######## hazard_forward_ctrl ########
**src/rtl/hazard_forward_ctrl.sv**
```systemverilog
// rtl/hazard_forward_ctrl.sv - EX operand forwarding, load-use/branch hazards and dmem-wait freeze.
// Optional perf counters (stall_cnt/flush_cnt/wait_cnt) built when HFC_PERF_CNT_EN is defined.
module hazard_forward_ctrl #(
  parameter int REG_AW = 5,
  parameter int CNT_W  = 32
) (
  input  logic              clk,
  input  logic              rst_n,
  input  logic              valid_d,
  input  logic [REG_AW-1:0] rs1_d,
  input  logic [REG_AW-1:0] rs2_d,
  input  logic [REG_AW-1:0] rd_d,
  input  logic              regwrite_d,
  input  logic              load_d,
  input  logic              pc_src_e,
  input  logic              mem_wait_m,
  output logic [1:0]        forward_a_e,
  output logic [1:0]        forward_b_e,
  output logic              stall_f,
  output logic              stall_d,
  output logic              stall_e,
  output logic              stall_m,
  output logic              flush_d,
  output logic              flush_e
`ifdef HFC_PERF_CNT_EN
  ,
  output logic [CNT_W-1:0]  stall_cnt,
  output logic [CNT_W-1:0]  flush_cnt,
  output logic [CNT_W-1:0]  wait_cnt
`endif
);

  localparam logic [REG_AW-1:0] X0 = '0;

  typedef enum logic {RUN, MWAIT} state_t;

  // Reset asserts asynchronously but is released two clocks later, in step with clk.
  logic [1:0] rst_pipe;
  logic       active;

  always_ff @(posedge clk or negedge rst_n) begin
    if (!rst_n) rst_pipe <= 2'b00;
    else        rst_pipe <= {rst_pipe[0], 1'b1};
  end

  assign active = rst_pipe[1];

  logic [REG_AW-1:0] rs1_e, rs2_e, rd_e, rd_m, rd_w;
  logic              regwrite_e, load_e, regwrite_m, regwrite_w;
  state_t            state_next;
  logic              load_use, branch, frozen;

  // Freeze, redirect and load-use are resolved in that priority order.
  always_comb begin
    state_next = (active && mem_wait_m) ? MWAIT : RUN;
    frozen     = (state_next == MWAIT);
    branch     = active && !frozen && pc_src_e;
    load_use   = active && !frozen && load_e && (rd_e != X0) && valid_d &&
                 ((rd_e == rs1_d) || (rd_e == rs2_d));
  end

  always_comb begin
    stall_f = frozen || (load_use && !branch);
    stall_d = frozen || (load_use && !branch);
    stall_e = frozen;
    stall_m = frozen;
    flush_d = branch;
    flush_e = branch || load_use;
  end

  always_comb begin
    forward_a_e = 2'b00;
    if (regwrite_m && (rd_m != X0) && (rd_m == rs1_e))      forward_a_e = 2'b10;
    else if (regwrite_w && (rd_w != X0) && (rd_w == rs1_e)) forward_a_e = 2'b01;

    forward_b_e = 2'b00;
    if (regwrite_m && (rd_m != X0) && (rd_m == rs2_e))      forward_b_e = 2'b10;
    else if (regwrite_w && (rd_w != X0) && (rd_w == rs2_e)) forward_b_e = 2'b01;
  end

  // Shadow pipeline; a flushed or invalid ID slot enters E as an all-zero bubble.
  always_ff @(posedge clk or negedge rst_n) begin
    if (!rst_n) begin
      rs1_e      <= '0;
      rs2_e      <= '0;
      rd_e       <= '0;
      regwrite_e <= 1'b0;
      load_e     <= 1'b0;
      rd_m       <= '0;
      regwrite_m <= 1'b0;
      rd_w       <= '0;
      regwrite_w <= 1'b0;
    end else if (active && !frozen) begin
      rd_w       <= rd_m;
      regwrite_w <= regwrite_m;
      rd_m       <= rd_e;
      regwrite_m <= regwrite_e;
      if (valid_d && !flush_e) begin
        rs1_e      <= rs1_d;
        rs2_e      <= rs2_d;
        rd_e       <= rd_d;
        regwrite_e <= regwrite_d;
        load_e     <= load_d;
      end else begin
        rs1_e      <= '0;
        rs2_e      <= '0;
        rd_e       <= '0;
        regwrite_e <= 1'b0;
        load_e     <= 1'b0;
      end
    end
  end

`ifdef HFC_PERF_CNT_EN
  localparam logic [CNT_W-1:0] CNT_MAX = '1;
  localparam logic [CNT_W-1:0] CNT_ONE = CNT_W'(1);

  always_ff @(posedge clk or negedge rst_n) begin
    if (!rst_n) begin
      stall_cnt <= '0;
      flush_cnt <= '0;
      wait_cnt  <= '0;
    end else begin
      if (load_use && !branch && stall_cnt != CNT_MAX) stall_cnt <= stall_cnt + CNT_ONE;
      if (branch && flush_cnt != CNT_MAX)              flush_cnt <= flush_cnt + CNT_ONE;
      if (frozen && wait_cnt != CNT_MAX)               wait_cnt  <= wait_cnt + CNT_ONE;
    end
  end
`endif

endmodule

```
**config.mk**
```make
export PLATFORM = sky130hd
export DESIGN_NAME = hazard_forward_ctrl
export DESIGN_NICKNAME = d
export VERILOG_FILES = /design/src/rtl/hazard_forward_ctrl.sv
export SDC_FILE = /design/constraint.sdc
export NUM_CORES = 1
export LEC_CHECK = 0
export CAP_MARGIN = 20
export CORE_UTILIZATION = 50
export CTS_CLUSTER_DIAMETER = 100
export CTS_CLUSTER_SIZE = 16
export DETAILED_ROUTE_END_ITERATION = 10
export PLACE_DENSITY = 0.81
export SETUP_SLACK_MARGIN = 0.15
export SYNTH_ARGS = -nofsm -noshare
export SYNTH_HDL_FRONTEND = slang
export SYNTH_SLANG_ARGS = --single-unit
```
**constraint.sdc**
```tcl
create_clock -name clk -period 6.7 [get_ports clk]
set_clock_uncertainty 0.2 [all_clocks]
set_input_delay 1.34 -clock clk [delete_from_list [all_inputs] [get_ports clk]]
set_output_delay 1.34 -clock clk [all_outputs]
set_load 0.05 [all_outputs]
```
######## pc_sequencer_flat ########
File: src/rtl/pc_sequencer_if.sv
// ============================================================================
// Module      : pc_sequencer_if
// Description : Bundle of the control, redirect and PC signals that connect
//               pc_sequencer to the hazard unit, ID resolution and PC register.
// Revision    : 1.0 - initial release
// ============================================================================
`default_nettype none

interface pc_sequencer_if;
  logic        start_i;
  logic        hazard_i;
  logic        icache_stall_i;
  logic        dcache_stall_i;
  logic        branch_i;
  logic [31:0] branch_target_i;
  logic        jump_i;
  logic [31:0] jump_target_i;
  logic [31:0] pc_cur_i;
  logic [31:0] pc_next_o;
  logic        pc_enable_o;
  logic        ifid_stall_o;
  logic        ifid_flush_o;
  logic        pipe_stall_o;
  logic        redirect_pending_o;
  logic [1:0]  state_o;
  logic [31:0] stall_cycles_o;
  logic [31:0] redirect_cnt_o;

  modport slave (
    input  start_i, hazard_i, icache_stall_i, dcache_stall_i,
    input  branch_i, branch_target_i, jump_i, jump_target_i, pc_cur_i,
    output pc_next_o, pc_enable_o, ifid_stall_o, ifid_flush_o, pipe_stall_o,
    output redirect_pending_o, state_o, stall_cycles_o, redirect_cnt_o
  );

  modport master (
    output start_i, hazard_i, icache_stall_i, dcache_stall_i,
    output branch_i, branch_target_i, jump_i, jump_target_i, pc_cur_i,
    input  pc_next_o, pc_enable_o, ifid_stall_o, ifid_flush_o, pipe_stall_o,
    input  redirect_pending_o, state_o, stall_cycles_o, redirect_cnt_o
  );
endinterface

`default_nettype wire

File: src/rtl/pc_sequencer.sv
// ============================================================================
// Module      : pc_sequencer
// Description : Next-PC controller: sequential fetch, jump/branch redirects,
//               hazard and cache-miss stalls, redirect buffering across stalls.
//               Optional performance counters enabled by PC_SEQ_PERF_EN.
// Revision    : 1.0 - initial release
// ============================================================================
`default_nettype none

module pc_sequencer #(
  parameter logic [31:0] RESET_VEC = 32'h0000_0000
) (
  input  wire logic      clk_i,
  input  wire logic      rst_i,
  pc_sequencer_if.slave  bus
);

  localparam logic [31:0] c_ALIGN_MASK = 32'hFFFF_FFFC;
  localparam logic [31:0] c_PC_STEP    = 32'd4;

  typedef enum logic [1:0] {
    ST_IDLE  = 2'b00,
    ST_RUN   = 2'b01,
    ST_STALL = 2'b10
  } state_t;

  state_t      r_state, w_state_nxt;
  logic        r_pend_v, w_pend_v_nxt;
  logic [31:0] r_pend_tgt, w_pend_tgt_nxt;

  logic        w_redirect;
  logic [31:0] w_redirect_tgt;
  logic        w_cache_stall;
  logic        w_fetch;
  logic [31:0] w_pc_next;
  logic        w_pc_enable;
  logic        w_ifid_stall;
  logic        w_ifid_flush;
  logic        w_pipe_stall;

  assign w_redirect     = bus.jump_i | bus.branch_i;
  assign w_redirect_tgt = (bus.jump_i ? bus.jump_target_i : bus.branch_target_i) & c_ALIGN_MASK;
  assign w_cache_stall  = bus.icache_stall_i | bus.dcache_stall_i;

  always_ff @(posedge clk_i or posedge rst_i) begin
    if (rst_i) begin
      r_state    <= ST_IDLE;
      r_pend_v   <= 1'b0;
      r_pend_tgt <= 32'h0;
    end else begin
      r_state    <= w_state_nxt;
      r_pend_v   <= w_pend_v_nxt;
      r_pend_tgt <= w_pend_tgt_nxt;
    end
  end

  always_comb begin
    w_state_nxt    = r_state;
    w_pend_v_nxt   = r_pend_v;
    w_pend_tgt_nxt = r_pend_tgt;
    w_pc_next      = bus.pc_cur_i + c_PC_STEP;
    w_pc_enable    = 1'b1;
    w_ifid_stall   = 1'b0;
    w_ifid_flush   = 1'b0;
    w_pipe_stall   = 1'b0;
    w_fetch        = 1'b0;

    case (r_state)
      ST_RUN, ST_STALL: begin
        if (!bus.start_i) begin
          w_state_nxt  = ST_IDLE;
          w_pend_v_nxt = 1'b0;
          w_pc_next    = RESET_VEC;
          w_ifid_flush = 1'b1;
        end else if (w_cache_stall) begin
          w_state_nxt  = ST_STALL;
          w_pc_enable  = 1'b0;
          w_pipe_stall = 1'b1;
          w_ifid_stall = (r_state == ST_STALL);
          // The first redirect seen during a stall is the one that survives.
          if (w_redirect && !bus.hazard_i && !(r_state == ST_STALL && r_pend_v)) begin
            w_pend_v_nxt   = 1'b1;
            w_pend_tgt_nxt = w_redirect_tgt;
          end
        end else begin
          w_state_nxt = ST_RUN;
          if (r_state == ST_STALL && r_pend_v) begin
            w_pc_next    = r_pend_tgt;
            w_ifid_flush = 1'b1;
            w_pend_v_nxt = 1'b0;
          end else begin
            w_fetch = 1'b1;
          end
        end
      end
      default: begin
        w_pend_v_nxt = 1'b0;
        w_pc_next    = RESET_VEC;
        w_ifid_flush = 1'b1;
        w_state_nxt  = bus.start_i ? ST_RUN : ST_IDLE;
      end
    endcase

    // Hazard suppresses the redirect: ID re-resolves it once the stall clears.
    if (w_fetch) begin
      if (bus.hazard_i) begin
        w_pc_enable  = 1'b0;
        w_ifid_stall = 1'b1;
      end else if (w_redirect) begin
        w_pc_next    = w_redirect_tgt;
        w_ifid_flush = 1'b1;
      end
    end
  end

  assign bus.pc_next_o          = w_pc_next;
  assign bus.pc_enable_o        = w_pc_enable;
  assign bus.ifid_stall_o       = w_ifid_stall;
  assign bus.ifid_flush_o       = w_ifid_flush;
  assign bus.pipe_stall_o       = w_pipe_stall;
  assign bus.redirect_pending_o = r_pend_v;
  assign bus.state_o            = r_state;

`ifdef PC_SEQ_PERF_EN
  logic [31:0] r_stall_cycles;
  logic [31:0] r_redirect_cnt;

  always_ff @(posedge clk_i or posedge rst_i) begin
    if (rst_i) begin
      r_stall_cycles <= 32'h0;
      r_redirect_cnt <= 32'h0;
    end else if (r_state == ST_IDLE) begin
      r_stall_cycles <= 32'h0;
      r_redirect_cnt <= 32'h0;
    end else begin
      if (!w_pc_enable && (r_stall_cycles != 32'hFFFF_FFFF))
        r_stall_cycles <= r_stall_cycles + 32'd1;
      if (w_ifid_flush && (r_redirect_cnt != 32'hFFFF_FFFF))
        r_redirect_cnt <= r_redirect_cnt + 32'd1;
    end
  end

  assign bus.stall_cycles_o = r_stall_cycles;
  assign bus.redirect_cnt_o = r_redirect_cnt;
`else
  assign bus.stall_cycles_o = 32'h0;
  assign bus.redirect_cnt_o = 32'h0;
`endif

endmodule

`default_nettype wire
File: src/flat_wrapper.sv
// flat-port wrapper written by rule: the top's interface ports become plain ports
module pc_sequencer_flat 
#(
  parameter logic [31:0] RESET_VEC = 32'h0000_0000
)
  (clk_i, rst_i, bus_start_i, bus_hazard_i, bus_icache_stall_i, bus_dcache_stall_i, bus_branch_i, bus_branch_target_i, bus_jump_i, bus_jump_target_i, bus_pc_cur_i, bus_pc_next_o, bus_pc_enable_o, bus_ifid_stall_o, bus_ifid_flush_o, bus_pipe_stall_o, bus_redirect_pending_o, bus_state_o, bus_stall_cycles_o, bus_redirect_cnt_o);
  pc_sequencer_if bus_i ();
  input  wire logic clk_i;
  input  wire logic rst_i;
  input wire logic [$bits(bus_i.start_i)-1:0] bus_start_i;
  input wire logic [$bits(bus_i.hazard_i)-1:0] bus_hazard_i;
  input wire logic [$bits(bus_i.icache_stall_i)-1:0] bus_icache_stall_i;
  input wire logic [$bits(bus_i.dcache_stall_i)-1:0] bus_dcache_stall_i;
  input wire logic [$bits(bus_i.branch_i)-1:0] bus_branch_i;
  input wire logic [$bits(bus_i.branch_target_i)-1:0] bus_branch_target_i;
  input wire logic [$bits(bus_i.jump_i)-1:0] bus_jump_i;
  input wire logic [$bits(bus_i.jump_target_i)-1:0] bus_jump_target_i;
  input wire logic [$bits(bus_i.pc_cur_i)-1:0] bus_pc_cur_i;
  output wire logic [$bits(bus_i.pc_next_o)-1:0] bus_pc_next_o;
  output wire logic [$bits(bus_i.pc_enable_o)-1:0] bus_pc_enable_o;
  output wire logic [$bits(bus_i.ifid_stall_o)-1:0] bus_ifid_stall_o;
  output wire logic [$bits(bus_i.ifid_flush_o)-1:0] bus_ifid_flush_o;
  output wire logic [$bits(bus_i.pipe_stall_o)-1:0] bus_pipe_stall_o;
  output wire logic [$bits(bus_i.redirect_pending_o)-1:0] bus_redirect_pending_o;
  output wire logic [$bits(bus_i.state_o)-1:0] bus_state_o;
  output wire logic [$bits(bus_i.stall_cycles_o)-1:0] bus_stall_cycles_o;
  output wire logic [$bits(bus_i.redirect_cnt_o)-1:0] bus_redirect_cnt_o;
  assign bus_i.start_i = bus_start_i;
  assign bus_i.hazard_i = bus_hazard_i;
  assign bus_i.icache_stall_i = bus_icache_stall_i;
  assign bus_i.dcache_stall_i = bus_dcache_stall_i;
  assign bus_i.branch_i = bus_branch_i;
  assign bus_i.branch_target_i = bus_branch_target_i;
  assign bus_i.jump_i = bus_jump_i;
  assign bus_i.jump_target_i = bus_jump_target_i;
  assign bus_i.pc_cur_i = bus_pc_cur_i;
  assign bus_pc_next_o = bus_i.pc_next_o;
  assign bus_pc_enable_o = bus_i.pc_enable_o;
  assign bus_ifid_stall_o = bus_i.ifid_stall_o;
  assign bus_ifid_flush_o = bus_i.ifid_flush_o;
  assign bus_pipe_stall_o = bus_i.pipe_stall_o;
  assign bus_redirect_pending_o = bus_i.redirect_pending_o;
  assign bus_state_o = bus_i.state_o;
  assign bus_stall_cycles_o = bus_i.stall_cycles_o;
  assign bus_redirect_cnt_o = bus_i.redirect_cnt_o;
  pc_sequencer #(.RESET_VEC(RESET_VEC)) u_core (.clk_i(clk_i), .rst_i(rst_i), .bus(bus_i));
endmodule
File: config.mk
export PLATFORM = sky130hd
export DESIGN_NAME = pc_sequencer_flat
export DESIGN_NICKNAME = d
export VERILOG_FILES = /design/src/rtl/pc_sequencer_if.sv /design/src/rtl/pc_sequencer.sv /design/src/flat_wrapper.sv
export SDC_FILE = /design/constraint.sdc
export NUM_CORES = 1
export LEC_CHECK = 0
export CAP_MARGIN = 5
export CORE_MARGIN = 2
export CORE_UTILIZATION = 38
export CTS_BUF_LIST = sky130_fd_sc_hd__clkbuf_8 sky130_fd_sc_hd__clkbuf_16
export CTS_CLUSTER_SIZE = 20
export DETAILED_ROUTE_END_ITERATION = 12
export GPL_TIMING_DRIVEN = 0
export PLACE_DENSITY_LB_ADDON = 0.08
export SLEW_MARGIN = 30
export SYNTH_ARGS = -nofsm -noshare
export SYNTH_HDL_FRONTEND = slang
export SYNTH_SLANG_ARGS = --single-unit
File: constraint.sdc
create_clock -name clk_i -period 2.6 [get_ports clk_i]
set_input_delay 0.39 -clock clk_i [delete_from_list [all_inputs] [get_ports clk_i]]
set_output_delay 0.39 -clock clk_i [all_outputs]
set_load 0.02 [all_outputs]
######## regfile_write_arbiter_flat ########
===== config.mk =====
export PLATFORM = sky130hd
export DESIGN_NAME = regfile_write_arbiter_flat
export DESIGN_NICKNAME = d
export VERILOG_FILES = /design/src/rtl/rfarb_pkg.sv /design/src/rtl/regfile_write_arbiter_if.sv /design/src/rtl/regfile_write_arbiter_decoder_5_32.sv /design/src/rtl/regfile_write_arbiter.sv /design/src/flat_wrapper.sv
export SDC_FILE = /design/constraint.sdc
export NUM_CORES = 1
export LEC_CHECK = 0
export ABC_AREA = 1
export CORE_MARGIN = 5
export CORE_UTILIZATION = 44
export CTS_CLUSTER_SIZE = 28
export DETAILED_ROUTE_END_ITERATION = 10
export HOLD_SLACK_MARGIN = 0.08
export MAX_ROUTING_LAYER = met4
export PLACE_DENSITY_LB_ADDON = 0.2
export SYNTH_ARGS = -nofsm -noshare
export SYNTH_HDL_FRONTEND = slang
export SYNTH_SLANG_ARGS = --single-unit

===== constraint.sdc =====
create_clock -name Clk -period 3.3 [get_ports Clk]
set_input_delay 0.33 -clock Clk [delete_from_list [all_inputs] [get_ports Clk]]
set_output_delay 0.33 -clock Clk [all_outputs]
set_load 0.05 [all_outputs]

===== src/rtl/rfarb_pkg.sv =====
// Shared constants and FSM state type for the register-file write arbiter.
// Imported by the interface, the decoder and the arbiter top.
package rfarb_pkg;

    localparam int REG_ADDR_W = 5;
    localparam int REG_DATA_W = 32;
    localparam int NUM_REGS   = 32;

    typedef enum logic {
        IDLE  = 1'b0,
        WRITE = 1'b1
    } state_t;

endpackage


===== src/rtl/regfile_write_arbiter_if.sv =====
// Bundle between the two writeback requesters and the arbiter.
// Stall, ReqA/AddrA/DataA/AckA, ReqB/AddrB/DataB/AckB, WE/WD/Conflict.
interface regfile_write_arbiter_if;
    import rfarb_pkg::*;

    logic                  Stall;
    logic                  ReqA;
    logic [REG_ADDR_W-1:0] AddrA;
    logic [REG_DATA_W-1:0] DataA;
    logic                  AckA;
    logic                  ReqB;
    logic [REG_ADDR_W-1:0] AddrB;
    logic [REG_DATA_W-1:0] DataB;
    logic                  AckB;
    logic [NUM_REGS-1:0]   WE;
    logic [REG_DATA_W-1:0] WD;
    logic                  Conflict;

    modport master (
        output Stall, ReqA, AddrA, DataA,
        output ReqB, AddrB, DataB,
        input  AckA, AckB, WE, WD, Conflict
    );

    modport slave (
        input  Stall, ReqA, AddrA, DataA,
        input  ReqB, AddrB, DataB,
        output AckA, AckB, WE, WD, Conflict
    );

endinterface


===== src/rtl/regfile_write_arbiter_decoder_5_32.sv =====
// decoder_5_32: register address to one-hot write-enable decode.
// Ports: addr (5b in), onehot (32b out).
module decoder_5_32
    import rfarb_pkg::*;
(
    input  logic [REG_ADDR_W-1:0] addr,
    output logic [NUM_REGS-1:0]   onehot
);

    always_comb begin
        onehot       = '0;
        onehot[addr] = 1'b1;
    end

endmodule


===== src/rtl/regfile_write_arbiter.sv =====
// Two-requester (ALU / load) register-file write arbiter, round-robin on
// contention, registered one-hot WE/WD with 1-cycle latency.
// Ports: Clk, Reset (sync, active-high), bus (regfile_write_arbiter_if.slave).
// Build option RFARB_R0_WRITE_EN: when defined, address 0 produces WE[0];
// by default writes to address 0 are acknowledged but never enabled.
module regfile_write_arbiter
    import rfarb_pkg::*;
(
    input  logic                    Clk,
    input  logic                    Reset,
    regfile_write_arbiter_if.slave  bus
);

    state_t                state;
    state_t                state_nxt;
    logic                  prio;
    logic                  acka;
    logic                  ackb;
    logic                  ack;
    logic                  both;
    logic [REG_ADDR_W-1:0] gaddr;
    logic [REG_DATA_W-1:0] gdata;
    logic [NUM_REGS-1:0]   dec;
    logic [NUM_REGS-1:0]   we_gated;
    logic [NUM_REGS-1:0]   we_nxt;
    logic [NUM_REGS-1:0]   we_q;
    logic [REG_DATA_W-1:0] wd_q;
    logic                  cf_q;

    assign both  = bus.ReqA & bus.ReqB;
    assign ack   = acka | ackb;
    assign gaddr = ackb ? bus.AddrB : bus.AddrA;
    assign gdata = ackb ? bus.DataB : bus.DataA;

    decoder_5_32 u_dec (
        .addr   (gaddr),
        .onehot (dec)
    );

    always_comb begin
`ifdef RFARB_R0_WRITE_EN
        we_gated = dec;
`else
        we_gated = (gaddr == '0) ? '0 : dec;
`endif
    end

    // State register
    always_ff @(posedge Clk) begin
        if (Reset)
            state <= IDLE;
        else if (!bus.Stall)
            state <= state_nxt;
    end

    // Next-state logic; stall is handled by the register hold
    always_comb begin
        state_nxt = state;
        unique case (state)
            IDLE:    state_nxt = ack ? WRITE : IDLE;
            WRITE:   state_nxt = ack ? WRITE : IDLE;
            default: state_nxt = IDLE;
        endcase
    end

    // Output logic: grants and the next WE value
    always_comb begin
        acka = 1'b0;
        ackb = 1'b0;
        if (!Reset && !bus.Stall) begin
            unique case ({bus.ReqA, bus.ReqB})
                2'b10: acka = 1'b1;
                2'b01: ackb = 1'b1;
                2'b11: begin
                    acka = ~prio;
                    ackb = prio;
                end
                default: ;
            endcase
        end
        we_nxt = (state_nxt == WRITE) ? we_gated : '0;
    end

    // Datapath registers; WD and Conflict only move on an accept
    always_ff @(posedge Clk) begin
        if (Reset) begin
            prio <= 1'b0;
            we_q <= '0;
            wd_q <= '0;
            cf_q <= 1'b0;
        end else if (!bus.Stall) begin
            we_q <= we_nxt;
            if (ack) begin
                wd_q <= gdata;
                cf_q <= both;
            end
            if (both)
                prio <= ~prio;
        end
    end

    assign bus.AckA     = acka;
    assign bus.AckB     = ackb;
    assign bus.WE       = we_q;
    assign bus.WD       = wd_q;
    assign bus.Conflict = cf_q;

endmodule


===== src/flat_wrapper.sv =====
// flat-port wrapper written by rule: the top's interface ports become plain ports
module regfile_write_arbiter_flat import rfarb_pkg::*;
  (Clk, Reset, bus_Stall, bus_ReqA, bus_AddrA, bus_DataA, bus_ReqB, bus_AddrB, bus_DataB, bus_AckA, bus_AckB, bus_WE, bus_WD, bus_Conflict);
  regfile_write_arbiter_if bus_i ();
  input  logic Clk;
  input  logic Reset;
  input wire logic [$bits(bus_i.Stall)-1:0] bus_Stall;
  input wire logic [$bits(bus_i.ReqA)-1:0] bus_ReqA;
  input wire logic [$bits(bus_i.AddrA)-1:0] bus_AddrA;
  input wire logic [$bits(bus_i.DataA)-1:0] bus_DataA;
  input wire logic [$bits(bus_i.ReqB)-1:0] bus_ReqB;
  input wire logic [$bits(bus_i.AddrB)-1:0] bus_AddrB;
  input wire logic [$bits(bus_i.DataB)-1:0] bus_DataB;
  output wire logic [$bits(bus_i.AckA)-1:0] bus_AckA;
  output wire logic [$bits(bus_i.AckB)-1:0] bus_AckB;
  output wire logic [$bits(bus_i.WE)-1:0] bus_WE;
  output wire logic [$bits(bus_i.WD)-1:0] bus_WD;
  output wire logic [$bits(bus_i.Conflict)-1:0] bus_Conflict;
  assign bus_i.Stall = bus_Stall;
  assign bus_i.ReqA = bus_ReqA;
  assign bus_i.AddrA = bus_AddrA;
  assign bus_i.DataA = bus_DataA;
  assign bus_i.ReqB = bus_ReqB;
  assign bus_i.AddrB = bus_AddrB;
  assign bus_i.DataB = bus_DataB;
  assign bus_AckA = bus_i.AckA;
  assign bus_AckB = bus_i.AckB;
  assign bus_WE = bus_i.WE;
  assign bus_WD = bus_i.WD;
  assign bus_Conflict = bus_i.Conflict;
  regfile_write_arbiter u_core (.Clk(Clk), .Reset(Reset), .bus(bus_i));
endmodule

==> pc_sequencer_flat/port_trees.png <==
Scale: 4 px per µm.
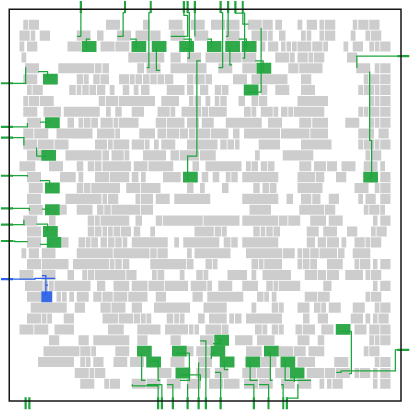
port	colour	direction	end cells	buffers	wire
bus_jump_target_i	green	input	30	30	474 µm
bus_pc_enable_o	blue	output	1	1	18.0 µm
IO Pins: 207
PortBufs: 137

==> results.ini, pc_sequencer_flat <==
[timing]
slew_headroom=0.519
fin_ws_ns=-0.0839
rsz0062_at_grt=yes
setup_viol=10
max_freq_mhz=373
worstMarginPinSlew_ns=0.720

[floorplan]
taps=108

[layout]
logic_gate_count=349
num-fill-cells=747
finalNonFillerCells=748
top_register=u_core.r_pend_tgt
drive_above_1_share=0.308
comb_area_frac=0.424

[worst_setup_path]
crit_end=bus_pc_next_o[14]
cp_num_cells=8
critPathArrivalTime_ns=2.29
reg2reg_from=u_core.bus.state_o[0]

[synthesis]
ys_area_um2=3320
most_common_cell=buf_4
flop_cell=dfrtp_1
synth-edff-count=0
topCellsByArea=dfrtp_1 25%, buf_4 15%, mux2i_1 9.3%

[cts]
path_clk_slew_ns=0.08
root_buffer=clkbuf_8
cts_tree=built
clock_sinks=33
numCtsBuffers=5

[power_and_ir_drop]
power_mw=2.49
vdd_drop_max_v=0.000243
p_per_area_nw_per_um2=444
pwr-share-comb=0.472
pwr-share-seq=0.350

[run_status]
status=finished with violations
violations=negative setup slack

[drt]
viasPerCell=4.79

[global_route]
overflow=0

[placed_design]
gp_congestion=0.776
dp_hpwl_mm=8.23

## pc_sequencer_flat: layer usage
| layer | vias up | GRT usage | part of all wire |
|---|---|---|---|
| met4 | 0 | 0.0342 | 0.0082 |
| met1 | 1636 | 0.301 | 0.42 |
| li1 | 1777 | - | - |
| met5 | - | 0 | 0 |
| met3 | 8 | 0.0324 | 0.083 |
| met2 | 159 | 0.377 | 0.49 |
## pc_sequencer_flat: what timing repair did
action | 4_1_cts | 5_1_grt
pin swaps | 3 | 9
endpoints found under the setup margin | 33 | 32
cloned | 1 | 2
buffers inserted | 7 | 7
gates resized | 196 | 65
## pc_sequencer_flat: tightest hold or removal path: stages (launching register included)
cell     delay [ns]
dfrtp_1        0.35
nor2_1         0.05
a21oi_1        0.10
## pc_sequencer_flat: logic make-up after synthesis
group,synth area share
XOR/XNOR,0.0738
buffers and inverters,0.197
other,0.00113
multiplexers,0.0933
adder cells (fa/ha/maj),0.00753
flip-flops,0.248
AND/OR/NAND/NOR,0.214
AND-OR/OR-AND,0.165
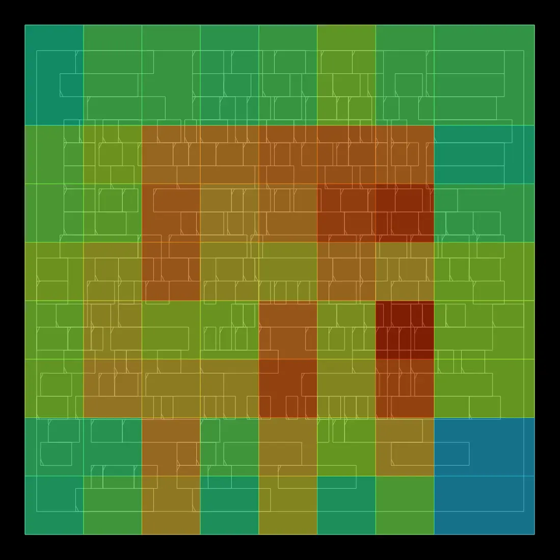
(hazard_forward_ctrl/congestion_map.png)
M1 GR Usage: 0.307
gr usage total: 0.253
average wire per standard cell: 15.9 µm
GRT Max-Usage Layer: met2
met3 usage: 0.0649

==> results.ini, hazard_forward_ctrl <==
[layout]
comb_area_frac=0.411
seq_area_frac=0.376
drive_above_1_share=0.0613
logic_gate_count=139
inv_count=1
ff_count=31
diodes=0

[synthesis]
topCellsByArea=dfrtp_1 46%, nand2_1 11%, xnor2_1 8.3%
fa_ha_area_frac=0
ys_seq_elements=31
yosys_cells=183
yosys.area_share.aoi=0.162
ys_sh_xor=0.155
ys_warn_count=0
synth.area.mux_share=0
ys_area_um2=1690
synth_area_leader_cell=dfrtp_1

[cts]
clock_sinks=31
clock_path_buffers=2
root_buffer=clkbuf_4
postCtsSetupBuffers=0
cts_tree=built

[run_status]
status=finished, final reports clean

[placed_design]
place_ws_ns=1.52
gp_congestion=0.887
place_inst=250

[hold_path]
hp-class=flip-flop to flip-flop

[drt]
wl_met1_mm=1.71
firstDrtPassIters=4

[floorplan]
die-width_um=60.1
num_rows=20

[power_and_ir_drop]
pg_comb_mw=0.101

[worst_setup_path]
reg2reg_setup_slack_ns=4.70
critical_path_class=primary input to primary output
crit_required_ns=5.16

[global_route]
grt_pass1_wl_mm=6.58
overflow=0

==> hazard_forward_ctrl: synthesized netlist by cell type, drive strengths merged <==
| cell | number |
|---|---|
| a32oi | 10 |
| inv | 1 |
| a22oi | 7 |
| a21oi | 7 |
| or4 | 5 |
| clkbuf | 4 |
| o21a | 1 |
| a31o | 1 |
| nand3 | 4 |
| nand2b | 1 |
| dfrtp | 31 |
| a21o | 1 |
| o22ai | 1 |
| buf | 8 |
| nor2 | 1 |
| xnor2 | 16 |
| o21ai | 13 |
| conb | 1 |
| nor4 | 4 |
| nor2b | 1 |
| xor2 | 14 |
| and2 | 1 |
| and3 | 2 |
| nand2 | 48 |
==> hazard_forward_ctrl: registers in the layout, summed over array words and instances, names as in the netlist <==
name / cells
regwrite_e: 1
regwrite_w: 1
rd_m: 5
rs1_e: 5
regwrite_m: 1
rd_e: 5
rd_w: 5
load_e: 1
rst_pipe: 2
rs2_e: 5
==> hazard_forward_ctrl: worst max-delay path: stages <==
cell and delay (ns):
clkdlybuf4s50_1 0.48, nand2b_1 0.85, nor2_1 0.12, a21o_1 0.19, clkdlybuf4s50_1 0.69
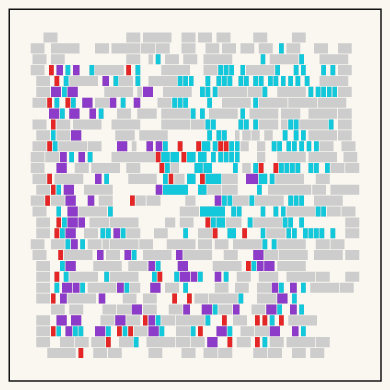
(regfile_write_arbiter_flat/gates.png)
Scale: 4 px per µm.
family	colour	cells	most used
aoi and oai cells	purple	70	a21oi_1
inv cells	red	47	inv_1
nand cells	cyan	196	nand2_1

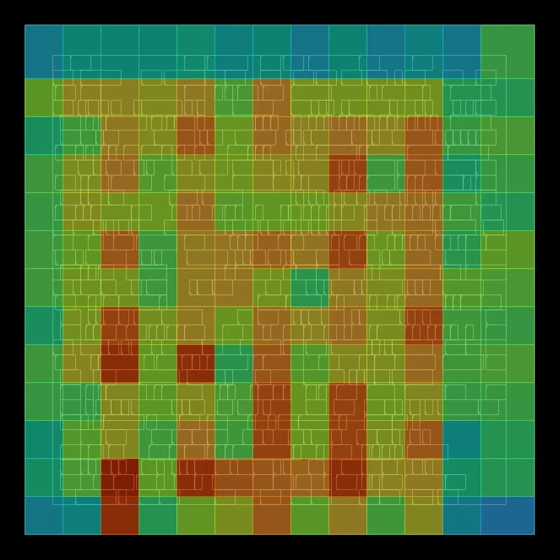
(regfile_write_arbiter_flat/congestion_map.png)
fin util: 0.697
M1 GR Usage: 0.227
met3 usage: 0.0707
average wire per standard cell: 13.3 µm

==> results.ini, regfile_write_arbiter_flat <==
[run_status]
status=finished, final reports clean

[floorplan]
pin_count=146
chip_area_um2=8560

[layout]
seq_area_frac=0.282
final-clk-cell-share=0.0468
inv_count=47
ff_count=66

[timing]
fin_ws_ns=0.929
slew_violations=0
setup_tns_ns=0
hold_viol_final=0

[global_route]
grt_pass1_wl_mm=13.9

[placed_design]
portBuffers=145

[drt]
postRouteAntennaNets=0
drt_wl_total_mm=8.53

[synthesis]
yosysTopAreaCellShare=0.441
ys_warn_count=0
ys_sh_xor=0

[power_and_ir_drop]
pwr-share-seq=0.426
pg_comb_mw=0.378
pwr-share-comb=0.193

[cts]
htreeDepth=3
worst_skew_pair.late_latency_ns=0.34
cts.repair.resized=0

-- regfile_write_arbiter_flat: cells in the final DEF, fill, tap and decap left out --
cell type        count
nand2_2              4
nand2_4              1
a21oi_1             34
nor2_2               8
o211ai_1            32
nor2_1               3
a211oi_1             1
buf_12               2
buf_4                4
inv_2                1
o21ai_1              1
clkinv_2             2
dfxtp_1             66
inv_1               46
bufinv_16            2
nor2_8               1
nand3_4              2
clkbuf_8            10
nor2_4               4
clkdlybuf4s50_1    143
o21ai_0              1
clkinvlp_4           1
nand2_1            181
nand4_1              8
clkbuf_1             1
o21ai_2              1
-- regfile_write_arbiter_flat: tightest hold or removal path, delay by kind of cell (launching register included) --
family | cells | cell delay (ns)
DFF | 1 | 0.31
and+or+nand+nor | 2 | 0.09
-- regfile_write_arbiter_flat: registers in the layout, summed over array words and instances (netlist names) --
signal               count
u_core.bus.Conflict      1
u_core.bus.WD           32
u_core.bus.WE           32
u_core.prio              1
-- regfile_write_arbiter_flat: per-layer routing --
metal	vias up	part of all wire	GRT usage	wire (µm)
li1	1594	-	-	-
met1	1396	0.40	0.227	3390
met4	0	0.021	0.0792	175
met3	12	0.085	0.0707	728
met5	-	0	-	0
met2	103	0.50	0.349	4230

## Gallery

Clock network drawn from the DEF.
picture 1
Scale: 8 px per µm.
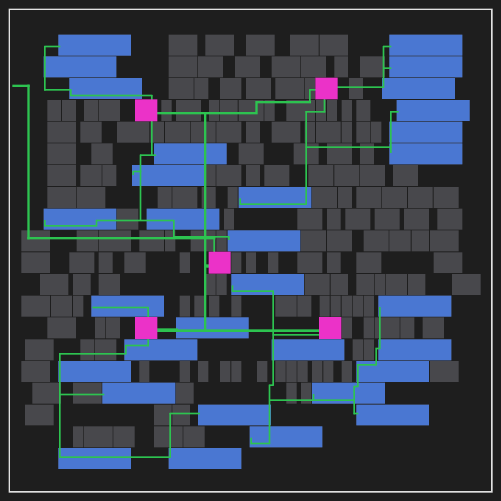
picture 2
Scale: 4 px per µm.
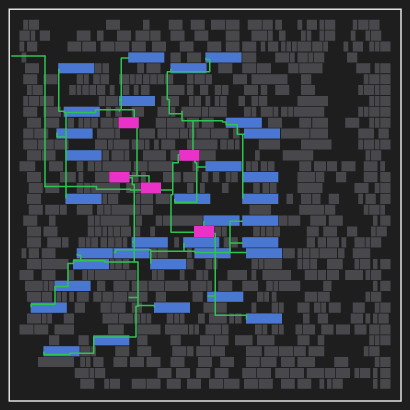
picture 3
Scale: 4 px per µm.
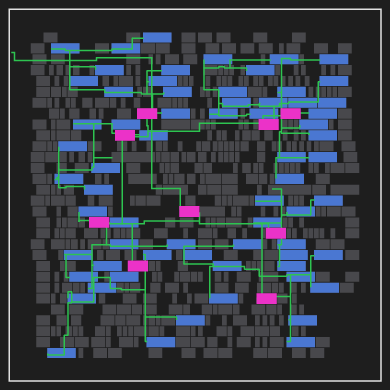
For pc_sequencer_flat, see picture 2.
For regfile_write_arbiter_flat, see picture 3.
For hazard_forward_ctrl, see picture 1.
The one with the smallest die is picture 1.
The one with the most sequential cells is picture 3.


######## otter_fetch_stage_flat ########
==> otter_fetch_stage_flat/congestion_map.png <==
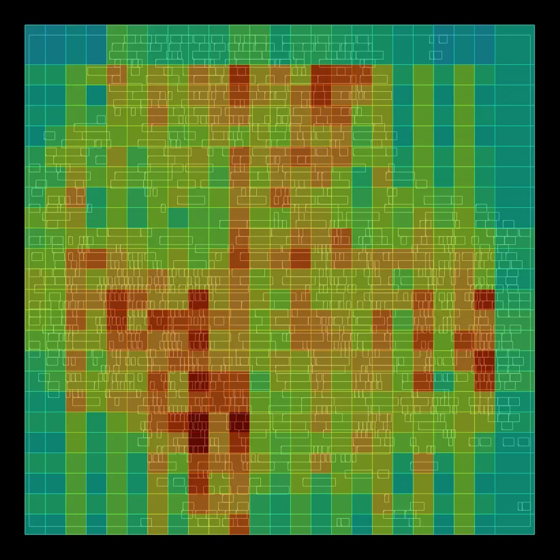

===== config.mk =====
export PLATFORM = sky130hd
export DESIGN_NAME = otter_fetch_stage_flat
export DESIGN_NICKNAME = d
export VERILOG_FILES = /design/src/rtl/otter_fetch_stage_if.sv /design/src/rtl/otter_fetch_stage.sv /design/src/flat_wrapper.sv
export SDC_FILE = /design/constraint.sdc
export NUM_CORES = 1
export LEC_CHECK = 0
export ABC_AREA = 1
export CORE_UTILIZATION = 30
export DETAILED_ROUTE_END_ITERATION = 10
export GPL_TIMING_DRIVEN = 0
export HOLD_SLACK_MARGIN = 0.03
export PLACE_DENSITY = 0.64
export SLEW_MARGIN = 20
export SYNTH_ARGS = -nofsm -noshare
export SYNTH_HDL_FRONTEND = slang
export SYNTH_SLANG_ARGS = --single-unit

===== constraint.sdc =====
create_clock -name CLK -period 4.9 [get_ports CLK]
set_input_delay 0.98 -clock CLK [delete_from_list [all_inputs] [get_ports CLK]]
set_output_delay 0.98 -clock CLK [all_outputs]
set_load 0.05 [all_outputs]

===== src/rtl/otter_fetch_stage_if.sv =====
// Fetch-stage bus bundle: hazard/redirect controls, instruction memory port,
// and the IF/ID register outputs toward decode.
interface otter_fetch_stage_if;
  logic        STALL;
  logic        REDIRECT;
  logic [31:0] REDIRECT_PC;
  logic [31:0] MEM_ADDR1;
  logic        MEM_READ1;
  logic [31:0] MEM_DOUT1;
  logic [31:0] DEC_IR;
  logic [31:0] DEC_PC;
  logic [31:0] DEC_PC4;
  logic        DEC_VALID;

  // Fetch stage side.
  modport master (
    input  STALL, REDIRECT, REDIRECT_PC, MEM_DOUT1,
    output MEM_ADDR1, MEM_READ1, DEC_IR, DEC_PC, DEC_PC4, DEC_VALID
  );

  // Environment side: memory, hazard unit, execute, decode.
  modport slave (
    output STALL, REDIRECT, REDIRECT_PC, MEM_DOUT1,
    input  MEM_ADDR1, MEM_READ1, DEC_IR, DEC_PC, DEC_PC4, DEC_VALID
  );
endinterface


===== src/rtl/otter_fetch_stage.sv =====
// OTTER RV32I instruction-fetch stage. Issues one fetch per cycle into a
// synchronous memory, keeps a one-entry skid buffer so the word returning
// during a stall is not lost, and flushes on redirect.
module otter_fetch_stage #(
  parameter logic [31:0] RESET_VECTOR = 32'h0000_0000,
  parameter logic [31:0] NOP_INSTR    = 32'h0000_0013
) (
  input  logic                CLK,
  input  logic                RST,
  otter_fetch_stage_if.master bus
);

  // p0: fetch PC about to be issued
  logic [31:0] r_pc_p0;
  // p1: request in flight (data on MEM_DOUT1 now) and the skid entry
  logic [31:0] r_f2_pc_p1;
  logic        r_f2_vld_p1;
  logic [31:0] r_hold_ir_p1;
  logic [31:0] r_hold_pc_p1;
  logic        r_hold_vld_p1;
  // p2: IF/ID register
  logic [31:0] r_dec_ir_p2;
  logic [31:0] r_dec_pc_p2;
  logic        r_dec_vld_p2;

  logic [31:0] w_redir_pc;
  logic        w_advance;
  logic        w_capture;

  // Redirect targets are word aligned; low two bits are dropped.
  assign w_redir_pc = bus.REDIRECT_PC & 32'hFFFF_FFFC;
  assign w_advance  = !bus.REDIRECT && !bus.STALL;
  assign w_capture  = !bus.REDIRECT && bus.STALL && r_f2_vld_p1;

  assign bus.MEM_ADDR1 = r_pc_p0;
  assign bus.MEM_READ1 = !RST && !bus.STALL && !bus.REDIRECT;
  assign bus.DEC_IR    = r_dec_ir_p2;
  assign bus.DEC_PC    = r_dec_pc_p2;
  assign bus.DEC_PC4   = r_dec_pc_p2 + 32'd4;
  assign bus.DEC_VALID = r_dec_vld_p2;

  // Control state and IF/ID register: redirect > stall > advance.
  always_ff @(posedge CLK or posedge RST) begin
    if (RST) begin
      r_pc_p0       <= RESET_VECTOR;
      r_f2_vld_p1   <= 1'b0;
      r_hold_vld_p1 <= 1'b0;
      r_dec_ir_p2   <= NOP_INSTR;
      r_dec_pc_p2   <= 32'h0000_0000;
      r_dec_vld_p2  <= 1'b0;
    end else if (bus.REDIRECT) begin
      r_pc_p0       <= w_redir_pc;
      r_f2_vld_p1   <= 1'b0;
      r_hold_vld_p1 <= 1'b0;
      r_dec_ir_p2   <= NOP_INSTR;
      r_dec_vld_p2  <= 1'b0;
    end else if (bus.STALL) begin
      // No request issued while stalled; park any returning word.
      r_f2_vld_p1 <= 1'b0;
      if (r_f2_vld_p1) begin
        r_hold_vld_p1 <= 1'b1;
      end
    end else begin
      // Oldest instruction first: skid entry, then the returning word.
      if (r_hold_vld_p1) begin
        r_dec_ir_p2  <= r_hold_ir_p1;
        r_dec_pc_p2  <= r_hold_pc_p1;
        r_dec_vld_p2 <= 1'b1;
      end else if (r_f2_vld_p1) begin
        r_dec_ir_p2  <= bus.MEM_DOUT1;
        r_dec_pc_p2  <= r_f2_pc_p1;
        r_dec_vld_p2 <= 1'b1;
      end else begin
        r_dec_ir_p2  <= NOP_INSTR;
        r_dec_vld_p2 <= 1'b0;
      end
      r_hold_vld_p1 <= 1'b0;
      r_f2_vld_p1   <= 1'b1;
      r_pc_p0       <= r_pc_p0 + 32'd4;
    end
  end

  // Datapath registers; qualified by their valid bits, so no reset needed.
  always_ff @(posedge CLK) begin
    if (w_advance) begin
      r_f2_pc_p1 <= r_pc_p0;
    end
    if (w_capture) begin
      r_hold_ir_p1 <= bus.MEM_DOUT1;
      r_hold_pc_p1 <= r_f2_pc_p1;
    end
  end

endmodule


===== src/flat_wrapper.sv =====
// flat-port wrapper written by rule: the top's interface ports become plain ports
module otter_fetch_stage_flat 
#(
  parameter logic [31:0] RESET_VECTOR = 32'h0000_0000,
  parameter logic [31:0] NOP_INSTR    = 32'h0000_0013
)
  (CLK, RST, bus_STALL, bus_REDIRECT, bus_REDIRECT_PC, bus_MEM_DOUT1, bus_MEM_ADDR1, bus_MEM_READ1, bus_DEC_IR, bus_DEC_PC, bus_DEC_PC4, bus_DEC_VALID);
  otter_fetch_stage_if bus_i ();
  input  logic CLK;
  input  logic RST;
  input wire logic [$bits(bus_i.STALL)-1:0] bus_STALL;
  input wire logic [$bits(bus_i.REDIRECT)-1:0] bus_REDIRECT;
  input wire logic [$bits(bus_i.REDIRECT_PC)-1:0] bus_REDIRECT_PC;
  input wire logic [$bits(bus_i.MEM_DOUT1)-1:0] bus_MEM_DOUT1;
  output wire logic [$bits(bus_i.MEM_ADDR1)-1:0] bus_MEM_ADDR1;
  output wire logic [$bits(bus_i.MEM_READ1)-1:0] bus_MEM_READ1;
  output wire logic [$bits(bus_i.DEC_IR)-1:0] bus_DEC_IR;
  output wire logic [$bits(bus_i.DEC_PC)-1:0] bus_DEC_PC;
  output wire logic [$bits(bus_i.DEC_PC4)-1:0] bus_DEC_PC4;
  output wire logic [$bits(bus_i.DEC_VALID)-1:0] bus_DEC_VALID;
  assign bus_i.STALL = bus_STALL;
  assign bus_i.REDIRECT = bus_REDIRECT;
  assign bus_i.REDIRECT_PC = bus_REDIRECT_PC;
  assign bus_i.MEM_DOUT1 = bus_MEM_DOUT1;
  assign bus_MEM_ADDR1 = bus_i.MEM_ADDR1;
  assign bus_MEM_READ1 = bus_i.MEM_READ1;
  assign bus_DEC_IR = bus_i.DEC_IR;
  assign bus_DEC_PC = bus_i.DEC_PC;
  assign bus_DEC_PC4 = bus_i.DEC_PC4;
  assign bus_DEC_VALID = bus_i.DEC_VALID;
  otter_fetch_stage #(.RESET_VECTOR(RESET_VECTOR), .NOP_INSTR(NOP_INSTR)) u_core (.CLK(CLK), .RST(RST), .bus(bus_i));
endmodule

######## branch_resolve_queue_flat ########
### config.mk
export PLATFORM = sky130hd
export DESIGN_NAME = branch_resolve_queue_flat
export DESIGN_NICKNAME = d
export VERILOG_FILES = /design/src/rtl/branch_resolve_queue_if.sv /design/src/rtl/branch_resolve_queue.sv /design/src/flat_wrapper.sv
export SDC_FILE = /design/constraint.sdc
export NUM_CORES = 1
export LEC_CHECK = 0
export ABC_AREA = 1
export CORE_ASPECT_RATIO = 0.6
export CORE_UTILIZATION = 55
export CTS_BUF_LIST = sky130_fd_sc_hd__clkbuf_2 sky130_fd_sc_hd__clkbuf_4 sky130_fd_sc_hd__clkbuf_8
export CTS_CLUSTER_SIZE = 24
export DETAILED_ROUTE_END_ITERATION = 10
export PLACE_DENSITY_LB_ADDON = 0.2
export SYNTH_ARGS = -nofsm -noshare
export SYNTH_HDL_FRONTEND = slang
export SYNTH_SLANG_ARGS = --single-unit
export TNS_END_PERCENT = 30
### constraint.sdc
create_clock -name clk -period 3.68 [get_ports clk]
set_clock_uncertainty 0.1 [all_clocks]
set_input_delay 0.552 -clock clk [delete_from_list [all_inputs] [get_ports clk]]
set_output_delay 0.552 -clock clk [all_outputs]
set_load 0.01 [all_outputs]
### src/rtl/branch_resolve_queue_if.sv
// Fetch/execute-facing bundle of the branch resolve queue: record, resolve,
// predictor renew, flush redirect and status signals.
interface branch_resolve_queue_if #(
    parameter int LOW_ADDR_WIDTH = 8,
    parameter int PC_WIDTH       = 32,
    parameter int PTR_WIDTH      = 2,
    parameter int CNT_WIDTH      = 16
);
    logic                      record_valid;
    logic [LOW_ADDR_WIDTH-1:0] record_addr;
    logic                      record_pred;
    logic [PC_WIDTH-1:0]       record_fallthrough;
    logic                      record_ready;

    logic                      resolve_valid;
    logic                      resolve_taken;
    logic [PC_WIDTH-1:0]       resolve_target;

    logic                      renew_valid;
    logic [LOW_ADDR_WIDTH-1:0] renew_addr;
    logic                      renew_result;

    logic                      flush_valid;
    logic [PC_WIDTH-1:0]       flush_pc;

    logic                      resolve_error;
    logic [CNT_WIDTH-1:0]      mispredict_count;
    logic [PTR_WIDTH:0]        occupancy;

    // Pipeline side: fetch records, execute resolves, both observe the results.
    modport master (
        output record_valid, record_addr, record_pred, record_fallthrough,
        input  record_ready,
        output resolve_valid, resolve_taken, resolve_target,
        input  renew_valid, renew_addr, renew_result,
        input  flush_valid, flush_pc,
        input  resolve_error, mispredict_count, occupancy
    );

    modport slave (
        input  record_valid, record_addr, record_pred, record_fallthrough,
        output record_ready,
        input  resolve_valid, resolve_taken, resolve_target,
        output renew_valid, renew_addr, renew_result,
        output flush_valid, flush_pc,
        output resolve_error, mispredict_count, occupancy
    );
endinterface

### src/rtl/branch_resolve_queue.sv
// In-order queue of predicted branches; resolving the head renews the predictor
// and, on mispredict, flushes the queue. Outputs registered, 1-cycle latency; pushes dropped when full.
module branch_resolve_queue #(
    parameter int LOW_ADDR_WIDTH = 8,
    parameter int PC_WIDTH       = 32,
    parameter int DEPTH          = 4,
    parameter int PTR_WIDTH      = 2,
    parameter int CNT_WIDTH      = 16
) (
    input  logic                    clk,
    input  logic                    rst_n,
    branch_resolve_queue_if.slave   bus
);
    typedef struct packed {
        logic [LOW_ADDR_WIDTH-1:0] addr;
        logic                      pred;
        logic [PC_WIDTH-1:0]       fallthrough;
    } entry_t;

    localparam logic [PTR_WIDTH:0] FULL = (PTR_WIDTH+1)'(DEPTH);

    entry_t               mem [DEPTH];
    logic [PTR_WIDTH-1:0] wr_ptr;
    logic [PTR_WIDTH-1:0] rd_ptr;
    logic [PTR_WIDTH:0]   count;
    logic [PTR_WIDTH:0]   count_nxt;

    entry_t head;
    logic   pop;
    logic   push;
    logic   mispredict;

    assign head       = mem[rd_ptr];
    assign pop        = bus.resolve_valid && (count != '0);
    assign mispredict = pop && (head.pred != bus.resolve_taken);
    // Readiness comes from the registered count, so a pop this cycle never frees a slot early.
    assign push       = bus.record_valid && bus.record_ready && !mispredict;

    assign bus.record_ready = (count != FULL);
    assign bus.occupancy    = count;

    always_comb begin
        count_nxt = count;
        case ({push, pop})
            2'b10:   count_nxt = count + 1'b1;
            2'b01:   count_nxt = count - 1'b1;
            default: count_nxt = count;
        endcase
    end

    always_ff @(posedge clk) begin
        if (push) begin
            mem[wr_ptr] <= '{addr: bus.record_addr, pred: bus.record_pred,
                             fallthrough: bus.record_fallthrough};
        end
    end

    always_ff @(posedge clk or negedge rst_n) begin
        if (!rst_n) begin
            wr_ptr <= '0;
            rd_ptr <= '0;
            count  <= '0;
        end else if (mispredict) begin
            // Everything younger than the mispredicted branch is wrong-path.
            wr_ptr <= '0;
            rd_ptr <= '0;
            count  <= '0;
        end else begin
            if (push) wr_ptr <= wr_ptr + 1'b1;
            if (pop)  rd_ptr <= rd_ptr + 1'b1;
            count <= count_nxt;
        end
    end

    always_ff @(posedge clk or negedge rst_n) begin
        if (!rst_n) begin
            bus.renew_valid      <= 1'b0;
            bus.renew_addr       <= '0;
            bus.renew_result     <= 1'b0;
            bus.flush_valid      <= 1'b0;
            bus.flush_pc         <= '0;
            bus.resolve_error    <= 1'b0;
            bus.mispredict_count <= '0;
        end else begin
            bus.renew_valid   <= pop;
            bus.flush_valid   <= mispredict;
            bus.resolve_error <= bus.resolve_valid && (count == '0);
            if (pop) begin
                bus.renew_addr   <= head.addr;
                bus.renew_result <= bus.resolve_taken;
            end
            if (mispredict) begin
                bus.flush_pc <= bus.resolve_taken ? bus.resolve_target : head.fallthrough;
                if (bus.mispredict_count != '1) begin
                    bus.mispredict_count <= bus.mispredict_count + 1'b1;
                end
            end
        end
    end
endmodule

### src/flat_wrapper.sv
// flat-port wrapper written by rule: the top's interface ports become plain ports
module branch_resolve_queue_flat 
#(
    parameter int LOW_ADDR_WIDTH = 8,
    parameter int PC_WIDTH       = 32,
    parameter int DEPTH          = 4,
    parameter int PTR_WIDTH      = 2,
    parameter int CNT_WIDTH      = 16
)
  (clk, rst_n, bus_record_valid, bus_record_addr, bus_record_pred, bus_record_fallthrough, bus_record_ready, bus_resolve_valid, bus_resolve_taken, bus_resolve_target, bus_renew_valid, bus_renew_addr, bus_renew_result, bus_flush_valid, bus_flush_pc, bus_resolve_error, bus_mispredict_count, bus_occupancy);
  branch_resolve_queue_if #(.LOW_ADDR_WIDTH(LOW_ADDR_WIDTH), .PC_WIDTH(PC_WIDTH), .PTR_WIDTH(PTR_WIDTH), .CNT_WIDTH(CNT_WIDTH)) bus_i ();
  input  logic clk;
  input  logic rst_n;
  input wire logic [$bits(bus_i.record_valid)-1:0] bus_record_valid;
  input wire logic [$bits(bus_i.record_addr)-1:0] bus_record_addr;
  input wire logic [$bits(bus_i.record_pred)-1:0] bus_record_pred;
  input wire logic [$bits(bus_i.record_fallthrough)-1:0] bus_record_fallthrough;
  output wire logic [$bits(bus_i.record_ready)-1:0] bus_record_ready;
  input wire logic [$bits(bus_i.resolve_valid)-1:0] bus_resolve_valid;
  input wire logic [$bits(bus_i.resolve_taken)-1:0] bus_resolve_taken;
  input wire logic [$bits(bus_i.resolve_target)-1:0] bus_resolve_target;
  output wire logic [$bits(bus_i.renew_valid)-1:0] bus_renew_valid;
  output wire logic [$bits(bus_i.renew_addr)-1:0] bus_renew_addr;
  output wire logic [$bits(bus_i.renew_result)-1:0] bus_renew_result;
  output wire logic [$bits(bus_i.flush_valid)-1:0] bus_flush_valid;
  output wire logic [$bits(bus_i.flush_pc)-1:0] bus_flush_pc;
  output wire logic [$bits(bus_i.resolve_error)-1:0] bus_resolve_error;
  output wire logic [$bits(bus_i.mispredict_count)-1:0] bus_mispredict_count;
  output wire logic [$bits(bus_i.occupancy)-1:0] bus_occupancy;
  assign bus_i.record_valid = bus_record_valid;
  assign bus_i.record_addr = bus_record_addr;
  assign bus_i.record_pred = bus_record_pred;
  assign bus_i.record_fallthrough = bus_record_fallthrough;
  assign bus_record_ready = bus_i.record_ready;
  assign bus_i.resolve_valid = bus_resolve_valid;
  assign bus_i.resolve_taken = bus_resolve_taken;
  assign bus_i.resolve_target = bus_resolve_target;
  assign bus_renew_valid = bus_i.renew_valid;
  assign bus_renew_addr = bus_i.renew_addr;
  assign bus_renew_result = bus_i.renew_result;
  assign bus_flush_valid = bus_i.flush_valid;
  assign bus_flush_pc = bus_i.flush_pc;
  assign bus_resolve_error = bus_i.resolve_error;
  assign bus_mispredict_count = bus_i.mispredict_count;
  assign bus_occupancy = bus_i.occupancy;
  branch_resolve_queue #(.LOW_ADDR_WIDTH(LOW_ADDR_WIDTH), .PC_WIDTH(PC_WIDTH), .DEPTH(DEPTH), .PTR_WIDTH(PTR_WIDTH), .CNT_WIDTH(CNT_WIDTH)) u_core (.clk(clk), .rst_n(rst_n), .bus(bus_i));
endmodule
==> branch_resolve_queue_flat/congestion_map.png <==
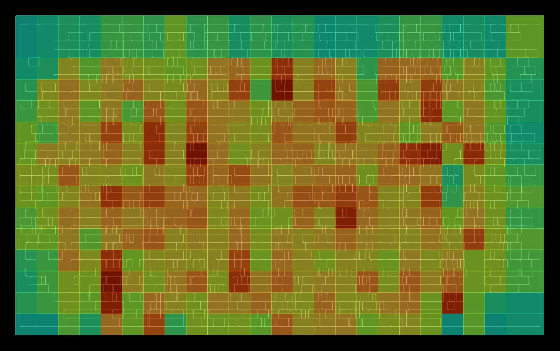
fin util: 0.715
met3 usage: 0.0506

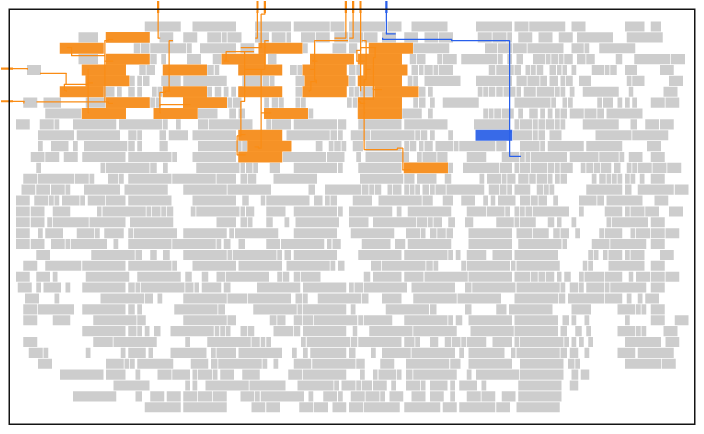
(branch_resolve_queue_flat/port_trees.png)
Scale: 4 px per µm.
port	colour	direction	end cells	buffers	wire
bus_record_addr	orange	input	32	8	370 µm
bus_renew_result	blue	output	1	1	72.5 µm
IO Pins: 142
PortBufs: 141

==> results.ini, branch_resolve_queue_flat <==
[placed_design]
dp_hpwl_mm=13.0
place_inst=1116

[layout]
comb_area_frac=0.216
finalNonFillerCells=1179
area_growth_pct=25.1
reg_top3=u_core.mem: 164 flops, u_core.bus.flush_pc: 32 flops, u_core.bus.mispredict_count: 16 flops
inv_count=24
logic_gate_count=478
comb_area_um2=2550

[synthesis]
yosys.cell_types.count=33
synth_area_leader_cell=edfxtp_1
ys_area_um2=9420

[worst_setup_path]
critPathArrivalTime_ns=2.82
crit_required_ns=3.76
start_kind=flip-flop

[timing]
finalClockPeriodUsage=0.744
setup_viol=0
min_period_ns=2.74

[cts]
cts_hold_buf=0
numCtsBuffers=35

[floorplan]
num_rows=36
fp_util=0.572

[power_and_ir_drop]
maxPowerGroup=sequential cells
p_sw_mw=3.11

[drt]
drt_wl_total_mm=21.1

[job]
log.warning_count=29

[hold_path]
hp-class=primary input to asynchronous set/reset pin

[run_status]
status=finished, final reports clean

## branch_resolve_queue_flat: critical path, stage by stage, from the launching register on
cell and delay [ns]:
dfrtp_1 0.63, inv_2 0.06, nand3_1 0.15, nand2_1 0.08
nand2_1 0.10, nand2_2 0.10, nand2_4 0.27, nand2_2 0.23
nor2_4 0.39, buf_12 0.28
## branch_resolve_queue_flat: per-layer routing
| metal | vias up | wire, µm | part of all wire |
|---|---|---|---|
| li1 | 3043 | - | - |
| met1 | 3170 | 9510 | 0.45 |
| met2 | 256 | 9820 | 0.47 |
| met3 | 28 | 1530 | 0.073 |
| met4 | 0 | 258 | 0.012 |
| met5 | - | 0 | 0 |
## branch_resolve_queue_flat: cells by family (layout without fill, tap and decap cells)
group	after synthesis	in the layout	synth area share
AND-OR/OR-AND	163	163	0.118
XOR/XNOR	15	15	0.0139
adder cells (fa/ha/maj)	6	6	0.00876
buffers and inverters	68	241	0.0323
flip-flops	231	231	0.700
other	0	1	0
AND/OR/NAND/NOR	294	294	0.127
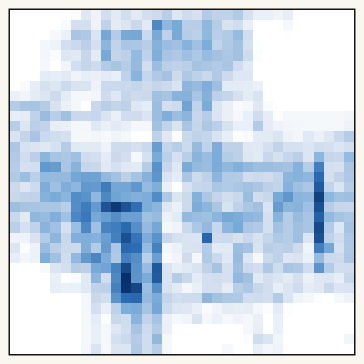
(otter_fetch_stage_flat/route_heat.png)
Scale: 2 px per µm. 34 x 34 tiles, from white (low) to dark blue (high), scaled to the fullest tile. Values are wire area over tile area, all layers added.
mean over tiles	0.13
densest ninth of the die	west
tiles over half the peak	8.0%
nearly empty tiles	21%
average wire per standard cell: 16.2 µm
gr usage total: 0.172
WL final: 24.8 mm

Notes on otter_fetch_stage_flat/congestion_map.png above:
GRT Max-Usage Layer: met2
fin util: 0.420
met3 usage: 0.0304

==> results.ini, otter_fetch_stage_flat <==
[run_status]
status=finished, final reports clean

[worst_setup_path]
cpLargestDelayFamily=buffers and inverters
critPathArrivalTime_ns=3.43
cp-startpoint=bus_REDIRECT
worst-path-max-fanout=10
cp-end-kind=primary output

[synthesis]
ys_area_um2=8680
synth.area.mux_share=0.00231
topCellsByArea=edfxtp_1 32%, dfrtp_1 27%, nand2_1 11%
flop_cell=edfxtp_1
top_cells_by_count=258 x nand2_1, 100 x inv_1, 92 x dfrtp_1, 92 x edfxtp_1, 77 x nor2_1

[timing]
setup_viol=0
fin_hold_ws_ns=0.452
fin_ws_ns=0.489

[drt]
wl_met2_mm=11.2
drtIter0Drc=505

[placed_design]
place_inst=1501

[floorplan]
fp_util=0.309
die-width_um=172

## otter_fetch_stage_flat: final timing paths
check / endpoint / slack [ns] / depth (start not counted)
min in group asynchronous: u_core.bus.DEC_IR[12] / 0.95 / 2
max reg2reg: u_core.bus.MEM_ADDR1[20] / 3.12 / 10
max in group asynchronous: u_core.bus.DEC_IR[4] / 3.27 / 3
max: bus_MEM_READ1 / 0.49 / 7
min: u_core.r_hold_pc_p1[10] / 0.45 / 0
min reg2reg: u_core.r_hold_pc_p1[10] / 0.45 / 0
## otter_fetch_stage_flat: final cells by class
type                            instances  area share
Sequential cell                       187       0.436
Timing Repair Buffer                  193       0.170
Multi-Input combinational cell        600       0.251
Buffer                                 40      0.0182
Clock inverter                         14      0.0139
Inverter                              103      0.0332
Clock buffer                           18      0.0382
Tap cell                              378      0.0401
## otter_fetch_stage_flat: power by group
part / internal (mW) / switching [mW] / leakage, nW
clock: 0.724 / 0.678 / 0.298
combinational: 0.414 / 0.864 / 2.35
sequential: 1.77 / 0.160 / 2.05
total: 2.91 / 1.70 / 4.69

## Gallery

Clock network drawn from the DEF.
Plate I
Scale: 3 px per µm.
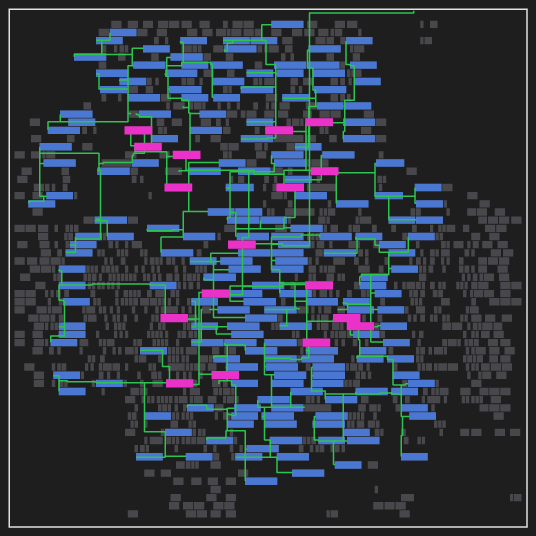
Plate II
Scale: 4 px per µm.
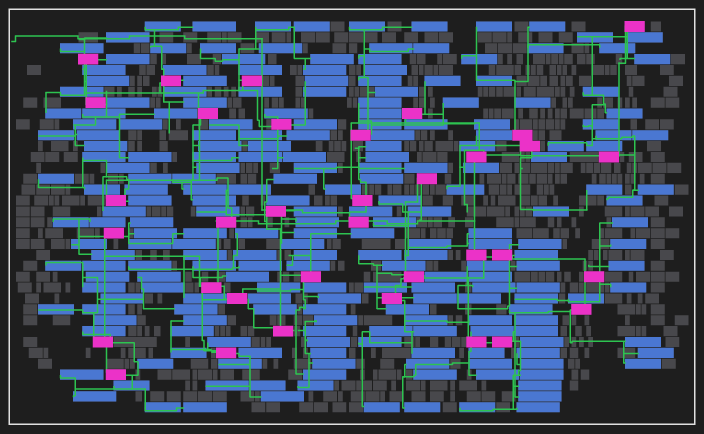
| picture | from |
|---|---|
| Plate II | branch_resolve_queue_flat |
| Plate I | otter_fetch_stage_flat |


######## instr_fetch_unit ########
==> instr_fetch_unit/port_trees.png <==
Scale: 4 px per µm.
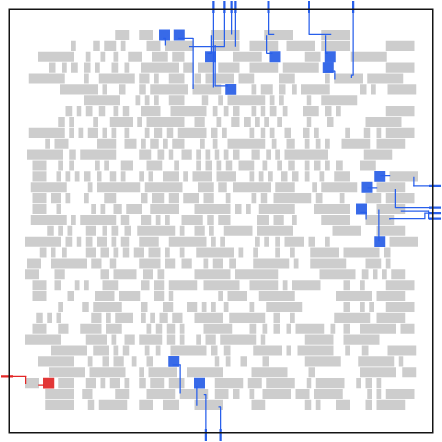

<file path="src/rtl/instr_fetch_unit.sv">
`timescale 1ns/1ps
// instr_fetch_unit
//   Upstream stage of the multi-cycle CPU controller. Owns the PC, fetches
//   opcode/operand bytes over an 8-bit single-outstanding memory port,
//   classifies each opcode as one- or two-byte, and presents IR/TR/flags
//   to the controller via a valid/ready handshake. Accepts PC redirects,
//   including redirects that arrive while a fetch is in flight.
//
// Ports
//   clk, rst      clock; asynchronous active-high reset
//   en            fetch enable (low: finish current instruction, then idle)
//   mem_req       read request, held until mem_ack
//   mem_addr      read byte address, stable while mem_req is high
//   mem_ack       read data valid; transfer completes at this edge
//   mem_rdata     read data byte
//   ir_out        opcode byte
//   tr_out        operand byte (held for one-byte instructions)
//   two_byte      opcode decodes as a two-byte instruction
//   instr_addr    address of the opcode byte of the presented instruction
//   pc_out        registered PC (next byte to fetch)
//   instr_valid   instruction presented to controller
//   instr_ready   controller consumes the instruction
//   pc_load       redirect request
//   pc_target     redirect address
module instr_fetch_unit #(
  parameter int unsigned       ADDR_W   = 13,
  parameter logic [ADDR_W-1:0] RESET_PC = '0
) (
  input  logic              clk,
  input  logic              rst,
  input  logic              en,
  output logic              mem_req,
  output logic [ADDR_W-1:0] mem_addr,
  input  logic              mem_ack,
  input  logic [7:0]        mem_rdata,
  output logic [7:0]        ir_out,
  output logic [7:0]        tr_out,
  output logic              two_byte,
  output logic [ADDR_W-1:0] instr_addr,
  output logic [ADDR_W-1:0] pc_out,
  output logic              instr_valid,
  input  logic              instr_ready,
  input  logic              pc_load,
  input  logic [ADDR_W-1:0] pc_target
);

  typedef enum logic [1:0] {IDLE, FETCH1, FETCH2, VALID} state_t;

  state_t            state, state_next;
  logic [ADDR_W-1:0] pc, pc_next;
  logic [ADDR_W-1:0] iaddr, iaddr_next;
  logic [ADDR_W-1:0] redir_target, redir_target_next;
  logic              redir_pending, redir_pending_next;
  logic [7:0]        ir, ir_next;
  logic [7:0]        tr, tr_next;
  logic              two, two_next;
  logic              fetching;

  function automatic logic is_two_byte(input logic [7:0] op);
    return (op[7] == 1'b0) || (op[7:5] == 3'b110);
  endfunction

  assign fetching    = (state == FETCH1) || (state == FETCH2);
  assign mem_req     = fetching;
  assign mem_addr    = fetching ? pc : '0;
  assign instr_valid = (state == VALID);
  assign ir_out      = ir;
  assign tr_out      = tr;
  assign two_byte    = two;
  assign instr_addr  = iaddr;
  assign pc_out      = pc;

  always_ff @(posedge clk or posedge rst) begin
    if (rst) begin
      state <= IDLE;
    end else begin
      state <= state_next;
    end
  end

  // The two-byte flag is registered with IR rather than decoded from it so
  // that it reads 0 out of reset (IR=0 would otherwise decode as two-byte).
  always_ff @(posedge clk or posedge rst) begin
    if (rst) begin
      pc            <= RESET_PC;
      iaddr         <= '0;
      redir_target  <= '0;
      redir_pending <= 1'b0;
      ir            <= '0;
      tr            <= '0;
      two           <= 1'b0;
    end else begin
      pc            <= pc_next;
      iaddr         <= iaddr_next;
      redir_target  <= redir_target_next;
      redir_pending <= redir_pending_next;
      ir            <= ir_next;
      tr            <= tr_next;
      two           <= two_next;
    end
  end

  always_comb begin
    state_next         = state;
    pc_next            = pc;
    iaddr_next         = iaddr;
    redir_target_next  = redir_target;
    redir_pending_next = redir_pending;
    ir_next            = ir;
    tr_next            = tr;
    two_next           = two;

    case (state)
      IDLE: begin
        if (pc_load) pc_next = pc_target;
        if (en) state_next = FETCH1;
      end

      FETCH1, FETCH2: begin
        if (mem_ack) begin
          if (redir_pending || pc_load) begin
            // A redirect raced the in-flight read: drop the byte and
            // restart from the newest target.
            pc_next            = pc_load ? pc_target : redir_target;
            redir_pending_next = 1'b0;
            state_next         = en ? FETCH1 : IDLE;
          end else if (state == FETCH1) begin
            ir_next    = mem_rdata;
            two_next   = is_two_byte(mem_rdata);
            iaddr_next = pc;
            pc_next    = pc + 1'b1;
            state_next = is_two_byte(mem_rdata) ? FETCH2 : VALID;
          end else begin
            tr_next    = mem_rdata;
            pc_next    = pc + 1'b1;
            state_next = VALID;
          end
        end else if (pc_load) begin
          // Request must stay stable until ack; remember the target instead.
          redir_target_next  = pc_target;
          redir_pending_next = 1'b1;
        end
      end

      VALID: begin
        if (pc_load) begin
          pc_next    = pc_target;
          state_next = en ? FETCH1 : IDLE;
        end else if (instr_ready) begin
          state_next = en ? FETCH1 : IDLE;
        end
      end

      default: state_next = IDLE;
    endcase
  end

endmodule

</file>
<file path="config.mk">
export PLATFORM = sky130hd
export DESIGN_NAME = instr_fetch_unit
export DESIGN_NICKNAME = d
export VERILOG_FILES = /design/src/rtl/instr_fetch_unit.sv
export SDC_FILE = /design/constraint.sdc
export NUM_CORES = 1
export LEC_CHECK = 0
export ABC_AREA = 1
export CELL_PAD_IN_SITES_DETAIL_PLACEMENT = 1
export CELL_PAD_IN_SITES_GLOBAL_PLACEMENT = 1
export CORE_MARGIN = 3
export CORE_UTILIZATION = 31
export DETAILED_ROUTE_END_ITERATION = 8
export GPL_ROUTABILITY_DRIVEN = 0
export PLACE_DENSITY_LB_ADDON = 0.1
export SETUP_SLACK_MARGIN = 0.02
export SLEW_MARGIN = 10
export SYNTH_ARGS = -nofsm -noshare
export SYNTH_HDL_FRONTEND = slang
export SYNTH_SLANG_ARGS = --single-unit
</file>
<file path="constraint.sdc">
create_clock -name clk -period 1.7 [get_ports clk]
set_clock_uncertainty 0.05 [all_clocks]
set_input_delay 0.255 -clock clk [delete_from_list [all_inputs] [get_ports clk]]
set_output_delay 0.255 -clock clk [all_outputs]
set_load 0.1 [all_outputs]
</file>
######## regfile_write_arbiter ########
<file path="src/rtl/regfile_write_arbiter.sv">
`default_nettype none
// ============================================================================
// Module   : regfile_write_arbiter
// Purpose  : Round-robin arbiter sharing the single register-file write port
//            between ALU/I-type writeback (req0) and load writeback (req1).
//            Registers the winner onto reg_write/wr/data, suppresses writes
//            to x0 and keeps a saturating count of contention cycles.
// Revision : 1.0  initial release
// ============================================================================
module regfile_write_arbiter #(
    parameter int XLEN  = 64,
    parameter int AW    = 5,
    parameter int CNT_W = 16
) (
    input  logic             clk,
    input  logic             reset,
    input  logic             hold,
    input  logic             req0_valid,
    output logic             req0_ready,
    input  logic [AW-1:0]    req0_addr,
    input  logic [XLEN-1:0]  req0_data,
    input  logic             req1_valid,
    output logic             req1_ready,
    input  logic [AW-1:0]    req1_addr,
    input  logic [XLEN-1:0]  req1_data,
    output logic             reg_write,
    output logic [AW-1:0]    wr,
    output logic [XLEN-1:0]  data,
    output logic             prio,
    output logic [CNT_W-1:0] conflict_cnt
);

    localparam logic [CNT_W-1:0] c_cnt_max = {CNT_W{1'b1}};
    localparam logic [CNT_W-1:0] c_cnt_one = {{(CNT_W-1){1'b0}}, 1'b1};
    localparam logic [AW-1:0]    c_x0      = {AW{1'b0}};

    logic             w_gnt0;
    logic             w_gnt1;
    logic             w_contend;

    logic             reg_write_q, reg_write_d;
    logic [AW-1:0]    wr_q,        wr_d;
    logic [XLEN-1:0]  data_q,      data_d;
    logic             prio_q,      prio_d;
    logic [CNT_W-1:0] cnt_q,       cnt_d;

    // Grant decision: a lone requester wins, on contention the prio holder wins.
    // Readiness never depends on itself, only on valids, prio, hold and reset.
    always_comb begin
        w_gnt0    = 1'b0;
        w_gnt1    = 1'b0;
        w_contend = req0_valid && req1_valid && !hold;
        if (!reset && !hold) begin
            w_gnt0 = req0_valid && (!req1_valid || (prio_q == 1'b0));
            w_gnt1 = req1_valid && (!req0_valid || (prio_q == 1'b1));
        end
    end

    // Next-state for the output stage, round-robin pointer and contention counter.
    always_comb begin
        reg_write_d = 1'b0;
        wr_d        = wr_q;
        data_d      = data_q;
        prio_d      = prio_q;
        cnt_d       = cnt_q;
        if (w_gnt0) begin
            wr_d        = req0_addr;
            data_d      = req0_data;
            reg_write_d = (req0_addr != c_x0);
            prio_d      = 1'b1;
        end else if (w_gnt1) begin
            wr_d        = req1_addr;
            data_d      = req1_data;
            reg_write_d = (req1_addr != c_x0);
            prio_d      = 1'b0;
        end
        if (w_contend && (cnt_q != c_cnt_max)) begin
            cnt_d = cnt_q + c_cnt_one;
        end
    end

    // State registers; reset discards any transfer seen in the same cycle.
    always_ff @(posedge clk) begin
        if (reset) begin
            reg_write_q <= 1'b0;
            wr_q        <= c_x0;
            data_q      <= {XLEN{1'b0}};
            prio_q      <= 1'b0;
            cnt_q       <= {CNT_W{1'b0}};
        end else begin
            reg_write_q <= reg_write_d;
            wr_q        <= wr_d;
            data_q      <= data_d;
            prio_q      <= prio_d;
            cnt_q       <= cnt_d;
        end
    end

    assign req0_ready   = w_gnt0;
    assign req1_ready   = w_gnt1;
    assign reg_write    = reg_write_q;
    assign wr           = wr_q;
    assign data         = data_q;
    assign prio         = prio_q;
    assign conflict_cnt = cnt_q;

endmodule
`default_nettype wire

</file>
<file path="config.mk">
export PLATFORM = sky130hd
export DESIGN_NAME = regfile_write_arbiter
export DESIGN_NICKNAME = d
export VERILOG_FILES = /design/src/rtl/regfile_write_arbiter.sv
export SDC_FILE = /design/constraint.sdc
export NUM_CORES = 1
export LEC_CHECK = 0
export ABC_AREA = 1
export CORE_ASPECT_RATIO = 0.7
export CORE_UTILIZATION = 25
export DETAILED_ROUTE_END_ITERATION = 8
export GPL_ROUTABILITY_DRIVEN = 0
export HOLD_SLACK_MARGIN = 0.02
export PLACE_DENSITY = 0.57
export SLEW_MARGIN = 15
export SYNTH_ARGS = -nofsm -noshare
export SYNTH_HDL_FRONTEND = slang
export SYNTH_SLANG_ARGS = --single-unit
export TNS_END_PERCENT = 20
</file>
<file path="constraint.sdc">
create_clock -name clk -period 1.8 [get_ports clk]
set_clock_uncertainty 0.1 [all_clocks]
set_input_delay 0.36 -clock clk [delete_from_list [all_inputs] [get_ports clk]]
set_output_delay 0.36 -clock clk [all_outputs]
set_load 0.01 [all_outputs]
</file>
######## keypad_debounce ########
`src/rtl/keypad_debounce.sv`:
```
// Keypad debounce-and-capture stage: paces the row scanner, samples the
// synchronized columns, debounces press/release and keeps a two-key history.
module keypad_debounce #(
  parameter int SCAN_DIV        = 4000,
  parameter int DEBOUNCE_CYCLES = 200000
) (
  input  logic       clk,
  input  logic       reset,
  input  logic [3:0] row,
  input  logic [3:0] col,
  output logic       scan_adv,
  output logic [3:0] s0,
  output logic [3:0] s1,
  output logic       key_strobe
);

  localparam int MAX_CNT = (SCAN_DIV > DEBOUNCE_CYCLES) ? SCAN_DIV : DEBOUNCE_CYCLES;
  localparam int CNT_W   = ($clog2(MAX_CNT) > 18) ? $clog2(MAX_CNT) : 18;

  localparam logic [CNT_W-1:0] SCAN_LAST = CNT_W'(SCAN_DIV - 1);
  localparam logic [CNT_W-1:0] DB_LAST   = CNT_W'(DEBOUNCE_CYCLES - 1);
  localparam logic [CNT_W-1:0] CNT_ONE   = CNT_W'(1);

  typedef enum logic [1:0] {
    IDLE,
    DB_PRESS,
    HELD,
    DB_RELEASE
  } state_t;

  state_t           state_q, state_d;
  logic [CNT_W-1:0] cnt_q, cnt_d;
  logic [3:0]       col_meta_q, col_sync_q;
  logic [1:0]       key_row_q, key_row_d;
  logic [1:0]       key_col_q, key_col_d;
  logic [3:0]       s0_q, s0_d;
  logic [3:0]       s1_q, s1_d;
  logic             strobe_q, strobe_d;
  logic             adv_q, adv_d;

  function automatic logic is_onehot(input logic [3:0] v);
    return (v != 4'd0) && ((v & (v - 4'd1)) == 4'd0);
  endfunction

  // Lowest set bit wins when several columns are active.
  function automatic logic [1:0] low_index(input logic [3:0] v);
    if (v[0])      return 2'd0;
    else if (v[1]) return 2'd1;
    else if (v[2]) return 2'd2;
    else           return 2'd3;
  endfunction

  function automatic logic [3:0] decode_key(input logic [1:0] r, input logic [1:0] c);
    logic [3:0] code;
    case ({r, c})
      4'h0: code = 4'h1;
      4'h1: code = 4'h2;
      4'h2: code = 4'h3;
      4'h3: code = 4'hA;
      4'h4: code = 4'h4;
      4'h5: code = 4'h5;
      4'h6: code = 4'h6;
      4'h7: code = 4'hB;
      4'h8: code = 4'h7;
      4'h9: code = 4'h8;
      4'hA: code = 4'h9;
      4'hB: code = 4'hC;
      4'hC: code = 4'hE;
      4'hD: code = 4'h0;
      4'hE: code = 4'hF;
      default: code = 4'hD;
    endcase
    return code;
  endfunction

  // Two-flop synchronizer for the asynchronous column lines.
  always_ff @(posedge clk) begin
    if (reset) begin
      col_meta_q <= 4'd0;
      col_sync_q <= 4'd0;
    end else begin
      col_meta_q <= col;
      col_sync_q <= col_meta_q;
    end
  end

  // Control state, shared counter, history and registered pulses.
  always_ff @(posedge clk) begin
    if (reset) begin
      state_q  <= IDLE;
      cnt_q    <= '0;
      s0_q     <= 4'd0;
      s1_q     <= 4'd0;
      strobe_q <= 1'b0;
      adv_q    <= 1'b0;
    end else begin
      state_q  <= state_d;
      cnt_q    <= cnt_d;
      s0_q     <= s0_d;
      s1_q     <= s1_d;
      strobe_q <= strobe_d;
      adv_q    <= adv_d;
    end
  end

  // Latched key position; only meaningful outside IDLE, so no reset needed.
  always_ff @(posedge clk) begin
    key_row_q <= key_row_d;
    key_col_q <= key_col_d;
  end

  // Next-state logic: scan pacing, press/release debounce, history shift.
  always_comb begin
    state_d   = state_q;
    cnt_d     = cnt_q;
    key_row_d = key_row_q;
    key_col_d = key_col_q;
    s0_d      = s0_q;
    s1_d      = s1_q;
    strobe_d  = 1'b0;
    adv_d     = 1'b0;
    case (state_q)
      IDLE: begin
        if (cnt_q == SCAN_LAST) begin
          cnt_d = '0;
          if (is_onehot(row) && (col_sync_q != 4'd0)) begin
            key_row_d = low_index(row);
            key_col_d = low_index(col_sync_q);
            state_d   = DB_PRESS;
          end else begin
            adv_d = 1'b1;
          end
        end else begin
          cnt_d = cnt_q + CNT_ONE;
        end
      end
      DB_PRESS: begin
        if (!col_sync_q[key_col_q]) begin
          state_d = IDLE;
          cnt_d   = '0;
        end else if (cnt_q == DB_LAST) begin
          state_d  = HELD;
          cnt_d    = '0;
          s1_d     = s0_q;
          s0_d     = decode_key(key_row_q, key_col_q);
          strobe_d = 1'b1;
        end else begin
          cnt_d = cnt_q + CNT_ONE;
        end
      end
      HELD: begin
        if (!col_sync_q[key_col_q]) begin
          state_d = DB_RELEASE;
          cnt_d   = '0;
        end
      end
      DB_RELEASE: begin
        if (col_sync_q[key_col_q]) begin
          state_d = HELD;
          cnt_d   = '0;
        end else if (cnt_q == DB_LAST) begin
          state_d = IDLE;
          cnt_d   = '0;
          adv_d   = 1'b1;
        end else begin
          cnt_d = cnt_q + CNT_ONE;
        end
      end
      default: begin
        state_d = IDLE;
        cnt_d   = '0;
      end
    endcase
  end

  assign scan_adv   = adv_q;
  assign key_strobe = strobe_q;
  assign s0         = s0_q;
  assign s1         = s1_q;

endmodule

```
`config.mk`:
```
export PLATFORM = sky130hd
export DESIGN_NAME = keypad_debounce
export DESIGN_NICKNAME = d
export VERILOG_FILES = /design/src/rtl/keypad_debounce.sv
export SDC_FILE = /design/constraint.sdc
export NUM_CORES = 1
export LEC_CHECK = 0
export CAP_MARGIN = 0
export CORE_ASPECT_RATIO = 1.2
export CORE_MARGIN = 2
export CORE_UTILIZATION = 61
export DETAILED_ROUTE_END_ITERATION = 6
export PLACE_DENSITY = 0.84
export SKIP_LAST_GASP = 1
export SYNTH_ARGS = -nofsm -noshare
export SYNTH_HDL_FRONTEND = slang
export SYNTH_SLANG_ARGS = --single-unit
```
`constraint.sdc`:
```
create_clock -name clk -period 3.05 [get_ports clk]
set_input_delay 0.61 -clock clk [delete_from_list [all_inputs] [get_ports clk]]
set_output_delay 0.61 -clock clk [all_outputs]
set_load 0.01 [all_outputs]
```
==> regfile_write_arbiter/gates.png <==
Scale: 2 px per µm.
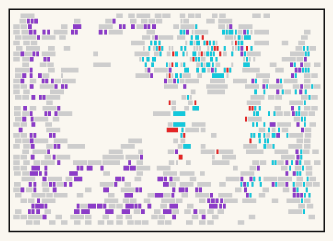
family	colour	cells	most used
aoi and oai cells	purple	191	a21oi_1
nand cells	cyan	149	nand2_1
inv cells	red	24	inv_1

==> results.ini, regfile_write_arbiter <==
[timing]
slew_violations=0
slew_headroom=0.727
min_period_ns=1.76

[synthesis]
fa_ha_area_frac=0.00299
topCellsByArea=dfxtp_1 42%, nand2_1 10%, a21oi_1 8.0%
synth-edff-count=0
simple_gate_area_frac=0.206
synth.area.mux_share=0
top_cells_by_count=115 x nand2_1, 87 x dfxtp_1, 67 x a21oi_1
yosys_cells=537
top_logic_kind=AND-OR/OR-AND gates

[placed_design]
place_inst=983
portBuffers=231
place_area_um2=6750
dp_hpwl_mm=10.7

[worst_setup_path]
reg2reg_setup_slack_ns=0.14
cp-startpoint=hold
reg2reg_from=conflict_cnt[1]
r2r_cells=8
crit_end=req0_ready

[layout]
area_growth_pct=69.2
lay_top_cells=215 x clkdlybuf4s50_1, 115 x nand2_1, 81 x dfxtp_1
final_common_cell=clkdlybuf4s50_1
fin_nets=913
diodes=0

[floorplan]
fp_util=0.256
die_h_um=110
core_um2=16300
die-width_um=157

[cts]
clock_sinks=87

[global_route]
overflow=0
antenna_found_initial=0
grt_max_degree=51
grt_pass1_vias=4287

[job]
maxCapViolations=0

[drt]
firstDrtPassIters=4
viasPerCell=4.60

[run_status]
status=finished, final reports clean

[hold_path]
min-delay-start=data[29]

-- regfile_write_arbiter: sequential cells by signal (all words and copies together), names as in the netlist --
signal        count
wr                5
prio              1
conflict_cnt     16
data             64
reg_write         1
-- regfile_write_arbiter: metal layers --
metal	routed length [µm]	global-route usage	vias up
met1	6440	0.202	2065
met5	0	0	-
li1	-	-	2312
met3	1450	0.0633	15
met2	6310	0.266	192
met4	209	0.0539	0
-- regfile_write_arbiter: worst max-delay path: stages --
cell             delay (ns)
dlygate4sd2_1          0.32
nor2_8                 0.16
nand3_4                0.12
inv_12                 0.07
clkdlybuf4s15_1        0.26
-- regfile_write_arbiter: cell type report --
| type | instances | area [µm²] |
|---|---|---|
| repair buffers | 259 | 2600 |
| well taps | 225 | 282 |
| inverters | 24 | 105 |
| fillers | 1625 | 9260 |
| flip-flops and latches | 87 | 1750 |
| clock buffers | 10 | 229 |
| multi-input cells | 388 | 2050 |
| clock inverters | 4 | 72.6 |
-- regfile_write_arbiter: per-stage QoR --
step,worst slack (ns),TNS [ns],util
floorplan,0.252,0,-
global placement,-0.586,-33.17,0.413
detailed placement,-0.583,-34.72,0.413
CTS,0.000981,0,0.432
global route,0.0138,0,0.434
finish,0.0411,0,0.434
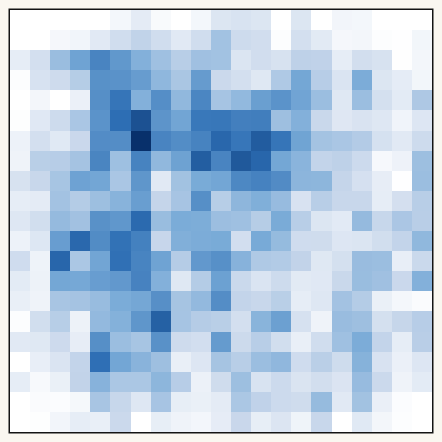
(instr_fetch_unit/route_heat.png)
Scale: 4 px per µm. 21 x 21 tiles, from white (low) to dark blue (high), scaled to the fullest tile. Values are wire area over tile area, all layers added.
tiles over half the peak	19%
fullest tile	0.49
mean over tiles	0.15
nearly empty tiles	7.7%
Via Count: 3161
WL final: 10.8 mm
gr usage total: 0.202

Notes on instr_fetch_unit/port_trees.png above:
port	colour	direction	end cells	buffers	wire
rst	red	input	1	1	6.70 µm
mem_addr	blue	output	13	13	224 µm
IO Pins: 85
PortBufs: 84

==> results.ini, instr_fetch_unit <==
[cts]
numCtsBuffers=9
htreeDepth=3
worst_skew_pair.late_latency_ns=0.35
cts_tree=built
path_clk_slew_ns=0.08

[floorplan]
num_rows=35
chip_area_um2=11100
die_h_um=106
core_um2=9420

[timing]
fin_ws_ns=-0.204
setup_tns_ns=-4.01
worstMarginPinSlew_ns=0.478
slew_headroom=0.678
setup_viol=31
max_freq_mhz=525

[synthesis]
yosys_cells=410
ys_warn_count=0
yosys.area_share.aoi=0.150
synth.area.mux_share=0

[worst_setup_path]
cp.buffers_inverters=4
regToRegEndpoint=pc_out[7]
cp-end-kind=primary output
critPathSlowestCell=dfrtp_1
critical_path_class=flip-flop to primary output

[job]
maxCapViolations=0

[drt]
drc=0
firstDrtPassIters=4
viasPerCell=4.76
avgRoutedWirePerCell_um=16.3

[global_route]
grt_use_met3=0.0312
grt-busiest-layer=met2
met2_usage=0.358

[run_status]
status=finished with violations
violations=negative setup slack

[placed_design]
dp_hpwl_mm=7.88

[layout]
finalNonFillerCells=664

[instr_fetch_unit: metrics by stage]
step	hold WS [ns]	setup WS, ns
3_5_place_dp	0.428	-0.217
6_report	0.273	-0.204
5_1_grt	0.306	-0.267
3_3_place_gp	0.414	-0.129
2_1_floorplan	0.304	-0.274
4_1_cts	0.294	-0.209
[instr_fetch_unit: registers in the layout, summed over array words and instances (netlist names)]
register       count
redir_target      13
redir_pending      1
instr_addr        13
two_byte           1
state              2
tr_out             8
pc_out            13
ir_out             8
[instr_fetch_unit: cells by family after synthesis]
group,count (synthesis)
compound gates,86
xor+xnor,1
fa+ha+maj,5
buf+inv,77
flops,59
simple gates,182
[instr_fetch_unit: timing repair]
| action | 4_1_cts | 5_1_grt |
|---|---|---|
| pin swaps | 4 | 3 |
| buffers inserted | 13 | 1 |
| gates resized | 24 | 28 |
| endpoints found under the setup margin | 28 | 66 |
[instr_fetch_unit: layout make-up]
class                           count  area (µm²)
Clock buffer                        9         124
Clock inverter                      7         124
Fill cell                        1060        3900
Inverter                           60         283
Multi-Input combinational cell    274        1480
Sequential cell                    59        1490
Tap cell                          129         161
Timing Repair Buffer              126        1850
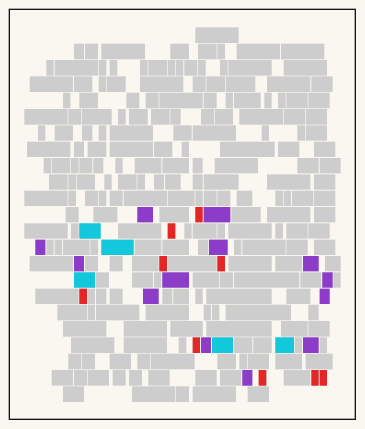
(keypad_debounce/gates.png)
Scale: 6 px per µm.
family	colour	cells
non-inverting ao/oa cells	cyan	5
aoi and oai cells	purple	13
inv cells	red	9
post-route insts no fill: 275
most frequent logic cell in the layout: dfxtp_1
Comb area share: 0.469

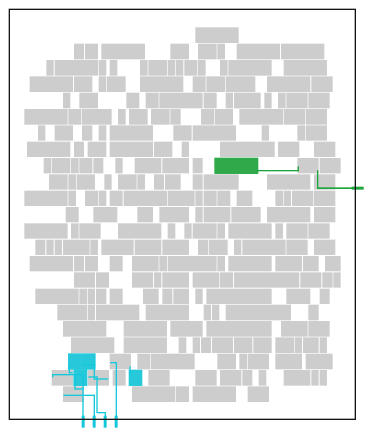
(keypad_debounce/port_trees.png)
Scale: 6 px per µm.
port	colour	direction	end cells	buffers	wire
col	cyan	input	4	4	53.4 µm
key_strobe	green	output	1	1	16.2 µm
PortBufs: 19
IO Pins: 20

==> results.ini, keypad_debounce <==
[run_status]
status=finished, final reports clean

[floorplan]
chip_area_um2=3910
fp_util=0.631
num_rows=23

[synthesis]
synth.area.mux_share=0.0713
ys_seq_elements=42
synth-edff-count=4
yosys.area_share.aoi=0.0707
top_logic_kind=simple AND/OR/NAND/NOR gates

[global_route]
grt_max_degree=17
grt_usage=0.213

[placed_design]
gp_congestion=0.849
place_inst=267

[worst_setup_path]
crit_required_ns=3.27
cpLargestDelayFamily=simple AND/OR/NAND/NOR gates

[cts]
worst_skew_pair.late_latency_ns=0.30
cts_hold_buf=0

[hold_path]
hold_end=col_sync_q[0]
hp-class=flip-flop to flip-flop

[layout]
ff_count=42

[drt]
drc=0

-- keypad_debounce: metal layers --
layer	routed length [µm]	global-route usage	share of wire	vias up
met5	0	0	0	-
met4	81	0.125	0.022	0
met3	143	0.0454	0.040	7
met2	1850	0.385	0.51	24
met1	1540	0.229	0.42	718
li1	-	-	-	793
-- keypad_debounce: cells by family (layout without fill, tap and decap cells) --
family          Yosys count  in the layout
xor+xnor                 16             16
simple gates            100            100
buf+inv                  16             38
compound gates           18             18
flops                    42             42
fa+ha+maj                11             11
mux                      13             13
-- keypad_debounce: sequential cells by signal (all words and copies together) (netlist names), named ones only --
register	count
cnt_q	18
scan_adv	1
s1	4
s0	4
col_meta_q	4
key_col_q	2
col_sync_q	4
state_q	1
key_strobe	1
key_row_q	2
-- keypad_debounce: through the flow --
| stage | utilization | setup WS, ns |
|---|---|---|
| floorplan | - | 0.944 |
| global placement | 0.691 | 0.596 |
| detailed placement | 0.691 | 0.557 |
| CTS | 0.722 | 0.713 |
| global route | 0.722 | 0.492 |
| finish | 0.722 | 0.705 |

######## mult_div_unit_flat ########
==> mult_div_unit_flat/route_heat.png <==
Scale: 1.5 px per µm. 20 x 24 tiles, from white (low) to dark blue (high), scaled to the fullest tile. Values are wire area over tile area, all layers added.
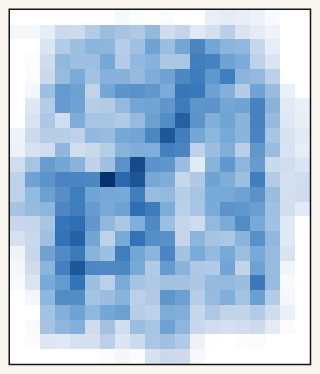

File: src/rtl/mult_div_unit_pkg.sv
// Shared definitions for the multicycle signed multiply/divide unit:
// operand width, op encodings, FSM state encodings and the fixed latency
// seen by the control unit.
package mult_div_unit_pkg;

   localparam int unsigned MD_WIDTH   = 32;
   localparam int unsigned MD_LATENCY = MD_WIDTH + 2;

   localparam logic OP_MULT = 1'b0;
   localparam logic OP_DIV  = 1'b1;

   typedef enum logic [2:0] {
      ST_MD_IDLE = 3'd0,
      ST_MD_MULT = 3'd1,
      ST_MD_DIV  = 3'd2,
      ST_MD_FIX  = 3'd3,
      ST_MD_DONE = 3'd4
   } md_state_e;

endpackage : mult_div_unit_pkg

File: src/rtl/mult_div_unit_if.sv
// Request/response bundle between the control unit and the multiply/divide unit.
//   start, op, a, b                  : request (control unit -> unit)
//   busy, done, hi_out, lo_out,
//   div_zero                         : response (unit -> control unit)
interface mult_div_unit_if
   import mult_div_unit_pkg::*;
#(
   parameter int unsigned WIDTH = MD_WIDTH
);
   logic             start;
   logic             op;
   logic [WIDTH-1:0] a;
   logic [WIDTH-1:0] b;
   logic             busy;
   logic             done;
   logic [WIDTH-1:0] hi_out;
   logic [WIDTH-1:0] lo_out;
   logic             div_zero;

   modport master (
      output start, op, a, b,
      input  busy, done, hi_out, lo_out, div_zero
   );

   modport slave (
      input  start, op, a, b,
      output busy, done, hi_out, lo_out, div_zero
   );
endinterface : mult_div_unit_if

File: src/rtl/mult_div_unit_sign_fix.sv
// md_sign_fix: conditional two's-complement negate (combinational).
//   val_i  : value to fix
//   neg_i  : negate when high
//   res_c  : neg_i ? -val_i : val_i
module md_sign_fix #(
   parameter int unsigned W = 64
) (
   input  logic [W-1:0] val_i,
   input  logic         neg_i,
   output logic [W-1:0] res_c
);
   always_comb begin
      res_c = neg_i ? (~val_i + W'(1)) : val_i;
   end
endmodule : md_sign_fix

File: src/rtl/mult_div_unit.sv
// mult_div_unit: multicycle signed MULT/DIV, one bit per cycle on operand
// magnitudes, sign applied in FIX. Results hold until the next FIX.
//   clk, reset : clock, synchronous active-high reset
//   bus        : slave side of mult_div_unit_if (start/op/a/b in;
//                busy/done/hi_out/lo_out/div_zero out)
module mult_div_unit
   import mult_div_unit_pkg::*;
#(
   parameter int unsigned WIDTH = MD_WIDTH
) (
   input  logic           clk,
   input  logic           reset,
   mult_div_unit_if.slave bus
);
   localparam int unsigned CNT_W = $clog2(WIDTH);
   localparam int unsigned PW    = 2 * WIDTH;

   md_state_e        state_q, state_d;
   logic             busy_q, busy_d, done_q, done_d, dz_q, dz_d;
   logic [CNT_W-1:0] cnt_q, cnt_d;
   logic             op_q, op_d, sa_q, sa_d, sb_q, sb_d;
   logic [WIDTH-1:0] am_q, am_d, bm_q, bm_d;
   logic [PW-1:0]    acc_q, acc_d;   // MULT: {hi, lo}; DIV: lo shifts dividend out, quotient in
   logic [WIDTH:0]   rem_q, rem_d;
   logic [WIDTH-1:0] hi_q, hi_d, lo_q, lo_d;

   logic             accept_c, fix_neg_c, ge_c;
   logic [PW-1:0]    fix_in_c, fix_res_c;
   logic [WIDTH:0]   sum_c, shl_c, diff_c;
   logic [WIDTH-1:0] b_abs_c, rem_fix_c;

   // One negator: |a| while idle, signed result in FIX
   md_sign_fix #(.W(PW)) u_sign_fix (
      .val_i (fix_in_c),
      .neg_i (fix_neg_c),
      .res_c (fix_res_c)
   );

   // Next state and registered status outputs
   always_comb begin
      state_d  = state_q;
      accept_c = 1'b0;
      case (state_q)
         ST_MD_IDLE: begin
            if (bus.start) begin
               accept_c = 1'b1;
               state_d  = (bus.op == OP_DIV) ? ST_MD_DIV : ST_MD_MULT;
            end
         end
         ST_MD_MULT: if (cnt_q == '0) state_d = ST_MD_FIX;
         ST_MD_DIV: begin
            if (bm_q == '0)       state_d = ST_MD_DONE;
            else if (cnt_q == '0) state_d = ST_MD_FIX;
         end
         ST_MD_FIX:  state_d = ST_MD_DONE;
         ST_MD_DONE: state_d = ST_MD_IDLE;
         default:    state_d = ST_MD_IDLE;
      endcase
      busy_d = (state_d == ST_MD_MULT) || (state_d == ST_MD_DIV) || (state_d == ST_MD_FIX);
      done_d = (state_d == ST_MD_DONE);
   end

   // Datapath next values
   always_comb begin
      cnt_d = cnt_q;
      op_d  = op_q;
      sa_d  = sa_q;
      sb_d  = sb_q;
      am_d  = am_q;
      bm_d  = bm_q;
      acc_d = acc_q;
      rem_d = rem_q;
      hi_d  = hi_q;
      lo_d  = lo_q;
      dz_d  = dz_q;

      fix_in_c  = {{WIDTH{bus.a[WIDTH-1]}}, bus.a};
      fix_neg_c = bus.a[WIDTH-1];
      if (state_q == ST_MD_FIX) begin
         fix_in_c  = (op_q == OP_MULT) ? acc_q : PW'(acc_q[WIDTH-1:0]);
         fix_neg_c = sa_q ^ sb_q;
      end

      b_abs_c   = bus.b[WIDTH-1] ? (~bus.b + WIDTH'(1)) : bus.b;
      // Remainder follows the dividend's sign; its top bit is always clear here
      rem_fix_c = sa_q ? (~WIDTH'(rem_q) + WIDTH'(1)) : WIDTH'(rem_q);
      // W+1-bit adder keeps the carry of each partial sum
      sum_c     = {1'b0, acc_q[PW-1:WIDTH]} + {1'b0, am_q};
      shl_c     = {rem_q[WIDTH-1:0], acc_q[WIDTH-1]};
      ge_c      = (shl_c >= {1'b0, bm_q});
      diff_c    = shl_c - {1'b0, bm_q};

      case (state_q)
         ST_MD_IDLE: begin
            if (accept_c) begin
               cnt_d = CNT_W'(WIDTH - 1);
               op_d  = bus.op;
               sa_d  = bus.a[WIDTH-1];
               sb_d  = bus.b[WIDTH-1];
               am_d  = fix_res_c[WIDTH-1:0];
               bm_d  = b_abs_c;
               acc_d = {WIDTH'(0), (bus.op == OP_DIV) ? fix_res_c[WIDTH-1:0] : b_abs_c};
               rem_d = '0;
               dz_d  = 1'b0;
            end
         end
         ST_MD_MULT: begin
            cnt_d = cnt_q - CNT_W'(1);
            acc_d = acc_q[0] ? {sum_c, acc_q[WIDTH-1:1]} : {1'b0, acc_q[PW-1:1]};
         end
         ST_MD_DIV: begin
            if (bm_q == '0) begin
               dz_d = 1'b1;
            end else begin
               cnt_d = cnt_q - CNT_W'(1);
               rem_d = ge_c ? diff_c : shl_c;
               acc_d = {acc_q[PW-1:WIDTH], acc_q[WIDTH-2:0], ge_c};
            end
         end
         ST_MD_FIX: begin
            if (op_q == OP_MULT) begin
               hi_d = fix_res_c[PW-1:WIDTH];
               lo_d = fix_res_c[WIDTH-1:0];
            end else begin
               hi_d = rem_fix_c;
               lo_d = fix_res_c[WIDTH-1:0];
            end
         end
         default: ;
      endcase
   end

   // State and datapath registers
   always_ff @(posedge clk) begin
      if (reset) begin
         state_q <= ST_MD_IDLE;
         busy_q  <= 1'b0;
         done_q  <= 1'b0;
         dz_q    <= 1'b0;
         cnt_q   <= '0;
         op_q    <= OP_MULT;
         sa_q    <= 1'b0;
         sb_q    <= 1'b0;
         am_q    <= '0;
         bm_q    <= '0;
         acc_q   <= '0;
         rem_q   <= '0;
         hi_q    <= '0;
         lo_q    <= '0;
      end else begin
         state_q <= state_d;
         busy_q  <= busy_d;
         done_q  <= done_d;
         dz_q    <= dz_d;
         cnt_q   <= cnt_d;
         op_q    <= op_d;
         sa_q    <= sa_d;
         sb_q    <= sb_d;
         am_q    <= am_d;
         bm_q    <= bm_d;
         acc_q   <= acc_d;
         rem_q   <= rem_d;
         hi_q    <= hi_d;
         lo_q    <= lo_d;
      end
   end

   assign bus.busy     = busy_q;
   assign bus.done     = done_q;
   assign bus.div_zero = dz_q;
   assign bus.hi_out   = hi_q;
   assign bus.lo_out   = lo_q;

endmodule : mult_div_unit

File: src/flat_wrapper.sv
// flat-port wrapper written by rule: the top's interface ports become plain ports
module mult_div_unit_flat import mult_div_unit_pkg::*;
#(
   parameter int unsigned WIDTH = MD_WIDTH
)
  (clk, reset, bus_start, bus_op, bus_a, bus_b, bus_busy, bus_done, bus_hi_out, bus_lo_out, bus_div_zero);
  mult_div_unit_if #(.WIDTH(WIDTH)) bus_i ();
  input  logic clk;
  input  logic reset;
  input wire logic [$bits(bus_i.start)-1:0] bus_start;
  input wire logic [$bits(bus_i.op)-1:0] bus_op;
  input wire logic [$bits(bus_i.a)-1:0] bus_a;
  input wire logic [$bits(bus_i.b)-1:0] bus_b;
  output wire logic [$bits(bus_i.busy)-1:0] bus_busy;
  output wire logic [$bits(bus_i.done)-1:0] bus_done;
  output wire logic [$bits(bus_i.hi_out)-1:0] bus_hi_out;
  output wire logic [$bits(bus_i.lo_out)-1:0] bus_lo_out;
  output wire logic [$bits(bus_i.div_zero)-1:0] bus_div_zero;
  assign bus_i.start = bus_start;
  assign bus_i.op = bus_op;
  assign bus_i.a = bus_a;
  assign bus_i.b = bus_b;
  assign bus_busy = bus_i.busy;
  assign bus_done = bus_i.done;
  assign bus_hi_out = bus_i.hi_out;
  assign bus_lo_out = bus_i.lo_out;
  assign bus_div_zero = bus_i.div_zero;
  mult_div_unit #(.WIDTH(WIDTH)) u_core (.clk(clk), .reset(reset), .bus(bus_i));
endmodule
File: config.mk
export PLATFORM = sky130hd
export DESIGN_NAME = mult_div_unit_flat
export DESIGN_NICKNAME = d
export VERILOG_FILES = /design/src/rtl/mult_div_unit_pkg.sv /design/src/rtl/mult_div_unit_if.sv /design/src/rtl/mult_div_unit_sign_fix.sv /design/src/rtl/mult_div_unit.sv /design/src/flat_wrapper.sv
export SDC_FILE = /design/constraint.sdc
export NUM_CORES = 1
export LEC_CHECK = 0
export CAP_MARGIN = 20
export CELL_PAD_IN_SITES_DETAIL_PLACEMENT = 0
export CELL_PAD_IN_SITES_GLOBAL_PLACEMENT = 1
export CORE_ASPECT_RATIO = 1.2
export CORE_MARGIN = 10
export CORE_UTILIZATION = 44
export CTS_BUF_LIST = sky130_fd_sc_hd__clkbuf_4 sky130_fd_sc_hd__clkbuf_8 sky130_fd_sc_hd__clkbuf_16
export CTS_CLUSTER_DIAMETER = 80
export CTS_CLUSTER_SIZE = 30
export DETAILED_ROUTE_END_ITERATION = 8
export PLACE_DENSITY = 0.8
export RECOVER_POWER = 100
export SLEW_MARGIN = 20
export SYNTH_ARGS = -nofsm -noshare
export SYNTH_HDL_FRONTEND = slang
export SYNTH_SLANG_ARGS = --single-unit
File: constraint.sdc
create_clock -name clk -period 4.8 [get_ports clk]
set_clock_uncertainty 0.15 [all_clocks]
set_input_delay 0.96 -clock clk [delete_from_list [all_inputs] [get_ports clk]]
set_output_delay 0.96 -clock clk [all_outputs]
set_load 0.02 [all_outputs]
######## alu_pipe ########
`src/rtl/alu_pipe.sv`:
```
// alu_pipe: handshaked, registered ALU with status flags, an iterative
// shift-add multiplier and a sticky halt state.
//
// Ports
//   clk        rising-edge clock
//   rst_n      asynchronous active-low reset
//   in_valid   op/a/b valid this cycle
//   in_ready   op accepted when in_valid & in_ready
//   opcode     4-bit operation select
//   a, b       WIDTH-bit operands
//   out_valid  result/flags valid
//   out_ready  consumer takes result when out_valid & out_ready
//   result     registered WIDTH-bit result
//   flags      {carry, overflow, negative, zero}, registered with result
//   halted     sticky, set after a HALT op is accepted
//
// Add/sub uses a grouped carry-lookahead adder: every GROUP bits form a
// lookahead block, and group carries ripple from one block to the next.
module alu_pipe #(
   parameter int WIDTH = 9,
   parameter int GROUP = 3
) (
   input  logic             clk,
   input  logic             rst_n,
   input  logic             in_valid,
   output logic             in_ready,
   input  logic [3:0]       opcode,
   input  logic [WIDTH-1:0] a,
   input  logic [WIDTH-1:0] b,
   output logic             out_valid,
   input  logic             out_ready,
   output logic [WIDTH-1:0] result,
   output logic [3:0]       flags,
   output logic             halted
);

   localparam int NGRP = WIDTH / GROUP;
   localparam int CW   = (WIDTH > 1) ? $clog2(WIDTH) : 1;

   localparam logic [3:0] OP_AND  = 4'b0000;
   localparam logic [3:0] OP_OR   = 4'b0001;
   localparam logic [3:0] OP_NOTA = 4'b0010;
   localparam logic [3:0] OP_ADD  = 4'b0011;
   localparam logic [3:0] OP_PASA = 4'b0100;
   localparam logic [3:0] OP_SHL  = 4'b0101;
   localparam logic [3:0] OP_SHR  = 4'b0110;
   localparam logic [3:0] OP_SUB  = 4'b0111;
   localparam logic [3:0] OP_ADD2 = 4'b1000;
   localparam logic [3:0] OP_SUB2 = 4'b1001;
   localparam logic [3:0] OP_PASB = 4'b1010;
   localparam logic [3:0] OP_NOP  = 4'b1011;
   localparam logic [3:0] OP_MUL  = 4'b1100;
   localparam logic [3:0] OP_HALT = 4'b1111;

   typedef enum logic [1:0] {ST_IDLE, ST_MUL, ST_HALTED} state_t;

   state_t           state_reg, state_next;
   logic [WIDTH-1:0] result_reg, result_next;
   logic [3:0]       flags_reg, flags_next;
   logic             out_valid_reg, out_valid_next;
   logic [WIDTH-1:0] acc_reg, acc_next;
   logic [WIDTH-1:0] mcand_reg, mcand_next;
   logic [WIDTH-1:0] mult_reg, mult_next;
   logic [CW-1:0]    count_reg, count_next;

   // ---------------- carry-lookahead add/sub ----------------
   logic             is_sub, add_cin, add_cout, add_ovf;
   logic [WIDTH-1:0] add_y, gen_bits, prp_bits, carry_bits, add_sum;
   logic [NGRP-1:0]  grp_g, grp_p;
   logic             chain_cy, bit_cy, bit_pall;

   // Subtraction is a + ~b + 1, so the carry-out reads as "no borrow".
   assign is_sub   = (opcode == OP_SUB) | (opcode == OP_SUB2);
   assign add_y    = is_sub ? ~b : b;
   assign add_cin  = is_sub;
   assign gen_bits = a & add_y;
   assign prp_bits = a ^ add_y;

   // Per-group generate/propagate, independent of the incoming carry.
   genvar gi;
   generate
      for (gi = 0; gi < NGRP; gi++) begin : g_grp
         logic grp_g_l, grp_p_l;
         always_comb begin
            grp_g_l = 1'b0;
            grp_p_l = 1'b1;
            for (int k = 0; k < GROUP; k++) begin
               grp_g_l = gen_bits[gi*GROUP+k] | (prp_bits[gi*GROUP+k] & grp_g_l);
               grp_p_l = grp_p_l & prp_bits[gi*GROUP+k];
            end
         end
         assign grp_g[gi] = grp_g_l;
         assign grp_p[gi] = grp_p_l;
      end
   endgenerate

   // Bit carries inside a group are flat lookahead terms from the group's
   // carry-in; the group carry then ripples into the next group.
   always_comb begin
      carry_bits = '0;
      chain_cy   = add_cin;
      bit_cy     = 1'b0;
      bit_pall   = 1'b1;
      for (int gr = 0; gr < NGRP; gr++) begin
         for (int j = 0; j < GROUP; j++) begin
            bit_cy   = 1'b0;
            bit_pall = 1'b1;
            for (int k = j - 1; k >= 0; k--) begin
               bit_cy   = bit_cy | (bit_pall & gen_bits[gr*GROUP+k]);
               bit_pall = bit_pall & prp_bits[gr*GROUP+k];
            end
            carry_bits[gr*GROUP+j] = bit_cy | (bit_pall & chain_cy);
         end
         chain_cy = grp_g[gr] | (grp_p[gr] & chain_cy);
      end
   end

   assign add_cout = chain_cy;
   assign add_sum  = prp_bits ^ carry_bits;
   assign add_ovf  = (a[WIDTH-1] == add_y[WIDTH-1]) & (add_sum[WIDTH-1] != a[WIDTH-1]);

   // ---------------- single-cycle op result ----------------
   logic [WIDTH-1:0] op_res;
   logic             op_c, op_v;

   always_comb begin
      op_res = '0;
      op_c   = 1'b0;
      op_v   = 1'b0;
      case (opcode)
         OP_AND:          op_res = a & b;
         OP_OR:           op_res = a | b;
         OP_NOTA:         op_res = ~a;
         OP_ADD, OP_ADD2,
         OP_SUB, OP_SUB2: begin
            op_res = add_sum;
            op_c   = add_cout;
            op_v   = add_ovf;
         end
         OP_PASA:         op_res = a;
         OP_SHL:          op_res = {a[WIDTH-2:0], 1'b0};
         OP_SHR:          op_res = {1'b0, a[WIDTH-1:1]};
         OP_PASB:         op_res = b;
         default:         op_res = '0;
      endcase
   end

   // ---------------- control ----------------
   logic             accept;
   logic [WIDTH-1:0] acc_step;

   assign in_ready = (state_reg == ST_IDLE) & (~out_valid_reg | out_ready);
   assign accept   = in_valid & in_ready;
   assign acc_step = acc_reg + (mult_reg[0] ? mcand_reg : '0);

   always_comb begin
      state_next     = state_reg;
      result_next    = result_reg;
      flags_next     = flags_reg;
      out_valid_next = out_valid_reg & ~out_ready;
      acc_next       = acc_reg;
      mcand_next     = mcand_reg;
      mult_next      = mult_reg;
      count_next     = count_reg;
      case (state_reg)
         ST_IDLE: begin
            if (accept) begin
               case (opcode)
                  OP_MUL: begin
                     state_next = ST_MUL;
                     acc_next   = '0;
                     mcand_next = a;
                     mult_next  = b;
                     count_next = '0;
                  end
                  OP_HALT: state_next = ST_HALTED;
                  // Previous result/flags stay in their registers; just re-present them.
                  OP_NOP:  out_valid_next = 1'b1;
                  default: begin
                     result_next    = op_res;
                     flags_next     = {op_c, op_v, op_res[WIDTH-1], (op_res == '0)};
                     out_valid_next = 1'b1;
                  end
               endcase
            end
         end
         ST_MUL: begin
            acc_next   = acc_step;
            mcand_next = mcand_reg << 1;
            mult_next  = mult_reg >> 1;
            count_next = count_reg + CW'(1);
            if (count_reg == CW'(WIDTH - 1)) begin
               result_next    = acc_step;
               flags_next     = {2'b00, acc_step[WIDTH-1], (acc_step == '0)};
               out_valid_next = 1'b1;
               count_next     = '0;
               state_next     = ST_IDLE;
            end
         end
         default: ;  // ST_HALTED: only a reset leaves
      endcase
   end

   always_ff @(posedge clk or negedge rst_n) begin
      if (!rst_n) begin
         state_reg     <= ST_IDLE;
         result_reg    <= '0;
         flags_reg     <= '0;
         out_valid_reg <= 1'b0;
         acc_reg       <= '0;
         mcand_reg     <= '0;
         mult_reg      <= '0;
         count_reg     <= '0;
      end else begin
         state_reg     <= state_next;
         result_reg    <= result_next;
         flags_reg     <= flags_next;
         out_valid_reg <= out_valid_next;
         acc_reg       <= acc_next;
         mcand_reg     <= mcand_next;
         mult_reg      <= mult_next;
         count_reg     <= count_next;
      end
   end

   assign out_valid = out_valid_reg;
   assign result    = result_reg;
   assign flags     = flags_reg;
   assign halted    = (state_reg == ST_HALTED);

endmodule
```
`config.mk`:
```
export PLATFORM = sky130hd
export DESIGN_NAME = alu_pipe
export DESIGN_NICKNAME = d
export VERILOG_FILES = /design/src/rtl/alu_pipe.sv
export SDC_FILE = /design/constraint.sdc
export NUM_CORES = 1
export LEC_CHECK = 0
export CORE_ASPECT_RATIO = 0.9
export CORE_MARGIN = 4
export CORE_UTILIZATION = 52
export DETAILED_ROUTE_END_ITERATION = 16
export PLACE_DENSITY = 0.79
export SYNTH_ARGS = -nofsm -noshare
export SYNTH_HDL_FRONTEND = slang
export SYNTH_SLANG_ARGS = --single-unit
export TNS_END_PERCENT = 50
```
`constraint.sdc`:
```
create_clock -name clk -period 2.9 [get_ports clk]
set_input_delay 0.58 -clock clk [delete_from_list [all_inputs] [get_ports clk]]
set_output_delay 0.58 -clock clk [all_outputs]
set_load 0.05 [all_outputs]
```
######## inst_fetch ########
--- config.mk ---
export PLATFORM = sky130hd
export DESIGN_NAME = inst_fetch
export DESIGN_NICKNAME = d
export VERILOG_FILES = /design/src/rtl/inst_fetch.sv
export SDC_FILE = /design/constraint.sdc
export NUM_CORES = 1
export LEC_CHECK = 0
export ABC_AREA = 1
export CAP_MARGIN = 25
export CELL_PAD_IN_SITES_DETAIL_PLACEMENT = 1
export CELL_PAD_IN_SITES_GLOBAL_PLACEMENT = 1
export CORE_MARGIN = 2
export CORE_UTILIZATION = 42
export DETAILED_ROUTE_END_ITERATION = 8
export GPL_TIMING_DRIVEN = 0
export PLACE_DENSITY = 0.9
export SLEW_MARGIN = 5
export SYNTH_ARGS = -nofsm -noshare
export SYNTH_HDL_FRONTEND = slang
export SYNTH_SLANG_ARGS = --single-unit
--- constraint.sdc ---
create_clock -name clk -period 5.5 [get_ports clk]
set_input_delay 1.1 -clock clk [delete_from_list [all_inputs] [get_ports clk]]
set_output_delay 1.1 -clock clk [all_outputs]
set_load 0.005 [all_outputs]
--- src/rtl/inst_fetch.sv ---
// inst_fetch: credit-limited instruction fetch with in-order response tracking,
// a fetch queue feeding decode, and redirect flushing of stale responses.
module inst_fetch #(
  parameter logic [31:0] RESET_PC = 32'h0000_0000,
  parameter int FQ_DEPTH = 2
) (
  input  logic        clk,
  input  logic        rst,
  input  logic        stall,
  input  logic        branch_taken,
  input  logic [31:0] new_pc,
  output logic        imem_req_valid,
  output logic [31:0] imem_req_addr,
  input  logic        imem_req_ready,
  input  logic        imem_rsp_valid,
  input  logic [31:0] imem_rsp_data,
  output logic [31:0] inst,
  output logic [31:0] inst_pc,
  output logic        inst_valid
);
  localparam int CW = $clog2(FQ_DEPTH + 1);
  localparam int AW = (FQ_DEPTH > 1) ? $clog2(FQ_DEPTH) : 1;
  localparam logic [CW:0] DEPTH = (CW + 1)'(FQ_DEPTH);

  logic [31:0] fpc;
  logic [CW-1:0] out_cnt, drop_cnt, q_cnt, out_nxt;
  logic [CW:0] used;
  logic [31:0] q_pc [FQ_DEPTH];
  logic [31:0] q_data [FQ_DEPTH];
  logic [31:0] pf_pc [FQ_DEPTH];
  logic [AW-1:0] q_rd, q_wr, pf_rd, pf_wr;
  logic acc, rsp, drop, push, pop;

  function automatic logic [AW-1:0] nxt(input logic [AW-1:0] p);
    return (p == AW'(FQ_DEPTH - 1)) ? '0 : p + AW'(1);
  endfunction

  assign used = {1'b0, out_cnt} + {1'b0, q_cnt};
  assign imem_req_valid = !rst && !branch_taken && (used < DEPTH);
  assign imem_req_addr = fpc;
  assign acc = imem_req_valid && imem_req_ready;
  assign rsp = imem_rsp_valid;
  assign drop = drop_cnt != '0;
  assign push = rsp && !drop && !branch_taken;
  assign inst_valid = q_cnt != '0;
  assign pop = inst_valid && !stall && !branch_taken;
  assign inst = inst_valid ? q_data[q_rd] : 32'h0;
  assign inst_pc = inst_valid ? q_pc[q_rd] : 32'h0;
  // Accounting includes this cycle's accept and response so a redirect drops exactly what is still owed.
  assign out_nxt = out_cnt + CW'(acc) - CW'(rsp);

  always_ff @(posedge clk or posedge rst) begin
    if (rst) begin
      fpc <= RESET_PC;
      out_cnt <= '0;
      drop_cnt <= '0;
      q_cnt <= '0;
      q_rd <= '0;
      q_wr <= '0;
      pf_rd <= '0;
      pf_wr <= '0;
    end else begin
      out_cnt <= out_nxt;
      if (acc) pf_wr <= nxt(pf_wr);
      if (rsp) pf_rd <= nxt(pf_rd);
      if (branch_taken) begin
        fpc <= {new_pc[31:2], 2'b00};
        drop_cnt <= out_nxt;
        q_cnt <= '0;
        q_rd <= '0;
        q_wr <= '0;
      end else begin
        if (acc) fpc <= fpc + 32'd4;
        if (rsp && drop) drop_cnt <= drop_cnt - CW'(1);
        if (push) q_wr <= nxt(q_wr);
        if (pop) q_rd <= nxt(q_rd);
        q_cnt <= q_cnt + CW'(push) - CW'(pop);
      end
    end
  end

  always_ff @(posedge clk) begin
    if (acc) pf_pc[pf_wr] <= fpc;
    if (push) begin
      q_pc[q_wr] <= pf_pc[pf_rd];
      q_data[q_wr] <= imem_rsp_data;
    end
  end
endmodule

==> inst_fetch/congestion_map.png <==
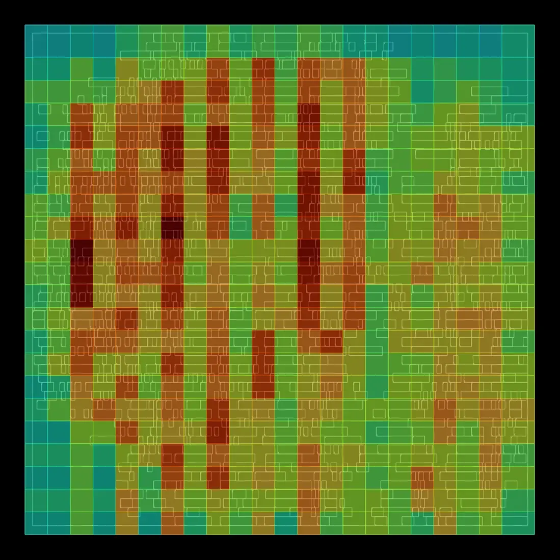
GR Util met2: 0.405
met3 usage: 0.0319
gr usage total: 0.224
fin util: 0.553
M1 GR Usage: 0.282

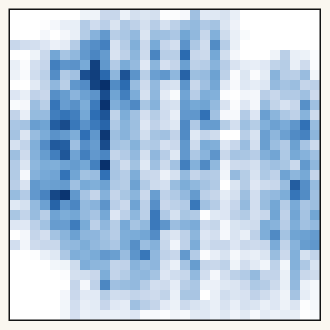
(inst_fetch/route_heat.png)
Scale: 2 px per µm. 31 x 31 tiles, from white (low) to dark blue (high), scaled to the fullest tile. Values are wire area over tile area, all layers added.
densest ninth of the die	west
emptiest ninth of the die	north-east
nearly empty tiles	10%

==> results.ini, inst_fetch <==
[job]
log.warning_count=28

[drt]
met3_length_mm=1.51
via_count=6936
drt_wl_total_mm=26.8

[cts]
postCtsSetupBuffers=0
clock_path_buffers=3
clock_sinks=224

[worst_setup_path]
cp_num_cells=4
cpLargestDelayFamily=buffers and inverters
critical_path_class=flip-flop to primary output
reg2reg_setup_slack_ns=2.90

[timing]
slew_headroom=0.362
fin_hold_ws_ns=0.545
hold_viol_final=0

[floorplan]
num_rows=55

[power_and_ir_drop]
pwr-share-comb=0.227
seq-power_mw=2.19
p_leak_nw=4.61
sw_frac_of_total=0.286

[global_route]
overflow=0

[synthesis]
simple_gate_area_frac=0.168
top_logic_kind=simple AND/OR/NAND/NOR gates
yosysTopAreaCellShare=0.578
ys_seq_elements=224
fa_ha_area_frac=0.00996

[placed_design]
place_inst=1295

[layout]
num-fill-cells=2356
finalNonFillerCells=1339
largest_reg_flops=64
comb_area_um2=2680
final_common_cell=nand2_1

[run_status]
status=finished, final reports clean

[inst_fetch: how the worst max path moves through the flow]
| stage | end | slack (ns) |
|---|---|---|
| 6_report | inst_pc[28] | 1.65 |
| 5_1_grt | inst_pc[29] | 1.43 |
| 4_1_cts | inst_pc[28] | 1.60 |
| 3_5_place_dp | q_data[1][21] | 1.98 |
| 3_3_place_gp | q_data[0][25] | -1.10 |
| 2_1_floorplan | q_data[0][0] | 0.90 |
[inst_fetch: cell type report]
| class | instances | share of cell area |
|---|---|---|
| sequential | 224 | 0.525 |
| multi-input combinational | 528 | 0.215 |
| timing repair buffer | 166 | 0.139 |
| clock buffer | 30 | 0.0518 |
| tap | 285 | 0.0287 |
| inverter | 58 | 0.0175 |
| buffer | 34 | 0.0138 |
| clock inverter | 14 | 0.00975 |
[inst_fetch: Yosys cell counts, drive strengths merged]
master and n:
dfrtp 40, xor2 5, xnor2 6, nand4 1
edfxtp 184, nor3 2, nor2 51, o211ai 2
buf 14, inv 58, fa 1, nand3b 1
clkbuf 20, nand3 50, o22ai 1, mux2 31
nand2 273, and2 3, or2 1, a21oi 65
o21bai 6, conb 1, ha 6, o21ai 19
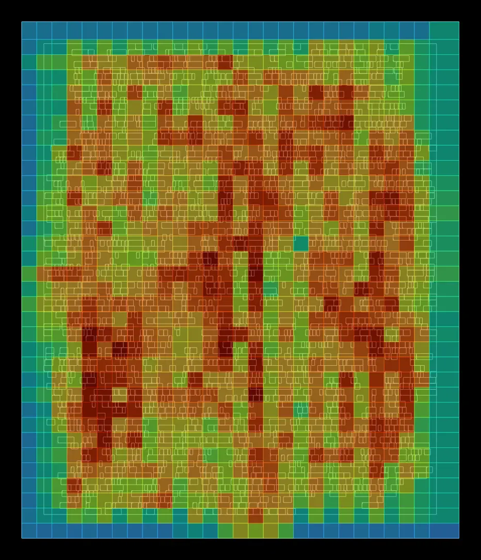
(mult_div_unit_flat/congestion_map.png)
GR Util met2: 0.449
gr usage total: 0.273
M1 GR Usage: 0.348
met3 usage: 0.0372

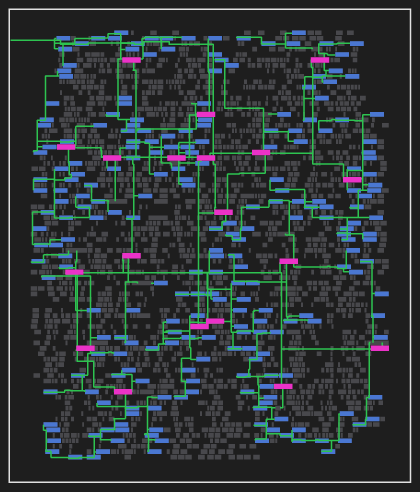
(mult_div_unit_flat/clock_wires.png)
Scale: 2 px per µm.
[flip-flops] blue | count: 238
[clock wires] green | length: 3480 µm
[clock-net drivers] magenta | count: 19
routed clock nets	20
flops lie	widely spread
Clk network pwr share: 0.337
Latency at later pin: 0.55 ns
clk pwr: 1.84 mW

About mult_div_unit_flat/route_heat.png:
densest ninth of the die	centre
emptiest ninth of the die	south-east
tiles over half the peak	28%

==> results.ini, mult_div_unit_flat <==
[power_and_ir_drop]
power_mw=5.46
vdd_drop_max_v=0.000292

[run_status]
violations=max-capacitance violations, max-slew violations
status=finished with violations

[drt]
drtIter0Drc=1626
wl_met1_mm=27.8

[worst_setup_path]
slowest_delay_ns=0.81
worst-path-max-fanout=24
worstPathCellList=and3b_4 -> nand3_1 -> a221oi_1 -> nand4_1 -> or4_1 -> o41ai_1 -> a211oi_2

[synthesis]
topCellsByArea=dfxtp_1 28%, a21oi_1 6.1%, nand2_1 5.7%
flop_cell=dfxtp_1
yosysTopAreaCellShare=0.279
yosys.cell_types.count=82
yosysSeqAreaShare=0.279

[timing]
slew_headroom=-0.525
setup_viol=0
rsz0062_at_grt=no
slew_violations=220
setup_tns_ns=0

[layout]
utilization=0.509
drive_above_1_share=0.0506
ff_count=238
inv_count=62
comb_area_um2=11500
finalNonFillerCells=2839
seq_area_frac=0.243
diodes=0
nClkBuffers=19

[cts]
postCtsSetupBuffers=0
clock_sinks=238
numCtsBuffers=19

[job]
log.warning_count=27
maxCapViolations=5

[hold_path]
hp-class=flip-flop to flip-flop

[global_route]
grt_max_degree=84
grt_pass1_wl_mm=101
grt_pass1_vias=16700
grt-busiest-layer=met2

[floorplan]
chip_area_um2=47100
die-width_um=200
pin_count=135
taps=486

[placed_design]
gp_congestion=0.963
place_inst=2807

-- mult_div_unit_flat: tightest hold or removal path, stage by stage (launching register included) --
cell	delay [ns]
dfxtp_1	0.31
nand2_1	0.05
nand2_1	0.04
-- mult_div_unit_flat: flip-flops by register name, summed over array words and instances, names as in the netlist --
register             count
u_core.acc_q            64
u_core.am_q             32
u_core.bm_q             32
u_core.bus.hi_out       32
u_core.bus.lo_out       32
u_core.rem_q            32
u_core.cnt_q             5
u_core.state_q           3
u_core.bus.busy          1
u_core.bus.div_zero      1
u_core.bus.done          1
u_core.op_q              1
u_core.sa_q              1
u_core.sb_q              1
-- mult_div_unit_flat: final timing paths --
check	startpoint	end	slack (ns)	cells after the start
worst min-delay path	u_core.bus.hi_out[26]	u_core.bus.hi_out[26]	0.29	2
worst max-delay path	u_core.state_q[0]	u_core.bus.hi_out[31]	0.41	7
worst max register to register	u_core.state_q[0]	u_core.bus.hi_out[31]	0.41	7
worst min register to register	u_core.bus.hi_out[26]	u_core.bus.hi_out[26]	0.29	2
-- mult_div_unit_flat: power by group --
part           internal [mW]  switching, mW
Combinational          0.492          0.876
Sequential              2.09          0.163
Clock                  0.835           1.01
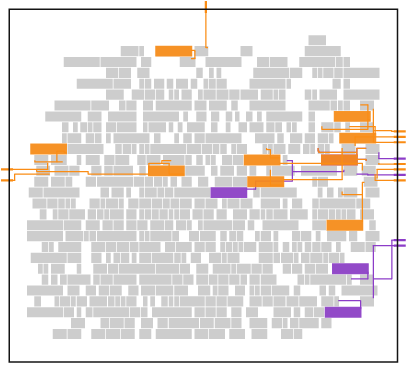
(alu_pipe/port_trees.png)
Scale: 4 px per µm.
port	colour	direction	end cells	buffers	wire
flags	purple	output	4	4	113 µm
result	orange	output	9	9	262 µm
IO Pins: 42
PortBufs: 41

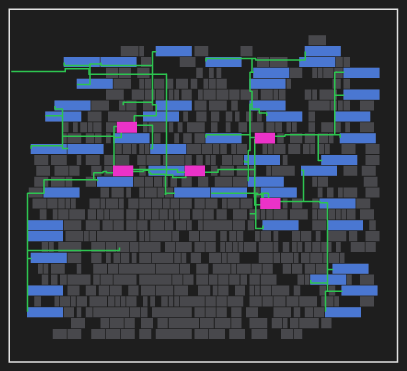
(alu_pipe/clock_wires.png)
Scale: 4 px per µm.
[clock-net drivers] magenta | count: 5
[flip-flops] blue | count: 46
[clock wires] green | length: 600 µm
routed clock nets	6
flops lie	widely spread
clock skew: 0.00987 ns
Clk network pwr share: 0.257
clk pwr: 0.409 mW

==> results.ini, alu_pipe <==
[run_status]
status=finished with violations
violations=negative setup slack

[worst_setup_path]
cp-startpoint=opcode[0]
critPathArrivalTime_ns=3.58
worstPathCellList=buf_6 -> and4bb_2 -> or2_4 -> xnor2_4 -> ha_4 -> nand2_2 -> nor3_2 -> a211o_1 -> a21oi_2 -> fa_1 -> mux2i_1 -> a32oi_1 -> nand3_1 -> nor4_2 -> a41o_1
start_kind=primary input
crit_end=flags[0]

[global_route]
grt_usage=0.263
overflow=0

[layout]
design_area_um2=4830
utilization=0.718
finalNonFillerCells=612
inv_count=15
final-clk-cell-share=0.0186

[synthesis]
ys_seq_elements=46
top_cells_by_count=53 x nand2_1, 47 x o21ai_0, 46 x dfrtp_1
topCellsByArea=dfrtp_1 31%, ha_1 7.1%, o21ai_0 6.4%
ys_area_um2=3680
yosysSeqAreaShare=0.313
most_common_cell=nand2_1

[drt]
top_layer=met4
wl_met2_mm=5.23

[floorplan]
fp_util=0.547

[cts]
postCtsSetupBuffers=6
cts.repair.resized=42

[power_and_ir_drop]
p_per_area_nw_per_um2=330

[timing]
fin_ws_ns=-0.439
finalClockPeriodUsage=1.15
setup_viol=7

## alu_pipe: cells by family after synthesis
| kind of cell | Yosys count | share of synthesized area |
|---|---|---|
| XOR/XNOR | 24 | 0.0571 |
| multiplexers | 22 | 0.0612 |
| AND/OR/NAND/NOR | 148 | 0.190 |
| AND-OR/OR-AND | 133 | 0.245 |
| buffers and inverters | 38 | 0.0459 |
| flip-flops | 46 | 0.313 |
| adder cells (fa/ha/maj) | 24 | 0.0877 |
## alu_pipe: worst min path at each step
stage                  from           end  slack (ns)  cells past startpoint
2_1_floorplan         rst_n    acc_reg[0]        0.28                      0
4_1_cts               rst_n      flags[1]        0.49                      1
3_3_place_gp      result[7]     result[7]        0.46                      2
6_report              rst_n     result[6]        0.46                      1
5_1_grt        mcand_reg[8]  mcand_reg[8]        0.51                      2
3_5_place_dp   mcand_reg[8]  mcand_reg[8]        0.47                      2
## alu_pipe: report_power, final
part	switching (mW)	internal (mW)	leakage [nW]
combinational	0.280	0.256	1.51
clock	0.240	0.170	0.0441
sequential	0.00373	0.645	0.590


## Gallery

Logic cells by family.
shot_01.png
Scale: 4 px per µm.
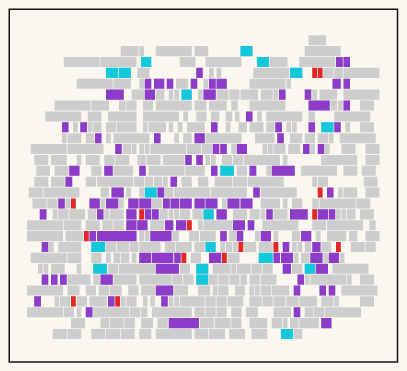
shot_02.png
Scale: 4 px per µm.
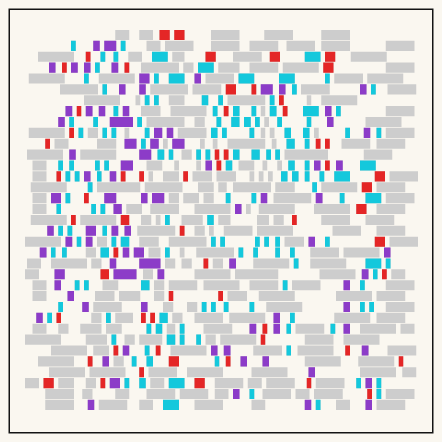
shot_03.png
Scale: 2 px per µm.
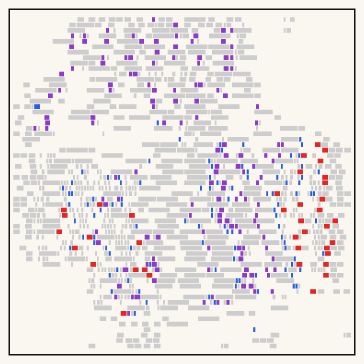
shot_04.png
Scale: 4 px per µm.
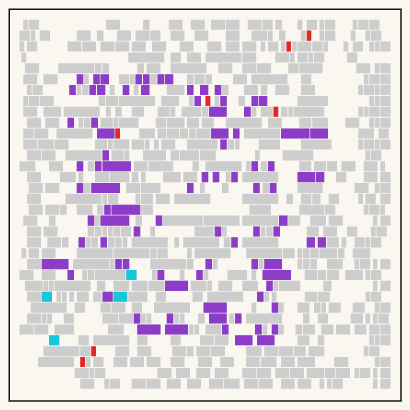
shot_05.png
Scale: 1.5 px per µm.
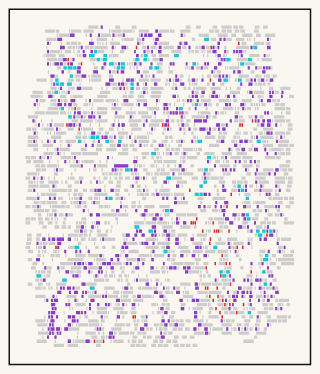
shot_06.png
Scale: 2 px per µm.
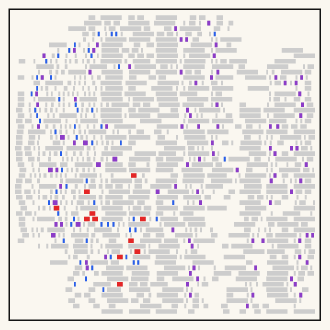
The one with the largest die is shot_05.png.
The one with the most cells is shot_05.png.
For mult_div_unit_flat, see shot_05.png.
For instr_fetch_unit, see shot_02.png.
For pc_sequencer_flat, see shot_04.png.
For inst_fetch, see shot_06.png.
For otter_fetch_stage_flat, see shot_03.png.
For alu_pipe, see shot_01.png.

Key to shot_03.png:
family	colour	cells	most used
inv cells	blue	103	inv_1
xor and xnor cells	red	38	xor2_1
aoi and oai cells	purple	142	o21ai_0


==> notes/layouts.md <==
Pictures saved along the way, in no particular order.

Wires at chosen ports, followed through buffers.
image #1
Scale: 3 px per µm.
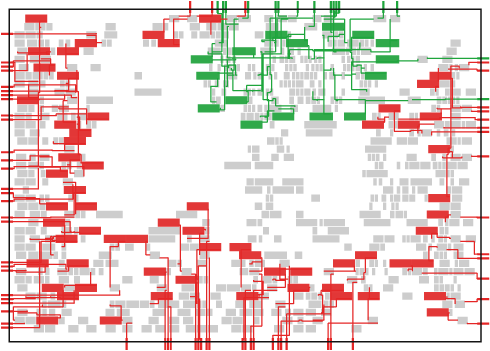
image #2
Scale: 8 px per µm.
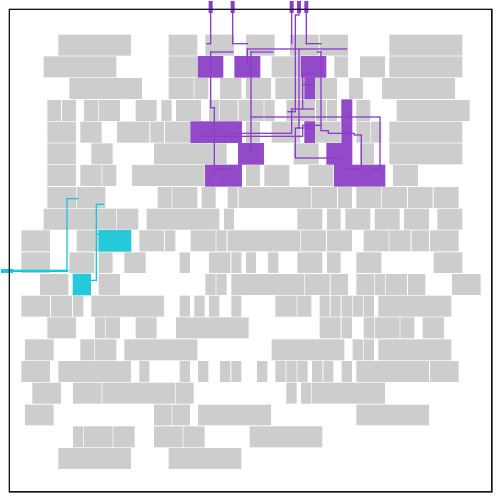
image #3
Scale: 3 px per µm.
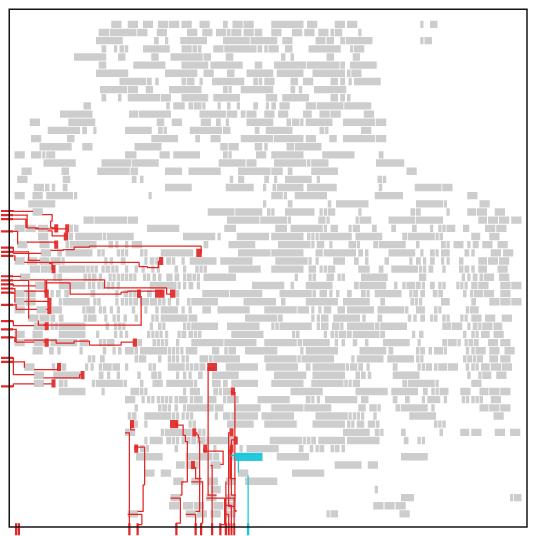
image #4
Scale: 4 px per µm.
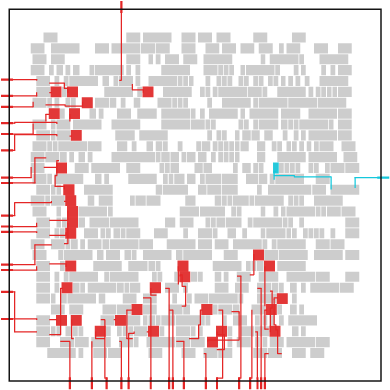
image #5
Scale: 3 px per µm.
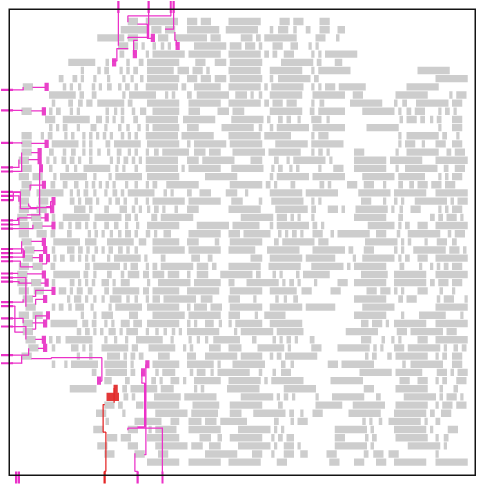
image #6
Scale: 2 px per µm.
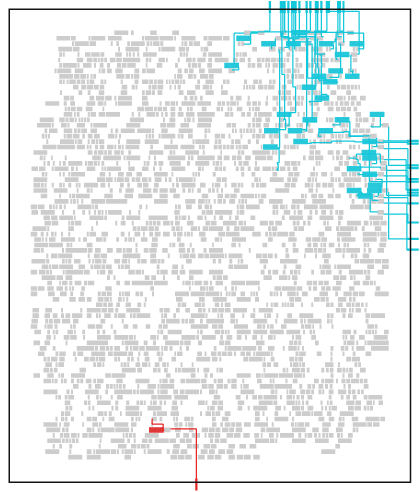
For regfile_write_arbiter, see image #1.
For inst_fetch, see image #5.
For hazard_forward_ctrl, see image #2.
For regfile_write_arbiter_flat, see image #4.
For otter_fetch_stage_flat, see image #3.
For mult_div_unit_flat, see image #6.
- fewest cells: image #2
- smallest die: image #2

Key to image #4:
port	colour	direction	end cells	buffers	wire
bus_AckB	cyan	output	1	1	28.6 µm
bus_DataB	red	input	32	32	619 µm

No activity file was given, so power comes from the tool's default toggle rates.
